# ---- design 1 ----
===== src/rtl/cmp_pkg.sv =====
// Shared types for the sequential magnitude comparator: FSM state,
// packed result and the operand/digit width sanity check.
package cmp_pkg;

  typedef enum logic [1:0] {
    IDLE = 2'd0,
    RUN  = 2'd1,
    DONE = 2'd2
  } cmp_state_t;

  typedef struct packed {
    logic gt;
    logic lt;
    logic eq;
  } cmp_res_t;

  // Operands are consumed whole digits at a time, so WIDTH must split evenly.
  function automatic bit width_ok(input int w, input int d);
    return (d > 0) && (w >= d) && ((w % d) == 0);
  endfunction

endpackage


===== src/rtl/cmp_digit.sv =====
// One DIGIT-bit magnitude slice. Equality is implied when both flags are low.
module cmp_digit #(
  parameter int DIGIT = 4
) (
  input  logic [DIGIT-1:0] x,
  input  logic [DIGIT-1:0] y,
  output logic             dgt,
  output logic             dlt
);

  // Pure combinational compare of a single digit.
  always_comb begin
    dgt = (x > y);
    dlt = (x < y);
  end

endmodule


===== src/rtl/seq_magnitude_cmp.sv =====
// Multi-cycle MSB-first magnitude comparator with early exit on the first
// differing digit. Define CMP_SIGNED_EN to add the is_signed port, which
// selects a two's-complement compare by flipping both operand sign bits.
module seq_magnitude_cmp
  import cmp_pkg::*;
#(
  parameter int WIDTH = 16,
  parameter int DIGIT = 4,
  localparam int NDIG = WIDTH / DIGIT,
  localparam int CW   = $clog2(NDIG + 1)
) (
  input  logic             clk,
  input  logic             rst_n,
  input  logic             in_valid,
  output logic             in_ready,
  input  logic [WIDTH-1:0] a,
  input  logic [WIDTH-1:0] b,
`ifdef CMP_SIGNED_EN
  input  logic             is_signed,
`endif
  output logic             out_valid,
  input  logic             out_ready,
  output logic             gt,
  output logic             lt,
  output logic             eq,
  output logic [CW-1:0]    cycles
);

  if (!width_ok(WIDTH, DIGIT)) begin : g_bad_cfg
    $error("seq_magnitude_cmp: WIDTH must be a positive multiple of DIGIT");
  end

  cmp_state_t       state, state_nxt;
  logic [WIDTH-1:0] sa, sb;
  logic [CW-1:0]    cnt;
  cmp_res_t         res;
  logic             dgt, dlt, last;

  // Sign-bit flip turns two's-complement ordering into unsigned ordering.
`ifdef CMP_SIGNED_EN
  logic [WIDTH-1:0] flip;
  assign flip = {is_signed, {(WIDTH-1){1'b0}}};
`else
  logic [WIDTH-1:0] flip;
  assign flip = '0;
`endif

  cmp_digit #(.DIGIT(DIGIT)) u_dig (
    .x   (sa[WIDTH-1 -: DIGIT]),
    .y   (sb[WIDTH-1 -: DIGIT]),
    .dgt (dgt),
    .dlt (dlt)
  );

  assign last = (cnt == CW'(NDIG - 1));

  // State register.
  always_ff @(posedge clk or negedge rst_n) begin
    if (!rst_n) state <= IDLE;
    else        state <= state_nxt;
  end

  // Next-state: accept in IDLE, stop on a differing or final digit, drain on out_ready.
  always_comb begin
    state_nxt = state;
    case (state)
      IDLE:    if (in_valid)          state_nxt = RUN;
      RUN:     if (dgt || dlt || last) state_nxt = DONE;
      DONE:    if (out_ready)         state_nxt = IDLE;
      default:                        state_nxt = IDLE;
    endcase
  end

  // Handshake outputs decoded from state only.
  always_comb begin
    in_ready  = (state == IDLE);
    out_valid = (state == DONE);
  end

  // Datapath: capture, per-digit shift/count, and result latch; frozen in DONE.
  always_ff @(posedge clk or negedge rst_n) begin
    if (!rst_n) begin
      sa  <= '0;
      sb  <= '0;
      cnt <= '0;
      res <= '0;
    end else begin
      case (state)
        IDLE: if (in_valid) begin
          sa  <= a ^ flip;
          sb  <= b ^ flip;
          cnt <= '0;
          res <= '0;
        end
        RUN: begin
          cnt <= cnt + CW'(1);
          if (dgt || dlt) begin
            res <= '{gt: dgt, lt: dlt, eq: 1'b0};
          end else if (last) begin
            res <= '{gt: 1'b0, lt: 1'b0, eq: 1'b1};
          end else begin
            sa <= sa << DIGIT;
            sb <= sb << DIGIT;
          end
        end
        default: ;
      endcase
    end
  end

  assign gt     = res.gt;
  assign lt     = res.lt;
  assign eq     = res.eq;
  assign cycles = cnt;

endmodule

===== config.mk =====
export PLATFORM = sky130hd
export DESIGN_NAME = seq_magnitude_cmp
export DESIGN_NICKNAME = d
export VERILOG_FILES = /design/src/rtl/cmp_pkg.sv /design/src/rtl/cmp_digit.sv /design/src/rtl/seq_magnitude_cmp.sv
export SDC_FILE = /design/constraint.sdc
export NUM_CORES = 1
export LEC_CHECK = 0
export ABC_AREA = 1
export CAP_MARGIN = 0
export CELL_PAD_IN_SITES_DETAIL_PLACEMENT = 1
export CELL_PAD_IN_SITES_GLOBAL_PLACEMENT = 2
export CORE_ASPECT_RATIO = 1.75
export CORE_UTILIZATION = 31
export DETAILED_ROUTE_END_ITERATION = 6
export GPL_TIMING_DRIVEN = 0
export HOLD_SLACK_MARGIN = 0.15
export PLACE_DENSITY = 0.94
export SLEW_MARGIN = 5
export SYNTH_ARGS = -nofsm -noshare
export SYNTH_HDL_FRONTEND = slang
export SYNTH_HIERARCHICAL = 1
export SYNTH_SLANG_ARGS = --single-unit

===== constraint.sdc =====
create_clock -name clk -period 3.9 [get_ports clk]
set_input_delay 0.78 -clock clk [delete_from_list [all_inputs] [get_ports clk]]
set_output_delay 0.78 -clock clk [all_outputs]
set_load 0.01 [all_outputs]

# ---- design 2 ----
File: src/rtl/cmp_sort_pkg.sv
// Shared types and constants for the sequential comparator-based batch sorter.
package cmp_sort_pkg;

   typedef enum logic [1:0] {
      LOAD,
      SORT,
      DRAIN
   } state_t;

   localparam int CMP_GT = 2;
   localparam int CMP_EQ = 1;
   localparam int CMP_LT = 0;

   // Counters must be able to hold DEPTH itself (len), not just DEPTH-1.
   function automatic int cnt_width(input int depth);
      return $clog2(depth) + 1;
   endfunction

endpackage

File: src/rtl/cmp_sort_seq_comparator.sv
// N-bit magnitude comparator; result is {A>B, A==B, A<B}.
module Comparator_Nbit #(
   parameter int N = 4
) (
   input  logic [N-1:0] a,
   input  logic [N-1:0] b,
   output logic [2:0]   result
);

   always_comb begin
      result = {(a > b), (a == b), (a < b)};
   end

endmodule

File: src/rtl/cmp_sort_seq.sv
// Batch bubble sorter: loads up to DEPTH words, sorts with one shared comparator
// (one compare-and-swap per clock), then drains the sorted batch.
module cmp_sort_seq
   import cmp_sort_pkg::*;
#(
   parameter int N       = 4,
   parameter int DEPTH   = 8,
   parameter int DESCEND = 0
) (
   input  logic         clk,
   input  logic         rst_n,
   input  logic         in_valid,
   output logic         in_ready,
   input  logic [N-1:0] in_data,
   input  logic         in_last,
   output logic         out_valid,
   input  logic         out_ready,
   output logic [N-1:0] out_data,
   output logic         out_last,
   output logic         busy
);

   localparam int CW = cnt_width(DEPTH);
   localparam int AW = $clog2(DEPTH);

   state_t          state_q, state_d;
   logic [CW-1:0]   wr_q, wr_d, rd_q, rd_d, idx_q, idx_d, len_q, len_d;
   logic            swapped_q, swapped_d;
   logic [N-1:0]    buf_q [DEPTH];
   logic [N-1:0]    buf_d [DEPTH];

   logic [N-1:0]    cmp_a, cmp_b;
   logic [2:0]      cmp_r;
   logic            swap, accept, batch_end, pass_end;

   assign cmp_a = buf_q[AW'(idx_q)];
   assign cmp_b = buf_q[AW'(idx_q + CW'(1))];

   Comparator_Nbit #(.N(N)) u_cmp (
      .a      (cmp_a),
      .b      (cmp_b),
      .result (cmp_r)
   );

   // Equal words never swap, keeping the sort stable.
   assign swap      = (DESCEND != 0) ? cmp_r[CMP_LT] : cmp_r[CMP_GT];
   assign accept    = in_valid && in_ready;
   assign batch_end = in_last || (wr_q == CW'(DEPTH - 1));
   assign pass_end  = (idx_q == len_q - CW'(2));

   always_ff @(posedge clk or negedge rst_n) begin
      if (!rst_n) begin
         state_q   <= LOAD;
         wr_q      <= '0;
         rd_q      <= '0;
         idx_q     <= '0;
         len_q     <= '0;
         swapped_q <= 1'b0;
         buf_q     <= '{default: '0};
      end else begin
         state_q   <= state_d;
         wr_q      <= wr_d;
         rd_q      <= rd_d;
         idx_q     <= idx_d;
         len_q     <= len_d;
         swapped_q <= swapped_d;
         buf_q     <= buf_d;
      end
   end

   always_comb begin
      state_d   = state_q;
      wr_d      = wr_q;
      rd_d      = rd_q;
      idx_d     = idx_q;
      len_d     = len_q;
      swapped_d = swapped_q;
      buf_d     = buf_q;
      case (state_q)
         LOAD: begin
            if (accept) begin
               buf_d[AW'(wr_q)] = in_data;
               wr_d             = wr_q + CW'(1);
               if (batch_end) begin
                  len_d     = wr_q + CW'(1);
                  idx_d     = '0;
                  swapped_d = 1'b0;
                  rd_d      = '0;
                  state_d   = (wr_q == '0) ? DRAIN : SORT;
               end
            end
         end
         SORT: begin
            if (swap) begin
               buf_d[AW'(idx_q)]            = cmp_b;
               buf_d[AW'(idx_q + CW'(1))]   = cmp_a;
               swapped_d                    = 1'b1;
            end
            // A swap on the last pair of a pass still forces another pass.
            if (pass_end) begin
               if (swapped_q || swap) begin
                  idx_d     = '0;
                  swapped_d = 1'b0;
               end else begin
                  state_d = DRAIN;
                  rd_d    = '0;
               end
            end else begin
               idx_d = idx_q + CW'(1);
            end
         end
         DRAIN: begin
            if (out_ready) begin
               rd_d = rd_q + CW'(1);
               if (out_last) begin
                  state_d = LOAD;
                  wr_d    = '0;
               end
            end
         end
         default: state_d = LOAD;
      endcase
   end

   always_comb begin
      in_ready  = rst_n && (state_q == LOAD);
      out_valid = (state_q == DRAIN);
      busy      = (state_q == SORT) || (state_q == DRAIN);
      out_data  = (state_q == DRAIN) ? buf_q[AW'(rd_q)] : '0;
      out_last  = (state_q == DRAIN) && (rd_q == len_q - CW'(1));
   end

   a_cmp_onehot: assert property (@(posedge clk) disable iff (!rst_n) $onehot(cmp_r));

endmodule

File: config.mk
export PLATFORM = sky130hd
export DESIGN_NAME = cmp_sort_seq
export DESIGN_NICKNAME = d
export VERILOG_FILES = /design/src/rtl/cmp_sort_pkg.sv /design/src/rtl/cmp_sort_seq_comparator.sv /design/src/rtl/cmp_sort_seq.sv
export SDC_FILE = /design/constraint.sdc
export NUM_CORES = 1
export LEC_CHECK = 0
export CORE_UTILIZATION = 40
export DETAILED_ROUTE_END_ITERATION = 10
export GPL_TIMING_DRIVEN = 0
export HOLD_SLACK_MARGIN = 0.03
export PLACE_DENSITY_LB_ADDON = 0.25
export SLEW_MARGIN = 5
export SYNTH_ARGS = -nofsm -noshare
export SYNTH_HDL_FRONTEND = slang
export SYNTH_SLANG_ARGS = --single-unit
File: constraint.sdc
create_clock -name clk -period 4.35 [get_ports clk]
set_input_delay 0.87 -clock clk [delete_from_list [all_inputs] [get_ports clk]]
set_output_delay 0.87 -clock clk [all_outputs]
set_load 0.05 [all_outputs]
# ---- design 3 ----
$ cat src/rtl/alarm_sequencer.sv
// Alarm clock sequencer: setpoint registers, arm/ring/snooze state machine,
// ring timeout and snooze countdown driven by the 1 Hz tick.
module alarm_sequencer #(
  parameter int RING_TIMEOUT_S = 60,
  parameter int SNOOZE_S       = 300,
  parameter int MAX_SNOOZE     = 3
) (
  input  logic       sysCLK,
  input  logic       rst,
  input  logic       tick_1hz,
  input  logic [4:0] cur_hour,
  input  logic [5:0] cur_min,
  input  logic [5:0] cur_sec,
  input  logic       alarm_en,
  input  logic       set_hour_p,
  input  logic       set_min_p,
  input  logic       snooze_p,
  input  logic       stop_p,
  output logic [4:0] alarm_hour,
  output logic [5:0] alarm_min,
  output logic       play_sound,
  output logic       snoozing,
  output logic [1:0] state,
  output logic [1:0] snooze_cnt
);

  localparam int RW = $clog2(RING_TIMEOUT_S + 1);
  localparam int SW = $clog2(SNOOZE_S + 1);

  typedef enum logic [1:0] {
    IDLE    = 2'd0,
    ARMED   = 2'd1,
    RINGING = 2'd2,
    SNOOZE  = 2'd3
  } state_t;

  state_t        state_q, state_d;
  logic [4:0]    hour_q, hour_d;
  logic [5:0]    min_q, min_d;
  logic          play_q, play_d;
  logic          snz_out_q, snz_out_d;
  logic [1:0]    scnt_q, scnt_d;
  logic [RW-1:0] ring_q, ring_d;
  logic [SW-1:0] snz_q, snz_d;

  logic          set_ok;
  logic          match;
  logic          snz_allowed;
  logic [RW-1:0] ring_inc;

  always_comb begin
    set_ok      = (state_q == IDLE) || (state_q == ARMED);
    match       = tick_1hz
               && (cur_hour == hour_q)
               && (cur_min == min_q)
               && (cur_sec == 6'd0);
    snz_allowed = int'(scnt_q) < MAX_SNOOZE;
    ring_inc    = ring_q + RW'(1);
  end

  always_comb begin
    hour_d = hour_q;
    min_d  = min_q;
    if (set_ok && set_hour_p) begin
      hour_d = (hour_q == 5'd23) ? 5'd0 : hour_q + 5'd1;
    end
    if (set_ok && set_min_p) begin
      min_d = (min_q == 6'd59) ? 6'd0 : min_q + 6'd1;
    end
  end

  always_comb begin
    state_d = state_q;
    scnt_d  = scnt_q;
    ring_d  = ring_q;
    snz_d   = snz_q;
    unique case (state_q)
      IDLE: begin
        if (alarm_en) begin
          state_d = ARMED;
        end
      end
      ARMED: begin
        if (!alarm_en) begin
          state_d = IDLE;
        end else if (match) begin
          state_d = RINGING;
          ring_d  = '0;
        end
      end
      RINGING: begin
        if (!alarm_en || stop_p) begin
          state_d = alarm_en ? ARMED : IDLE;
          scnt_d  = '0;
          ring_d  = '0;
          snz_d   = '0;
        end else if (snooze_p && snz_allowed) begin
          state_d = SNOOZE;
          scnt_d  = (scnt_q == 2'd3) ? 2'd3 : scnt_q + 2'd1;
          snz_d   = SW'(SNOOZE_S);
        end else if (tick_1hz) begin
          if (ring_inc == RW'(RING_TIMEOUT_S)) begin
            state_d = ARMED;
            scnt_d  = '0;
            ring_d  = '0;
            snz_d   = '0;
          end else begin
            ring_d = ring_inc;
          end
        end
      end
      SNOOZE: begin
        if (!alarm_en || stop_p) begin
          state_d = alarm_en ? ARMED : IDLE;
          scnt_d  = '0;
          ring_d  = '0;
          snz_d   = '0;
        end else if (tick_1hz) begin
          // a load of 0 or 1 both end on this tick; never wrap below zero
          if (snz_q <= SW'(1)) begin
            state_d = RINGING;
            ring_d  = '0;
            snz_d   = '0;
          end else begin
            snz_d = snz_q - SW'(1);
          end
        end
      end
    endcase
    play_d    = (state_d == RINGING);
    snz_out_d = (state_d == SNOOZE);
  end

  always_ff @(posedge sysCLK or posedge rst) begin
    if (rst) begin
      state_q   <= IDLE;
      hour_q    <= '0;
      min_q     <= '0;
      play_q    <= 1'b0;
      snz_out_q <= 1'b0;
      scnt_q    <= '0;
      ring_q    <= '0;
      snz_q     <= '0;
    end else begin
      state_q   <= state_d;
      hour_q    <= hour_d;
      min_q     <= min_d;
      play_q    <= play_d;
      snz_out_q <= snz_out_d;
      scnt_q    <= scnt_d;
      ring_q    <= ring_d;
      snz_q     <= snz_d;
    end
  end

  assign alarm_hour = hour_q;
  assign alarm_min  = min_q;
  assign play_sound = play_q;
  assign snoozing   = snz_out_q;
  assign state      = state_q;
  assign snooze_cnt = scnt_q;

endmodule

$ cat config.mk
export PLATFORM = sky130hd
export DESIGN_NAME = alarm_sequencer
export DESIGN_NICKNAME = d
export VERILOG_FILES = /design/src/rtl/alarm_sequencer.sv
export SDC_FILE = /design/constraint.sdc
export NUM_CORES = 1
export LEC_CHECK = 0
export ABC_CLOCK_PERIOD_IN_PS = 2450
export CELL_PAD_IN_SITES_DETAIL_PLACEMENT = 1
export CELL_PAD_IN_SITES_GLOBAL_PLACEMENT = 2
export CORE_MARGIN = 3
export CORE_UTILIZATION = 30
export CTS_BUF_LIST = sky130_fd_sc_hd__clkbuf_16
export DETAILED_ROUTE_END_ITERATION = 12
export GPL_TIMING_DRIVEN = 1
export PLACE_DENSITY_LB_ADDON = 0.1
export SYNTH_ARGS = -nofsm -noshare
export SYNTH_HDL_FRONTEND = slang
export SYNTH_SLANG_ARGS = --single-unit
$ cat constraint.sdc
create_clock -name sysCLK -period 2.45 [get_ports sysCLK]
set_input_delay 0.49 -clock sysCLK [delete_from_list [all_inputs] [get_ports sysCLK]]
set_output_delay 0.49 -clock sysCLK [all_outputs]
set_load 0.02 [all_outputs]
# ---- design 4 ----
<file path="src/rtl/mem_port_arbiter.sv">
// Two-requester (instruction fetch / data) arbiter for a single memory port.
// Optional feature: define MEM_ARB_RR_EN for round-robin priority (default is fixed D>I).
module mem_port_arbiter #(
  parameter int ADDR_W = 32,
  parameter int DATA_W = 32
) (
  input  logic                clk,
  input  logic                rst,
  input  logic                i_read,
  input  logic [ADDR_W-1:0]   i_addr,
  output logic [DATA_W-1:0]   i_rdata,
  output logic                i_resp,
  input  logic                d_read,
  input  logic                d_write,
  input  logic [ADDR_W-1:0]   d_addr,
  input  logic [DATA_W-1:0]   d_wdata,
  input  logic [DATA_W/8-1:0] d_mbe,
  output logic [DATA_W-1:0]   d_rdata,
  output logic                d_resp,
  output logic                mem_read,
  output logic                mem_write,
  output logic [ADDR_W-1:0]   mem_addr,
  output logic [DATA_W-1:0]   mem_wdata,
  output logic [DATA_W/8-1:0] mem_mbe,
  input  logic [DATA_W-1:0]   mem_rdata,
  input  logic                mem_resp
);

  localparam int MBE_W = DATA_W / 8;

  typedef enum logic [1:0] {IDLE, GNT_I, GNT_D} state_t;

  state_t state, state_next;
  logic   last_gnt_d, last_gnt_d_next;
  logic   i_req, d_req, pick_d;

  logic              read_q, write_q;
  logic [ADDR_W-1:0] addr_q;
  logic [DATA_W-1:0] wdata_q;
  logic [MBE_W-1:0]  mbe_q;

  // Winner selection among requests sampled in IDLE.
  always_comb begin
    i_req  = i_read;
    d_req  = d_read | d_write;
`ifdef MEM_ARB_RR_EN
    pick_d = d_req && (!i_req || !last_gnt_d);
`else
    pick_d = d_req;
`endif
  end

  always_ff @(posedge clk) begin
    if (rst) begin
      state      <= IDLE;
      last_gnt_d <= 1'b0;
    end else begin
      state      <= state_next;
      last_gnt_d <= last_gnt_d_next;
    end
  end

  always_comb begin
    state_next      = state;
    last_gnt_d_next = last_gnt_d;
    case (state)
      IDLE: begin
        if (pick_d)     state_next = GNT_D;
        else if (i_req) state_next = GNT_I;
      end
      GNT_I: begin
        if (mem_resp) begin
          state_next      = IDLE;
          last_gnt_d_next = 1'b0;
        end
      end
      GNT_D: begin
        if (mem_resp) begin
          state_next      = IDLE;
          last_gnt_d_next = 1'b1;
        end
      end
      default: state_next = IDLE;
    endcase
  end

  // The memory port is driven only from these registers so it stays stable
  // for the whole grant regardless of what the requesters do meanwhile.
  always_ff @(posedge clk) begin
    if (rst) begin
      read_q  <= 1'b0;
      write_q <= 1'b0;
      addr_q  <= '0;
      wdata_q <= '0;
      mbe_q   <= '0;
    end else if (state == IDLE) begin
      if (state_next == GNT_D) begin
        read_q  <= ~d_write;
        write_q <= d_write;
        addr_q  <= d_addr;
        wdata_q <= d_wdata;
        mbe_q   <= d_mbe;
      end else if (state_next == GNT_I) begin
        read_q  <= 1'b1;
        write_q <= 1'b0;
        addr_q  <= i_addr;
        wdata_q <= '0;
        mbe_q   <= '1;
      end
    end else if (mem_resp) begin
      read_q  <= 1'b0;
      write_q <= 1'b0;
    end
  end

  assign mem_read  = read_q;
  assign mem_write = write_q;
  assign mem_addr  = addr_q;
  assign mem_wdata = wdata_q;
  assign mem_mbe   = mbe_q;

  assign i_resp  = mem_resp && (state == GNT_I);
  assign d_resp  = mem_resp && (state == GNT_D);
  assign i_rdata = mem_rdata;
  assign d_rdata = mem_rdata;

  // Simultaneous read and write from D is illegal; it is served as a write.
  assert property (@(posedge clk) disable iff (rst) !(d_read && d_write));

endmodule

</file>
<file path="config.mk">
export PLATFORM = sky130hd
export DESIGN_NAME = mem_port_arbiter
export DESIGN_NICKNAME = d
export VERILOG_FILES = /design/src/rtl/mem_port_arbiter.sv
export SDC_FILE = /design/constraint.sdc
export NUM_CORES = 1
export LEC_CHECK = 0
export ABC_AREA = 1
export CAP_MARGIN = 20
export CORE_MARGIN = 4
export CORE_UTILIZATION = 25
export CTS_BUF_LIST = sky130_fd_sc_hd__clkbuf_4 sky130_fd_sc_hd__clkbuf_8
export DETAILED_ROUTE_END_ITERATION = 10
export HOLD_SLACK_MARGIN = 0.03
export PLACE_DENSITY = 0.61
export SYNTH_ARGS = -nofsm -noshare
export SYNTH_HDL_FRONTEND = slang
export SYNTH_SLANG_ARGS = --single-unit
</file>
<file path="constraint.sdc">
create_clock -name clk -period 5.3 [get_ports clk]
set_input_delay 1.325 -clock clk [delete_from_list [all_inputs] [get_ports clk]]
set_output_delay 1.325 -clock clk [all_outputs]
set_load 0.005 [all_outputs]
</file>
design_3/clocks.png
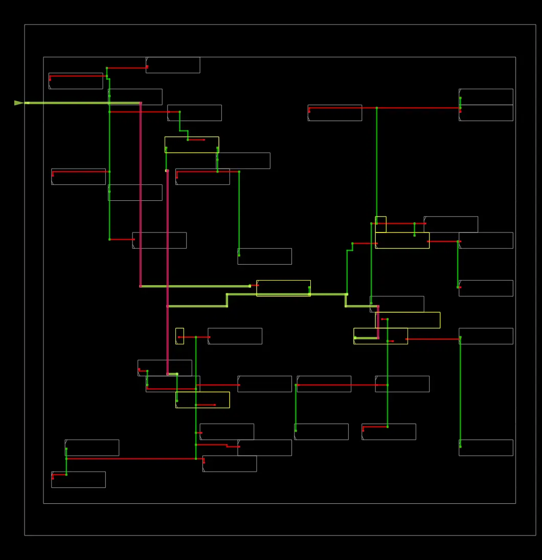
worst clock skew on the final layout: 0.005889 ns
# clk buffers: 5
number of sequential cells: 32
sink count of the clock tree: 32

==> design notes, design 3 <==
The flow ran to the end, and the final reports show no timing, DRC or antenna violations. The worst path in the final design needs a cycle of 2.185 ns, including I/O delays and setup. For reference, compound AND-OR and OR-AND cells occupy 19.57% of the area reported after synthesis. The worst hold path belongs to the class reg -> reg. The report lists the number of cells resized after CTS as 0. Per the CTS log, the maximum H-tree level is 2. Per the detail_route report, routed wire per instance is 16.01 um.

On the final layout, the worst hold slack is 0.5153 ns. The run gives 0.001976 mm^2 for the post-synth design cell area. The run gives 5.554 mm as the final wirelength.

TritonCTS built the clock tree. In this run, placement finished with an instance count of 339. The power per cell area is 773.4 mW/mm^2, and the wire length of the first global-routing pass is 9.370 mm.

Library cell with the highest instance count after synthesis: dfrtp_1. Setup repair after global routing left no endpoint under its margin. The routed layout reports a DRC error count of 0.

The synth_stat.txt file lists the number of cells as 217. The synthesized-area fraction occupied by and/or/nand/nor cells works out to 23.75%. The critical path capture point type was a flip-flop. The run gives 44.31% as the core occupancy in the finished layout. Combinational logic is responsible for 29.5% of the overall power. The placement report lists the number of port buffers as 41. The first TritonRoute pass finished after 3 iterations. Sequential elements use 40.53% of the synthesized area. The die is 87.15 um tall. Looking at the area split, the leading class of cells is multi-input combinational cells.

STA classifies the critical path startpoint as a flip-flop. Buffers inserted during clock tree synthesis total 5. The finished layout holds 347 standard cells, fillers aside.

The multi-input combinational cells in the finished layout cover a total of 0.001101 mm^2. The run gives 32.22% as the starting utilization of the core area. The chip occupies 0.007595 mm^2. The family with the most delay on the worst path was AND-OR/OR-AND gates.

After Yosys synthesis, full adders, half adders and majority gates account for 3.167% of the synthesized area. For reference, the final report shows the max-slew violation count at 0. By area the synthesized netlist is led by dfrtp_1, xnor2_1, o21ai_0. In this run the VDD rail shows a maximum IR drop of 600.5 uV. Yosys printed 0 warnings. snz_q holds more flip-flops than any other register. At the pin with the least slew margin, the transition time is 0.6097 ns.

Counting along the longest clock path gives a buffer depth of 2.
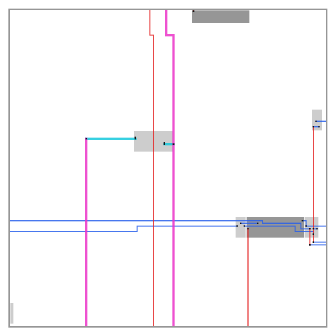
design_4/detail.png
Region (46, 46) to (86, 86) um. Cells in grey, sequential cells in the stronger grey; small squares are vias.
Key: metal 1 = blue; metal 2 = red; metal 3 = cyan; metal 4 = magenta
Sequential cells in the window: 2. 6 logic cells have their middle in the window. Netlist names of flops here include mem_addr (1), mem_mbe (1). Most frequent: dfxtp_1 (2).

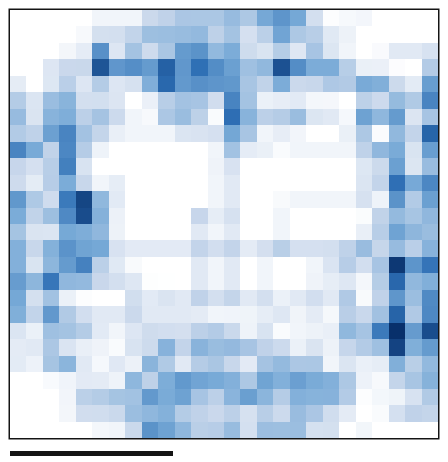
design_4/metal_density.png
The bar under the picture is 50 um long. 26 x 26 tiles, from white (low) to dark blue (high), scaled to the fullest tile. Values are wire area over tile area, all layers added.
19% of the tiles are nearly empty. 12% of the tiles are over half the peak. The fullest tile reaches 0.43. The emptiest ninth of the die: centre.
via count of the routed design: 3,389
all-layer global routing usage: 12.23%

==> design notes, design 4 <==
For reference, the critical path is captured by d_resp. Warnings reported by Yosys during synthesis add up to 0. In this run, post-CTS repair resized a total of 0 instances.

For this design the static power due to leakage is 0.001969 uW. CTS reports a maximum clock tree buffer depth of 2. Final-report hold violation count: 0. The tools report the clock latency at the later pin of the worst-skew pair as 0.35 ns. The routed wire length per instance works out to 14.15 um.

The run gives 885 um for the total met3 wirelength after detailed routing. Looking at the cell usage after synthesis, the top flip-flop cell is dfxtp_1. Counting the inverters off the clock network in the layout gives 13. The tools report the tally of non-filler cells in the final layout as 770. The summed area of non-filler cells in the final layout was 0.005220 mm^2. For the met2 layer usage reported by global route, the log shows 20.37%. With the largest fanout on the critical path at 4, the register bit total from synthesis is 72. Setup violations remaining at the end of the flow were counted as 0. During I/O placement, the number of pins put on the boundary was 274. The flow ran to the end, and the final reports show no timing, DRC or antenna violations. The run gives 0 for the post-synth tally of flip-flops with integrated enable. For the finished layout, the period the worst path requires is 3.777 ns. After synthesis, the cell types taking the most area are dfxtp_1, buf_4, nand2_1.
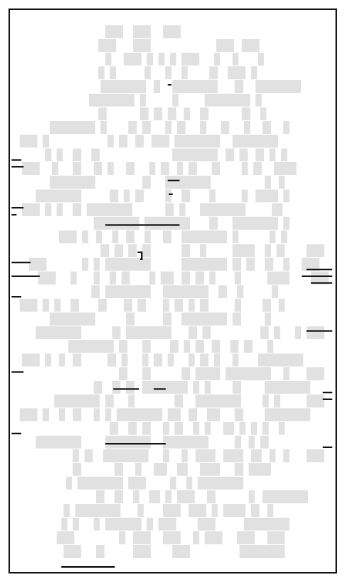
design_1/layer_met3.png
Cells faint in the background.
The layer holds 1.5% of the routed length. The layer carries 92.9 um of wire. The longest straight run is 14.5 um. 20 nets have wire on it. The wires run mostly horizontal.
global-route track usage on met3: 2.152%
final routed wirelength across all metal layers: 6.160 mm
via count of the routed design: 2,047

==> design notes, design 1 <==
The flow ran to the end, and the final reports show no timing, DRC or antenna violations. The run gives 7.569 um^2 for the synthesized area per cell. In this design, the stage delay of the slowest critical-path cell is 0.49 ns. The setup TNS after final layout was 0 ns. 213 cells are multi-input combinational gates. At the later pin of the worst-skew pair, clock insertion delay measures 0.28 ns. STA on the placed design reports a worst setup slack of 1.535 ns. The synthesized design devotes to its leading area cell type 46.89% of total area. In this run the maximum-capacitance check reported violations numbering 0.

Signal routing reaches up to met4. Setup repair after global routing left no endpoint under its margin. Looking at the max-slew report, the worst-margin pin has a slew of 0.4752 ns. Entering global routing, the biggest net connects 35 pins. Per the OpenROAD power report, leakage power amounts to 0.001469 uW. For the number of clock sinks, the log shows 40. The tools report the maximum number of buffers from clock root to sink as 2. Sequential cells placed in the final layout were counted as 40. Share of total power consumed by net switching: 43.41%. In the final routing, the length of wire on met1 measures 2.477 mm.

Registers take 0.001001 mm^2. The commonest cells after synthesis are nand2_1, nand3_1, dfrtp_1. The tools report the master cell of the clock root buffer as clkbuf_16. With the area overhead of the layout relative to synthesis at 32.65%, the number of nets at floorplan is 324. The number of warning messages in the yosys log is 6, and the fraction of final layout cells with drive strength greater than 1 is 9.281%. Per the log, the first TritonRoute iteration ended with a DRC count of 72.

The critical path startpoint was state[1]$_DFFE_PN0P_. The script reports the combined buffer and inverter count of the critical path as 3. Across all hold checks on the routed design, the worst slack comes to 0.3394 ns.

The tools report the tally of non-filler cells in the final layout as 416. After layout, the worst path uses 68.13% of the clock period. According to the timing report, the critical path is captured at out_valid. The sequential-to-total area share from yosys stat came out at 46.89%. Endpoint of the lowest-slack register-to-register path: sb[8]$_DFFE_PN0P_.

The net count of the finished layout is 375. With the number of ordinary and repair buffers in the finished layout at 61, the global placer's final weighted congestion is 0.7902. The run gives 0 as the antenna diode instance count. By area the synthesized netlist is led by dfrtp_1, nand3_1, nand2_1. The largest cell class by area is flip-flops and latches.

Dividing total power by cell area gives a power density of 824.2 mW/mm^2. The run gives 40 for the register bit total from synthesis. The layout clock buffer count was 6. Clock-pin slew of the registers on the worst-case setup and hold paths: 0.06 ns. The final-layout non-clock buffer area share came out at 19.13%.

Per the layout report, the design carries 12 non-clock inverters. The detail route stage leaves a number of antenna-violating nets equal to 0. TritonCTS built the clock tree. The worst slew slack as a fraction of its limit is 68.32%, and the floorplan die height is 111.8 um. The post-placement cell area is 0.002683 mm^2. TritonRoute reported its final design rule violation total as 0. The sequential power was 743 uW. The largest share of the power goes to combinational cells.

In the final routed layout, each cell accounts on average for 14.81 um. The total power consumption of the routed design came out at 2334 uW. The flow inserted 82 tap cells.

STA classifies the critical path endpoint as an output port. For the count of pins over their slew limit, the log shows 0. The part of the total power dissipated in sequential elements was 31.9%.
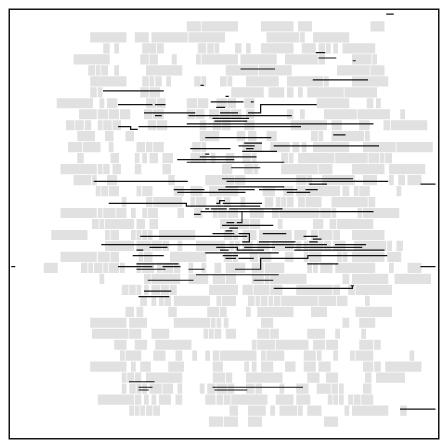
design_2/layer_met3.png
Cells faint in the background.
The wires run mostly horizontal. The layer carries 1,090 um of wire. The layer holds 8.0% of the routed length.
final routed wirelength across all metal layers: 13.74 mm
global-route track usage on met3: 3.924%
via count of the routed design: 4,110

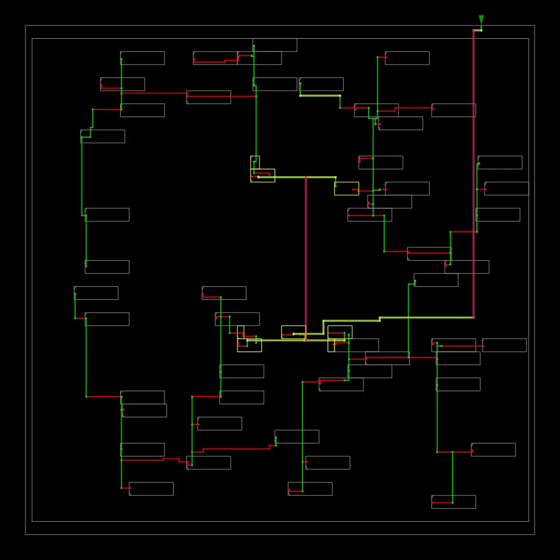
design_2/clocks.png
sink count of the clock tree: 51
worst clock skew on the final layout: 0.008435 ns

==> design notes, design 2 <==
For this configuration, the core starts out at a cell density of 41.60%. The post-detailed-placement half-perimeter wirelength is 10.09 mm, and the xor/xnor cell area share of the yosys netlist is 3.581%. Total cell area reported by yosys after synthesis: 0.004333 mm^2.

In this run, CTS created clock tree buffers numbering 5. Measured in cells, the most critical reg-to-reg path has a length of 12. No sink is reached through more buffers than the 2 on the longest clock path. The last timing report of the flow puts the setup violation total at 0.

In this run, the number of DRC markers left after iteration 0 of detailed routing was 381. Counting plain and timing-repair buffers in the layout gives 59. Before antenna repair, the detailed router went through 5 iterations. The number of flip-flops in the largest register came out at 32. For this design, Yosys synthesis ends with a cell count of 476. The critical path crosses 12 cells after its start point. The worst register-to-register path begins at idx_q[0]$_DFFE_PN0P_. After synthesis the cells add up to 0.004333 mm^2. Kind of critical path: reg -> reg.

The number of different library cells used by synthesis comes to 53. The minimum setup slack in the final design was 0.2280 ns; the clock latency at the later pin of the worst-skew pair was 0.31 ns. Category of the worst setup path launch point: a flip-flop.

The floorplan die height is 106.1 um. The slowest stage of the critical path is the a211oi_4 cell. After floorplanning, the core was divided into 37 placement rows. The number of stages on the worst hold path works out to 1.

OpenSTA lists the critical path endpoint as buf_q[31]$_DFFE_PN0P_. More flip-flops sit in one register than any other, and that register is buf_q. The placement summary gives the final routability congestion estimate as 0.9182. Ranking logic cells in the layout by count gives the top entries nor2_1, dfrtp_1, a21oi_1, nand2_1. Summing the areas of all and, or, nand and nor instances in the mapped netlist gives 16.11% of the synthesized area. With the number of well-tap cells placed at 136, the proportion of netlist area held by the largest area contributor is 29.45%.

The worst hold path class is reg -> reg. The transition time recorded at the tightest slew-check pin is 0.9065 ns. The data required time of the critical path is 4.59 ns.

Dividing the final minimum period by the clock period gives 94.76%. Among all flip-flop cells after synthesis, the most frequent one is dfrtp_1. The flow ran to the end, and the final reports show no timing, DRC or antenna violations. The tools report the master cell of the clock root buffer as clkbuf_8. Summed over all nets, the switching power comes to 2188 uW. With the sequential power at 907 uW, the final-layout non-clock buffer area share is 8.278%. The die is 106.1 um wide. The filler cells instantiated in the layout total 1,013. The tools report the total met3 wirelength after detailed routing as 1.094 mm. The timing report gives the worst reg2reg path a setup slack of 0.23 ns. The tools report the initial antenna violation count as 0. The run gives 39.82% for the met2 layer usage reported by global route.

==> screenshots <==
Clock network drawn from the DEF.
Plate I
The bar under the picture is 20 um long.
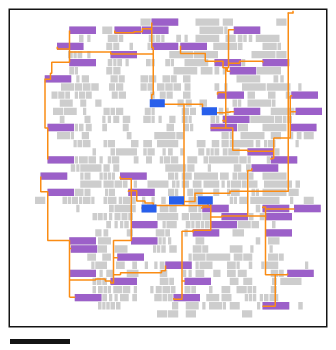
Plate II
The bar under the picture is 20 um long.
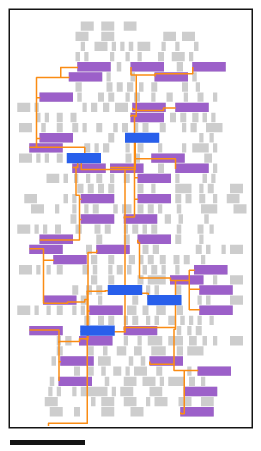
Plate III
The bar under the picture is 50 um long.
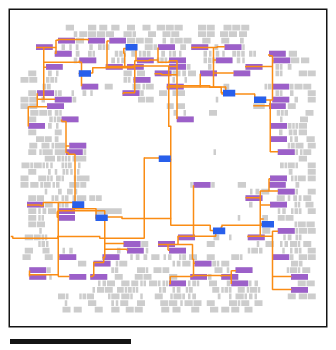
Plate IV
The bar under the picture is 20 um long.
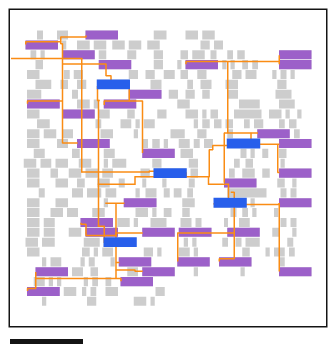
| from | picture |
|---|---|
| design 1 | Plate II |
| design 4 | Plate III |
| design 3 | Plate IV |
| design 2 | Plate I |
- fewest sequential cells: Plate IV
- largest die: Plate III


# ---- design 5 ----
design_5/layer_met3.png
Cells faint in the background.
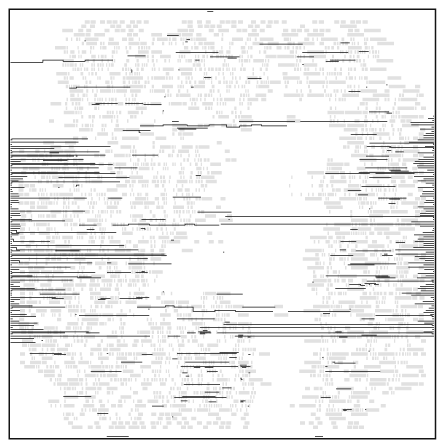

File: config.mk
export PLATFORM = sky130hd
export DESIGN_NAME = riscv_perf_monitor
export DESIGN_NICKNAME = d
export VERILOG_FILES = /design/src/rtl/riscv_perf_monitor.sv
export SDC_FILE = /design/constraint.sdc
export NUM_CORES = 1
export LEC_CHECK = 0
export ABC_AREA = 1
export CAP_MARGIN = 20
export CORE_AREA = 5 5 263 265
export CTS_BUF_LIST = sky130_fd_sc_hd__clkbuf_16
export DETAILED_ROUTE_END_ITERATION = 10
export DIE_AREA = 0 0 268 270
export GPL_TIMING_DRIVEN = 0
export PLACE_DENSITY = 0.54
export SYNTH_ARGS = -nofsm -noshare
export SYNTH_HDL_FRONTEND = slang
export SYNTH_SLANG_ARGS = --single-unit
File: constraint.sdc
create_clock -name clk -period 5.3 [get_ports clk]
set_input_delay 0.795 -clock clk [delete_from_list [all_inputs] [get_ports clk]]
set_output_delay 0.795 -clock clk [all_outputs]
set_load 0.01 [all_outputs]
File: src/rtl/riscv_perf_monitor.sv
// Performance/halt monitor on the core debug bus: saturating counters plus loop and timeout halt detection.
// Latency: all outputs are registered and update on the edge after the sampled inputs; done follows state combinationally.
// Backpressure: none, because the monitor only observes the bus; once halted it freezes until reset or clear.
module riscv_perf_monitor #(
  parameter int CNT_WIDTH      = 32,
  parameter int LOOP_THRESH    = 5,
  parameter int NUM_EVT        = 4,
  parameter int TIMEOUT_CYCLES = 20000
) (
  input  logic                          clk,
  input  logic                          rst_n,
  input  logic                          enable,
  input  logic                          clear,
  input  logic [31:0]                   debug_pc,
  input  logic [31:0]                   debug_instr,
  input  logic                          debug_stall,
  input  logic                          debug_branch_taken,
  input  logic [NUM_EVT-1:0]            evt_in,
  output logic [CNT_WIDTH-1:0]          cycle_count,
  output logic [CNT_WIDTH-1:0]          instr_count,
  output logic [CNT_WIDTH-1:0]          stall_count,
  output logic [CNT_WIDTH-1:0]          branch_count,
  output logic [NUM_EVT*CNT_WIDTH-1:0]  evt_count,
  output logic                          overflow,
  output logic [1:0]                    state,
  output logic                          done,
  output logic [31:0]                   loop_pc
);

  typedef enum logic [1:0] {
    ST_IDLE         = 2'd0,
    ST_RUN          = 2'd1,
    ST_HALT_LOOP    = 2'd2,
    ST_HALT_TIMEOUT = 2'd3
  } state_t;

  localparam logic [CNT_WIDTH-1:0] CNT_MAX     = '1;
  localparam logic [8:0]           LOOP_LIM    = 9'(LOOP_THRESH);
  localparam logic [63:0]          TIMEOUT_LIM = 64'(TIMEOUT_CYCLES);
  localparam logic [31:0]          INSTR_NOP   = 32'h0000_0013;

  state_t                 state_q, state_d;
  logic [CNT_WIDTH-1:0]   cycle_q, instr_q, stall_q, branch_q;
  logic [CNT_WIDTH-1:0]   evt_q [NUM_EVT];
  logic [31:0]            prev_pc, prev_instr;
  logic [8:0]             match_cnt;

  logic                   running;
  logic                   instr_valid;
  logic                   retire;
  logic                   sample_match;
  logic [8:0]             match_inc;
  logic                   loop_hit;
  logic                   timeout_hit;
  logic [CNT_WIDTH-1:0]   cycle_nx;
  logic                   evt_sat;
  logic                   any_sat;

  // Increment unless already at all-ones; a saturated counter simply holds.
  function automatic logic [CNT_WIDTH-1:0] sat_inc(input logic [CNT_WIDTH-1:0] v, input logic en);
    return (en && (v != CNT_MAX)) ? v + CNT_WIDTH'(1) : v;
  endfunction

  // An increment request that lands on an all-ones counter is what marks overflow.
  function automatic logic sat_hit(input logic [CNT_WIDTH-1:0] v, input logic en);
    return en && (v == CNT_MAX);
  endfunction

  assign running      = (state_q == ST_RUN);
  assign instr_valid  = (debug_instr != 32'd0);
  assign retire       = instr_valid && (debug_instr != INSTR_NOP) && !debug_stall;
  assign sample_match = (debug_pc == prev_pc) && (debug_instr == prev_instr);
  assign match_inc    = match_cnt + 9'd1;
  // A zero instruction is a bubble, so it neither advances nor breaks a loop run.
  assign loop_hit     = running && instr_valid && sample_match && (match_inc == LOOP_LIM);
  assign cycle_nx     = sat_inc(cycle_q, 1'b1);
  // Compare against the post-increment count so the halt lands exactly on the limit.
  assign timeout_hit  = running && (TIMEOUT_CYCLES != 0) && (64'(cycle_nx) == TIMEOUT_LIM);

  // Collect saturation hits across the generic event counters.
  always_comb begin
    evt_sat = 1'b0;
    for (int i = 0; i < NUM_EVT; i++) begin
      evt_sat = evt_sat | sat_hit(evt_q[i], evt_in[i]);
    end
  end

  assign any_sat = sat_hit(cycle_q, 1'b1) | sat_hit(instr_q, retire) |
                   sat_hit(stall_q, debug_stall) | sat_hit(branch_q, debug_branch_taken) |
                   evt_sat;

  // Next-state: arm on a live instruction, loop halt outranks timeout, halts are terminal.
  always_comb begin
    state_d = state_q;
    case (state_q)
      ST_IDLE: begin
        if (enable && instr_valid) state_d = ST_RUN;
      end
      ST_RUN: begin
        if (loop_hit)         state_d = ST_HALT_LOOP;
        else if (timeout_hit) state_d = ST_HALT_TIMEOUT;
      end
      default: state_d = state_q;
    endcase
  end

  // State register; clear behaves exactly like reset.
  always_ff @(posedge clk) begin
    if (!rst_n || clear) state_q <= ST_IDLE;
    else                 state_q <= state_d;
  end

  // Counters and loop tracking advance only in RUN, including the halting edge itself.
  always_ff @(posedge clk) begin
    if (!rst_n || clear) begin
      cycle_q    <= '0;
      instr_q    <= '0;
      stall_q    <= '0;
      branch_q   <= '0;
      for (int i = 0; i < NUM_EVT; i++) evt_q[i] <= '0;
      overflow   <= 1'b0;
      loop_pc    <= 32'd0;
      prev_pc    <= 32'd0;
      prev_instr <= 32'd0;
      match_cnt  <= 9'd0;
    end else if (running) begin
      cycle_q  <= cycle_nx;
      instr_q  <= sat_inc(instr_q, retire);
      stall_q  <= sat_inc(stall_q, debug_stall);
      branch_q <= sat_inc(branch_q, debug_branch_taken);
      for (int i = 0; i < NUM_EVT; i++) evt_q[i] <= sat_inc(evt_q[i], evt_in[i]);
      if (any_sat) overflow <= 1'b1;
      if (instr_valid) begin
        prev_pc    <= debug_pc;
        prev_instr <= debug_instr;
        match_cnt  <= sample_match ? match_inc : 9'd0;
      end
      if (loop_hit) loop_pc <= debug_pc;
    end
  end

  // Flatten the event counter array onto the packed output bus.
  genvar gi;
  generate
    for (gi = 0; gi < NUM_EVT; gi++) begin : g_evt_out
      assign evt_count[gi*CNT_WIDTH +: CNT_WIDTH] = evt_q[gi];
    end
  endgenerate

  assign cycle_count  = cycle_q;
  assign instr_count  = instr_q;
  assign stall_count  = stall_q;
  assign branch_count = branch_q;
  assign state        = state_q;
  assign done         = state_q[1];

endmodule

# ---- design 6 ----
## config.mk

```make
export PLATFORM = sky130hd
export DESIGN_NAME = uart_transmitter
export DESIGN_NICKNAME = d
export VERILOG_FILES = /design/src/rtl/uart_transmitter.sv
export SDC_FILE = /design/constraint.sdc
export NUM_CORES = 1
export LEC_CHECK = 0
export CAP_MARGIN = 15
export CORE_ASPECT_RATIO = 0.9
export CORE_MARGIN = 2
export CORE_UTILIZATION = 53
export CTS_CLUSTER_SIZE = 8
export DETAILED_ROUTE_END_ITERATION = 10
export MAX_ROUTING_LAYER = met4
export PLACE_DENSITY_LB_ADDON = 0.2
export SYNTH_ARGS = -nofsm -noshare
export SYNTH_HDL_FRONTEND = slang
export SYNTH_SLANG_ARGS = --single-unit
```

## constraint.sdc

```tcl
create_clock -name clk -period 2.6 [get_ports clk]
set_input_delay 0.26 -clock clk [delete_from_list [all_inputs] [get_ports clk]]
set_output_delay 0.26 -clock clk [all_outputs]
set_load 0.05 [all_outputs]
```

## src/rtl/uart_transmitter.sv

```systemverilog
// UART transmitter: 8N1/8N2 framing, LSB first, idle-high line.
// All outputs come straight from flops; a new frame is accepted only in IDLE.
module uart_transmitter #(
  parameter int unsigned CLKS_PER_BIT = 1,
  parameter int unsigned STOP_BITS    = 1
) (
  input  logic       clk,
  input  logic       rst,
  input  logic       start,
  input  logic [7:0] input_Byte,
  output logic       output_serial,
  output logic       active,
  output logic       done
);

  localparam int CNT_W = (CLKS_PER_BIT > 1) ? $clog2(CLKS_PER_BIT) : 1;
  localparam logic [CNT_W-1:0] CNT_MAX = CNT_W'(CLKS_PER_BIT - 1);
  localparam logic STOP_LAST = (STOP_BITS == 2);

  typedef enum logic [2:0] {
    IDLE,
    START_BIT,
    DATA_BITS,
    STOP_BIT,
    CLEANUP
  } state_t;

  state_t           state_reg, state_next;
  logic [CNT_W-1:0] cnt_reg, cnt_next;
  logic [2:0]       bit_idx_reg, bit_idx_next;
  logic             stop_idx_reg, stop_idx_next;
  logic [7:0]       shift_reg, shift_next;
  logic             serial_reg, serial_next;
  logic             active_reg, active_next;
  logic             done_reg, done_next;

  always_ff @(posedge clk) begin
    if (rst) begin
      state_reg    <= IDLE;
      cnt_reg      <= '0;
      bit_idx_reg  <= '0;
      stop_idx_reg <= 1'b0;
      shift_reg    <= '0;
      serial_reg   <= 1'b1;
      active_reg   <= 1'b0;
      done_reg     <= 1'b0;
    end else begin
      state_reg    <= state_next;
      cnt_reg      <= cnt_next;
      bit_idx_reg  <= bit_idx_next;
      stop_idx_reg <= stop_idx_next;
      shift_reg    <= shift_next;
      serial_reg   <= serial_next;
      active_reg   <= active_next;
      done_reg     <= done_next;
    end
  end

  // Next-state logic also computes the next output values, so the line
  // level registered here is exactly what appears during the next cycle.
  always_comb begin
    state_next    = state_reg;
    cnt_next      = cnt_reg;
    bit_idx_next  = bit_idx_reg;
    stop_idx_next = stop_idx_reg;
    shift_next    = shift_reg;
    serial_next   = serial_reg;
    active_next   = active_reg;
    done_next     = 1'b0;

    unique case (state_reg)
      IDLE: begin
        serial_next = 1'b1;
        active_next = 1'b0;
        if (start) begin
          state_next   = START_BIT;
          shift_next   = input_Byte;
          cnt_next     = '0;
          bit_idx_next = '0;
          serial_next  = 1'b0;
          active_next  = 1'b1;
        end
      end

      START_BIT: begin
        if (cnt_reg == CNT_MAX) begin
          cnt_next     = '0;
          bit_idx_next = '0;
          state_next   = DATA_BITS;
          serial_next  = shift_reg[0];
        end else begin
          cnt_next = cnt_reg + 1'b1;
        end
      end

      DATA_BITS: begin
        if (cnt_reg == CNT_MAX) begin
          cnt_next = '0;
          if (bit_idx_reg == 3'd7) begin
            state_next    = STOP_BIT;
            stop_idx_next = 1'b0;
            serial_next   = 1'b1;
          end else begin
            bit_idx_next = bit_idx_reg + 3'd1;
            shift_next   = {1'b0, shift_reg[7:1]};
            serial_next  = shift_reg[1];
          end
        end else begin
          cnt_next = cnt_reg + 1'b1;
        end
      end

      STOP_BIT: begin
        serial_next = 1'b1;
        if (cnt_reg == CNT_MAX) begin
          cnt_next = '0;
          if (stop_idx_reg == STOP_LAST) begin
            state_next  = CLEANUP;
            done_next   = 1'b1;
            active_next = 1'b0;
          end else begin
            stop_idx_next = 1'b1;
          end
        end else begin
          cnt_next = cnt_reg + 1'b1;
        end
      end

      CLEANUP: begin
        state_next  = IDLE;
        serial_next = 1'b1;
        active_next = 1'b0;
      end

      default: begin
        state_next  = IDLE;
        serial_next = 1'b1;
        active_next = 1'b0;
      end
    endcase
  end

  assign output_serial = serial_reg;
  assign active        = active_reg;
  assign done          = done_reg;

endmodule

```

# ---- design 7 ----
$ cat src/rtl/bru_pkg.sv
// rtl/bru_pkg.sv - shared types and constants for the branch resolve unit
package bru_pkg;

   localparam int BRU_XLEN = 32;

   localparam logic [6:0] OP_BRANCH = 7'b1100011;
   localparam logic [6:0] OP_JAL    = 7'b1101111;
   localparam logic [6:0] OP_JALR   = 7'b1100111;

   typedef struct packed {
      logic [BRU_XLEN-1:0] pc;
      logic                taken;
      logic [BRU_XLEN-1:0] target;
   } pred_entry_t;

   typedef enum logic {
      ACTIVE  = 1'b0,
      RECOVER = 1'b1
   } bru_state_t;

endpackage

$ cat src/rtl/bru_fifo.sv
// rtl/bru_fifo.sv - in-order prediction queue with push/pop/clear
module bru_fifo
   import bru_pkg::*;
#(
   parameter int DEPTH = 4
) (
   input  logic                     clk,
   input  logic                     rst,
   input  logic                     push,
   input  logic                     pop,
   input  logic                     clear,
   input  pred_entry_t              wr_data,
   output pred_entry_t              rd_data,
   output logic                     full,
   output logic                     empty,
   output logic [$clog2(DEPTH):0]   count
);

   localparam int AW = $clog2(DEPTH);

   pred_entry_t     mem [DEPTH];
   logic [AW-1:0]   wr_ptr;
   logic [AW-1:0]   rd_ptr;
   logic            do_push;
   logic            do_pop;

   assign full    = (count == (AW+1)'(DEPTH));
   assign empty   = (count == '0);
   assign do_push = push && !full;
   assign do_pop  = pop && !empty;
   assign rd_data = mem[rd_ptr];

   // DEPTH is a power of two, so pointer wrap is the natural overflow
   always_ff @(posedge clk or posedge rst) begin
      if (rst) begin
         wr_ptr <= '0;
         rd_ptr <= '0;
         count  <= '0;
      end else if (clear) begin
         wr_ptr <= '0;
         rd_ptr <= '0;
         count  <= '0;
      end else begin
         if (do_push) wr_ptr <= wr_ptr + 1'b1;
         if (do_pop)  rd_ptr <= rd_ptr + 1'b1;
         case ({do_push, do_pop})
            2'b10:   count <= count + 1'b1;
            2'b01:   count <= count - 1'b1;
            default: count <= count;
         endcase
      end
   end

   always_ff @(posedge clk) begin
      if (do_push && !clear) mem[wr_ptr] <= wr_data;
   end

endmodule

$ cat src/rtl/branch_resolve_unit.sv
// rtl/branch_resolve_unit.sv - resolves queued predictions against EX outcomes
// Optional perf counters enabled by BRU_PERF_CNT_EN.
module branch_resolve_unit
   import bru_pkg::*;
#(
   parameter int DEPTH          = 4,
   parameter int RECOVER_CYCLES = 2,
   parameter int XLEN           = BRU_XLEN
) (
   input  logic                      clk,
   input  logic                      rst,
   input  logic                      pred_valid,
   input  logic [XLEN-1:0]           pred_pc,
   input  logic                      pred_taken,
   input  logic [XLEN-1:0]           pred_target,
   output logic                      pred_ready,
   input  logic                      res_valid,
   input  logic                      res_taken,
   input  logic [XLEN-1:0]           res_target,
   output logic                      redirect_valid,
   output logic [XLEN-1:0]           redirect_pc,
   output logic                      flush,
   output logic                      upd_valid,
   output logic [7:0]                upd_idx,
   output logic                      upd_taken,
   output logic                      res_err,
   output logic [$clog2(DEPTH):0]    occupancy,
   output logic [31:0]               perf_resolved,
   output logic [31:0]               perf_mispredict
);

   localparam int RCW = (RECOVER_CYCLES > 1) ? $clog2(RECOVER_CYCLES + 1) : 1;

   bru_state_t     state, state_nxt;
   logic [RCW-1:0] rcnt, rcnt_nxt;
   pred_entry_t    wr_entry, head;
   logic           full, empty;
   logic           push, resolve, mispredict, clear;

   assign pred_ready = (state == ACTIVE) && !full;
   assign push       = pred_valid && pred_ready;
   assign resolve    = (state == ACTIVE) && res_valid && !empty;
   assign mispredict = (res_taken != head.taken) || (res_taken && (res_target != head.target));
   assign clear      = resolve && mispredict;

   assign wr_entry.pc     = pred_pc;
   assign wr_entry.taken  = pred_taken;
   assign wr_entry.target = pred_target;

   bru_fifo #(.DEPTH(DEPTH)) u_fifo (
      .clk     (clk),
      .rst     (rst),
      .push    (push),
      .pop     (resolve),
      .clear   (clear),
      .wr_data (wr_entry),
      .rd_data (head),
      .full    (full),
      .empty   (empty),
      .count   (occupancy)
   );

   always_ff @(posedge clk or posedge rst) begin
      if (rst) begin
         state <= ACTIVE;
         rcnt  <= '0;
      end else begin
         state <= state_nxt;
         rcnt  <= rcnt_nxt;
      end
   end

   always_comb begin
      state_nxt = state;
      rcnt_nxt  = rcnt;
      case (state)
         ACTIVE: begin
            if (clear && (RECOVER_CYCLES != 0)) begin
               state_nxt = RECOVER;
               rcnt_nxt  = RCW'(RECOVER_CYCLES);
            end
         end
         RECOVER: begin
            rcnt_nxt = rcnt - 1'b1;
            if (rcnt == RCW'(1)) state_nxt = ACTIVE;
         end
         default: state_nxt = ACTIVE;
      endcase
   end

   // Result outputs are registered one cycle behind res_valid
   always_ff @(posedge clk or posedge rst) begin
      if (rst) begin
         upd_valid      <= 1'b0;
         upd_idx        <= '0;
         upd_taken      <= 1'b0;
         redirect_valid <= 1'b0;
         flush          <= 1'b0;
         redirect_pc    <= '0;
         res_err        <= 1'b0;
      end else begin
         upd_valid      <= resolve;
         redirect_valid <= clear;
         flush          <= clear;
         res_err        <= (state == ACTIVE) && res_valid && empty;
         if (resolve) begin
            upd_idx   <= head.pc[7:0];
            upd_taken <= res_taken;
         end
         if (clear) redirect_pc <= res_taken ? res_target : head.pc + XLEN'(4);
      end
   end

`ifdef BRU_PERF_CNT_EN
   always_ff @(posedge clk or posedge rst) begin
      if (rst) begin
         perf_resolved   <= '0;
         perf_mispredict <= '0;
      end else begin
         if (resolve && (perf_resolved != 32'hFFFF_FFFF))
            perf_resolved <= perf_resolved + 1'b1;
         if (clear && (perf_mispredict != 32'hFFFF_FFFF))
            perf_mispredict <= perf_mispredict + 1'b1;
      end
   end
`else
   assign perf_resolved   = '0;
   assign perf_mispredict = '0;
`endif

endmodule

$ cat config.mk
export PLATFORM = sky130hd
export DESIGN_NAME = branch_resolve_unit
export DESIGN_NICKNAME = d
export VERILOG_FILES = /design/src/rtl/bru_pkg.sv /design/src/rtl/bru_fifo.sv /design/src/rtl/branch_resolve_unit.sv
export SDC_FILE = /design/constraint.sdc
export NUM_CORES = 1
export LEC_CHECK = 0
export CORE_ASPECT_RATIO = 0.8
export CORE_MARGIN = 3
export CORE_UTILIZATION = 35
export DETAILED_ROUTE_END_ITERATION = 12
export SLEW_MARGIN = 15
export SYNTH_ARGS = -nofsm -noshare
export SYNTH_HDL_FRONTEND = slang
export SYNTH_HIERARCHICAL = 1
export SYNTH_SLANG_ARGS = --single-unit
$ cat constraint.sdc
create_clock -name clk -period 8.15 [get_ports clk]
set_clock_uncertainty 0.15 [all_clocks]
set_input_delay 2.445 -clock clk [delete_from_list [all_inputs] [get_ports clk]]
set_output_delay 2.445 -clock clk [all_outputs]
set_load 0.02 [all_outputs]

## Gallery

Wire density map.
shot_01.png
The bar under the picture is 10 um long. 9 x 8 tiles, from white (low) to dark blue (high), scaled to the fullest tile. Values are wire area over tile area, all layers added.
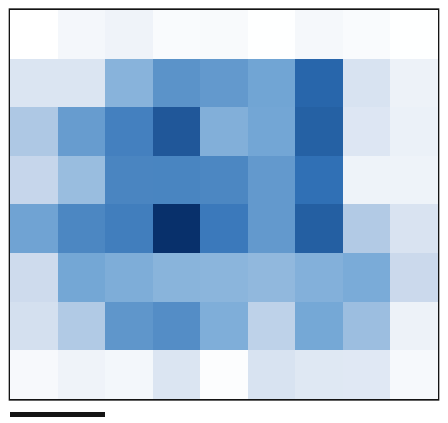
shot_02.png
The bar under the picture is 100 um long. 27 x 27 tiles, from white (low) to dark blue (high), scaled to the fullest tile. Values are wire area over tile area, all layers added.
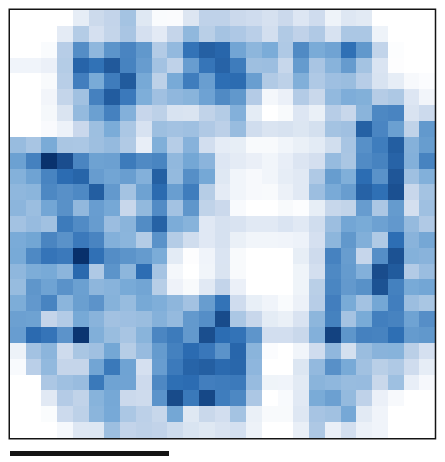
shot_03.png
The bar under the picture is 50 um long. 23 x 18 tiles, from white (low) to dark blue (high), scaled to the fullest tile. Values are wire area over tile area, all layers added.
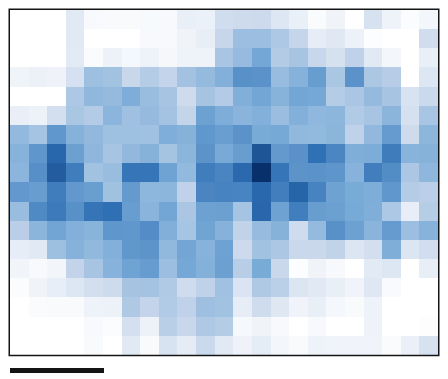
The one with the largest die is shot_02.png.
The one with the smallest die is shot_01.png.
shot_02.png comes from design 5.
shot_01.png comes from design 6.
shot_03.png comes from design 7.

Key to shot_03.png:
21% of the tiles are over half the peak. The fullest tile reaches 0.41. The emptiest ninth of the die: lower right. 11% of the tiles are nearly empty.

design_7/clk_routes.png
The bar under the picture is 50 um long.
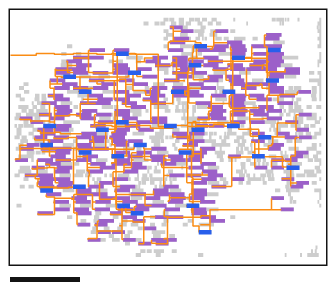
Key: clock drivers = blue [count 31]; clock wires = orange [length 3,730 um]; flip-flops = purple [count 314]
There are 32 routed clock nets.

==> design notes, design 7 <==
The run finished with clean final reports. The number of warning messages in the yosys log came out at 6. The proportion of netlist area held by the largest area contributor works out to 57.35%. Looking at the reg2reg group, the worst path ends at u_fifo/mem[2][22]$_DFFE_PP_. The master cell of the clock root buffer was clkbuf_16. The clock network is responsible for 25.6% of the overall power. The cell with the biggest individual delay on the critical path is and2_2.

The largest share of the power goes to sequential cells. The met2 layer usage reported by global route was 23.77%; the overall chip area was 0.04131 mm^2. Note that the worst hold path type here is reg -> reg. Critical path startpoint: res_target[13]. Per the cell usage report, the commonest logic cells after layout are edfxtp_1, clkdlybuf4s50_1, mux4_2, conb_1, dfrtp_1. In this run the count of I/O pins placed on the die edge is 215.

The synthesis run identifies the leading combinational cell family as multiplexers. Yosys reports that the most numerous cell types are edfxtp_1, buf_4, mux4_2. In the Yosys report, the sequential cells make up 67.28% of the chip area.

The xor/xnor cell area share of the yosys netlist came out at 3.989%. The total met3 wirelength after detailed routing came out at 2.305 mm. The number of well-tap cells placed was 487; the count of inverters not on the clock network in the layout was 10. Global routing put the most usage on met2. The vertical die dimension reported for this design is 182.4 um. TritonRoute output was used to compute an average wire per cell of 22.38 um. The total cell area reported by yosys after synthesis is 0.01361 mm^2. The run gives 1750 uW for the power consumed by combinational cells.

In this run the worst setup path terminates at u_fifo/mem[2][22]$_DFFE_PP_. The biggest slice of the area belongs to flip-flops and latches. Once synthesis finished, the tally of register bits stood at 314. The script reports the combined buffer and inverter count of the critical path as 2. The share of synthesized cell area in full adder, half adder and majority cells was 0.6985%; the number of CTS-inserted buffers was 31. With the iteration count of the initial detailed-routing pass at 5, the final net count is 1,045. Summed over all nets, the switching power comes to 1665 uW. For the minimum setup slack in the final design, the log shows 2.545 ns.
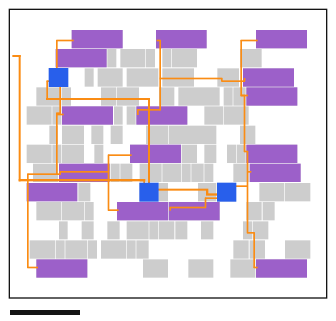
design_6/clk_routes.png
The bar under the picture is 10 um long.
Key: clock drivers = blue [count 3]; clock wires = orange [length 218 um]; flip-flops = purple [count 17]
Position of the flops: all over the die. There are 4 routed clock nets.
Clk. pwr: 141 uW
Clk Latency, worst-skew pair: 0.30 ns
worst clock skew on the final layout: 0.008927 ns
clock group share of total power: 24.8%

==> design notes, design 6 <==
The layout report lists the clock-cell share of area as 2.785%. The largest power group is sequential cells. Pin placement for this block handled 14 I/O pins. The worst path in the final design needs a cycle of 1.788 ns, including I/O delays and setup. In the final layout, the share of cells above drive strength 1 is 6.863%.

For this block, the initial DRC count from the detailed router was 15. Cell area reported after detailed placement: 917.1 um^2. Setup repair after global routing left no endpoint under its margin. The largest net degree at the start of global routing is 24, and the H-tree level count is 1. The slack of the worst reg-to-reg path came out at 0.81 ns. With the number of CTS-inserted buffers at 3, the number of well-tap cells placed is 15.

For the worst flop-to-flop path, the logic depth is 4. The number of sequential storage elements came out at 17. Multiplexer cells account for 3.750% of the synthesized area.

Post-synth the commonest register cell is dfxtp_1. The fraction of the cycle the final worst path needs is 68.77%. The number of warnings reported in the stage logs is 26.

The xor/xnor cell area share of the yosys netlist is 1.094%, and the multi-input combinational cell area is 420.4 um^2. Most frequent standard cell in the layout excluding fill and tap cells: dfxtp_1. With the number of warning messages in the yosys log at 0, the data required time of the critical path is 2.80 ns. For reference, the critical path is launched at state_reg[1]$_SDFFE_PP0P_. In this run the deepest clock path goes through 2 buffers. With the number of clock sinks at 17, the synthesized area per cell is 8.800 um^2. Per the summary, power density relative to cell area is 603.7 mW/mm^2.

The run gives 0.7149 ns for the transition time at the pin with the least slew margin. The synthesized netlist devotes 29.84% of its cell area to simple gates. The count of distinct cell types in the synthesized netlist is 26, and the final wirelength is 1.480 mm.

The final-layout non-clock buffer area share came out at 14.59%. The register with the most flip-flops in the layout has 8 of them. Setup violations remaining at the end of the flow were counted as 0.

Counting flops and latches in the post-synthesis netlist gives 17. In the synthesized netlist the async set-or-reset flop fraction comes to 0%. The busiest layer in global routing was met2. The worst setup path is launched from a flip-flop.

The logs give 65.91% for the core occupancy in the finished layout and 0 for the initial antenna violation count. The master cell of the clock root buffer is clkbuf_4. The number of nets handed over by synthesis was 104. In this design, the stage delay of the slowest critical-path cell is 0.80 ns. The layout has 4 clock buffers. The run finished with clean final reports. Post-CTS timing repair inserted 0 buffers for setup. In the final report, the number of pins over their slew limit comes to 0.

With the data arrival time at the worst-slack endpoint at 1.98 ns, the final-report hold violation count is 0.
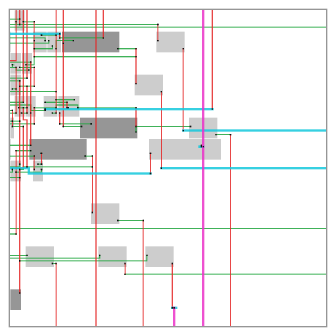
design_5/detail.png
Region (114, 115) to (154, 155) um. Cells in grey, sequential cells in the stronger grey; small squares are vias.
Key: metal 4 = magenta; metal 1 = green; metal 2 = red; metal 3 = cyan
Most frequent: clkdlybuf4s50_1 (7), nor3_1 (3), dfxtp_1 (3). Sequential cells in the window: 3. Netlist names of flops here include branch_count (3). 23 logic cells have their middle in the window.

Notes on design_5/layer_met3.png above:
The layer holds 8.8% of the routed length. The wires run mostly horizontal. The layer carries 6,130 um of wire.

==> design notes, design 5 <==
The timing report gives the worst reg2reg path a setup slack of 1.04 ns. For the final database, setup skew stands at 0.02017 ns. After legalization and detailed placement, the total HPWL measured 54.79 mm.

The via count of the first global-routing pass is 18.42k. Clock tree buffers and inverters occupy 5.530% of the routed design's cell area. In the final report, the number of endpoints failing setup comes to 0. The busiest layer in global routing is met2.

Counting flops with a built-in enable in the synthesized netlist gives 128. Counting only logic cells after layout, the most numerous master is nand2_1. For met3 alone, demand over resource in global routing was 6.313%. The final hold violation count recorded for this run is 0. Summed over all layers, the global routing overflow is 0.

Per the final report, the share of cell area in non-clock buffers is 15.68%. Worst setup path endpoint: evt_q[1][2]$_SDFFCE_PN0P_. The number of sequential storage elements is 364. Summing all multiplexer cells gives an area fraction of 0%. After floorplanning, the die was sized to cover 0.07236 mm^2. Listed in order, past its start point the critical path passes clkdlybuf4s50_1 -> inv_1 -> nor2_2 -> clkinv_1 -> nor2_1 -> clkbuf_1 -> clkbuf_1 -> nand3_1 -> nand2_1 -> buf_16.

At the worst endpoint, the arrival time is 5.08 ns. Post-synthesis share of cell area spent on and-or and or-and gates: 12.19%. The flow ran to the end, and the final reports show no timing, DRC or antenna violations.

The clock-pin slew of the registers on the worst-case setup and hold paths came out at 0.06 ns. The run gives 36.89% for the combinational share of cell area. For the maximum number of buffers from clock root to sink, the log shows 3.

The logs give 0 for the max-capacitance violation count and 95 for the number of rows in the core area. For the total length of routed met2 wires, the log shows 32.63 mm. For the minimum setup slack in the final design, the log shows 0.5008 ns.

With the share of synthesized cell area in full adder, half adder and majority cells at 0.6324%, the combinational gate count is 1,991. The logs give 3040 uW for the clock group power and 0.009623 mm^2 for the multi-input combinational cell area. The worst min-delay path startpoint was loop_pc[5]$_SDFFE_PP0P_. The worst vdd rail ir drop is 196.5 uV, and the transition time at the pin with the least slew margin is 0.9492 ns. The worst path in the final design needs a cycle of 4.799 ns, including I/O delays and setup. Power spread over the standard cell area amounts to 254.4 mW/mm^2. The largest power group is sequential cells. Counting plain and timing-repair buffers in the layout gives 449. Per the TritonCTS log, the buffer count is 46.

The master cell of the clock root buffer was clkbuf_16.


## Gallery

Zoomed window.
panel A
Region (12, 36) to (52, 76) um. Cells in grey, sequential cells in the stronger grey; small squares are vias.
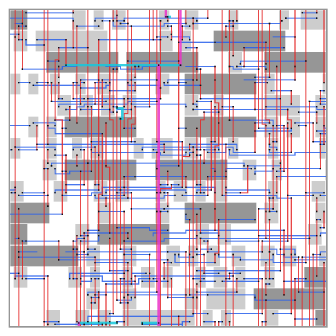
panel B
Region (33, 33) to (73, 73) um. Cells in grey, sequential cells in the stronger grey; small squares are vias.
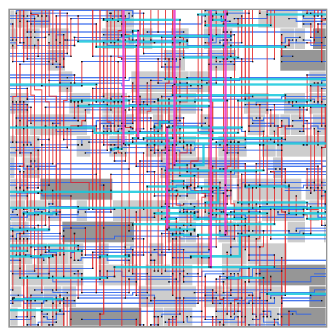
panel C
Region (93, 71) to (133, 111) um. Cells in grey, sequential cells in the stronger grey; small squares are vias.
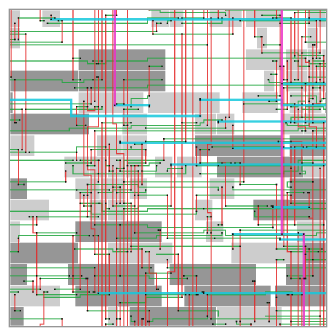
panel D
Region (24, 24) to (64, 64) um. Cells in grey, sequential cells in the stronger grey; small squares are vias.
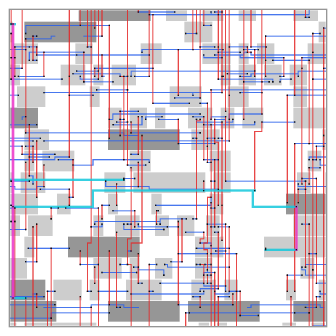
| from | picture |
|---|---|
| design 3 | panel D |
| design 1 | panel A |
| design 7 | panel C |
| design 2 | panel B |

Key to panel C:
Key: metal 2 = red; metal 4 = magenta; metal 1 = green; metal 3 = cyan
Sequential cells in the window: 15. 61 logic cells have their middle in the window. Most frequent: edfxtp_1 (15), nand4_1 (6), xor2_1 (5). Netlist names of flops here include u_fifo/mem (15).


==> screenshots <==
The metal 3 layer.
Cells faint in the background.
(a)
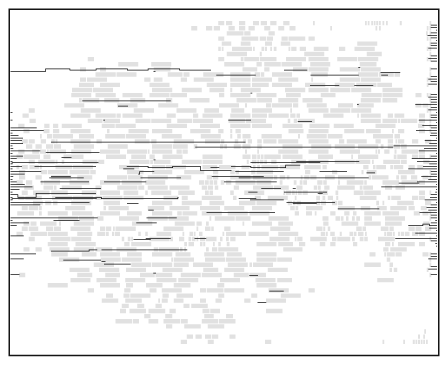
(b)
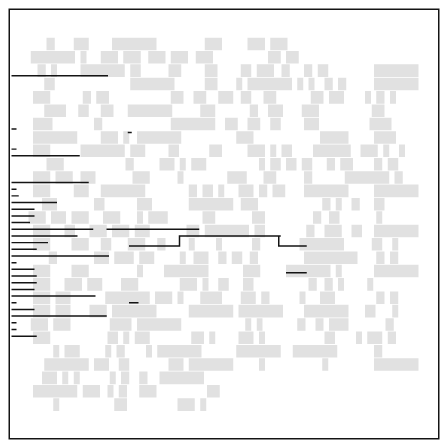
(c)
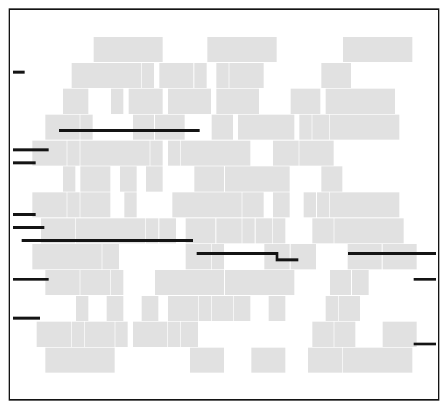
(d)
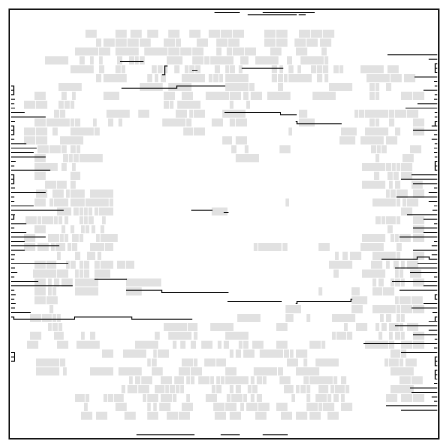
(c) -> design 6
(b) -> design 3
(d) -> design 4
(a) -> design 7

Power and IR drop assume default switching activity.
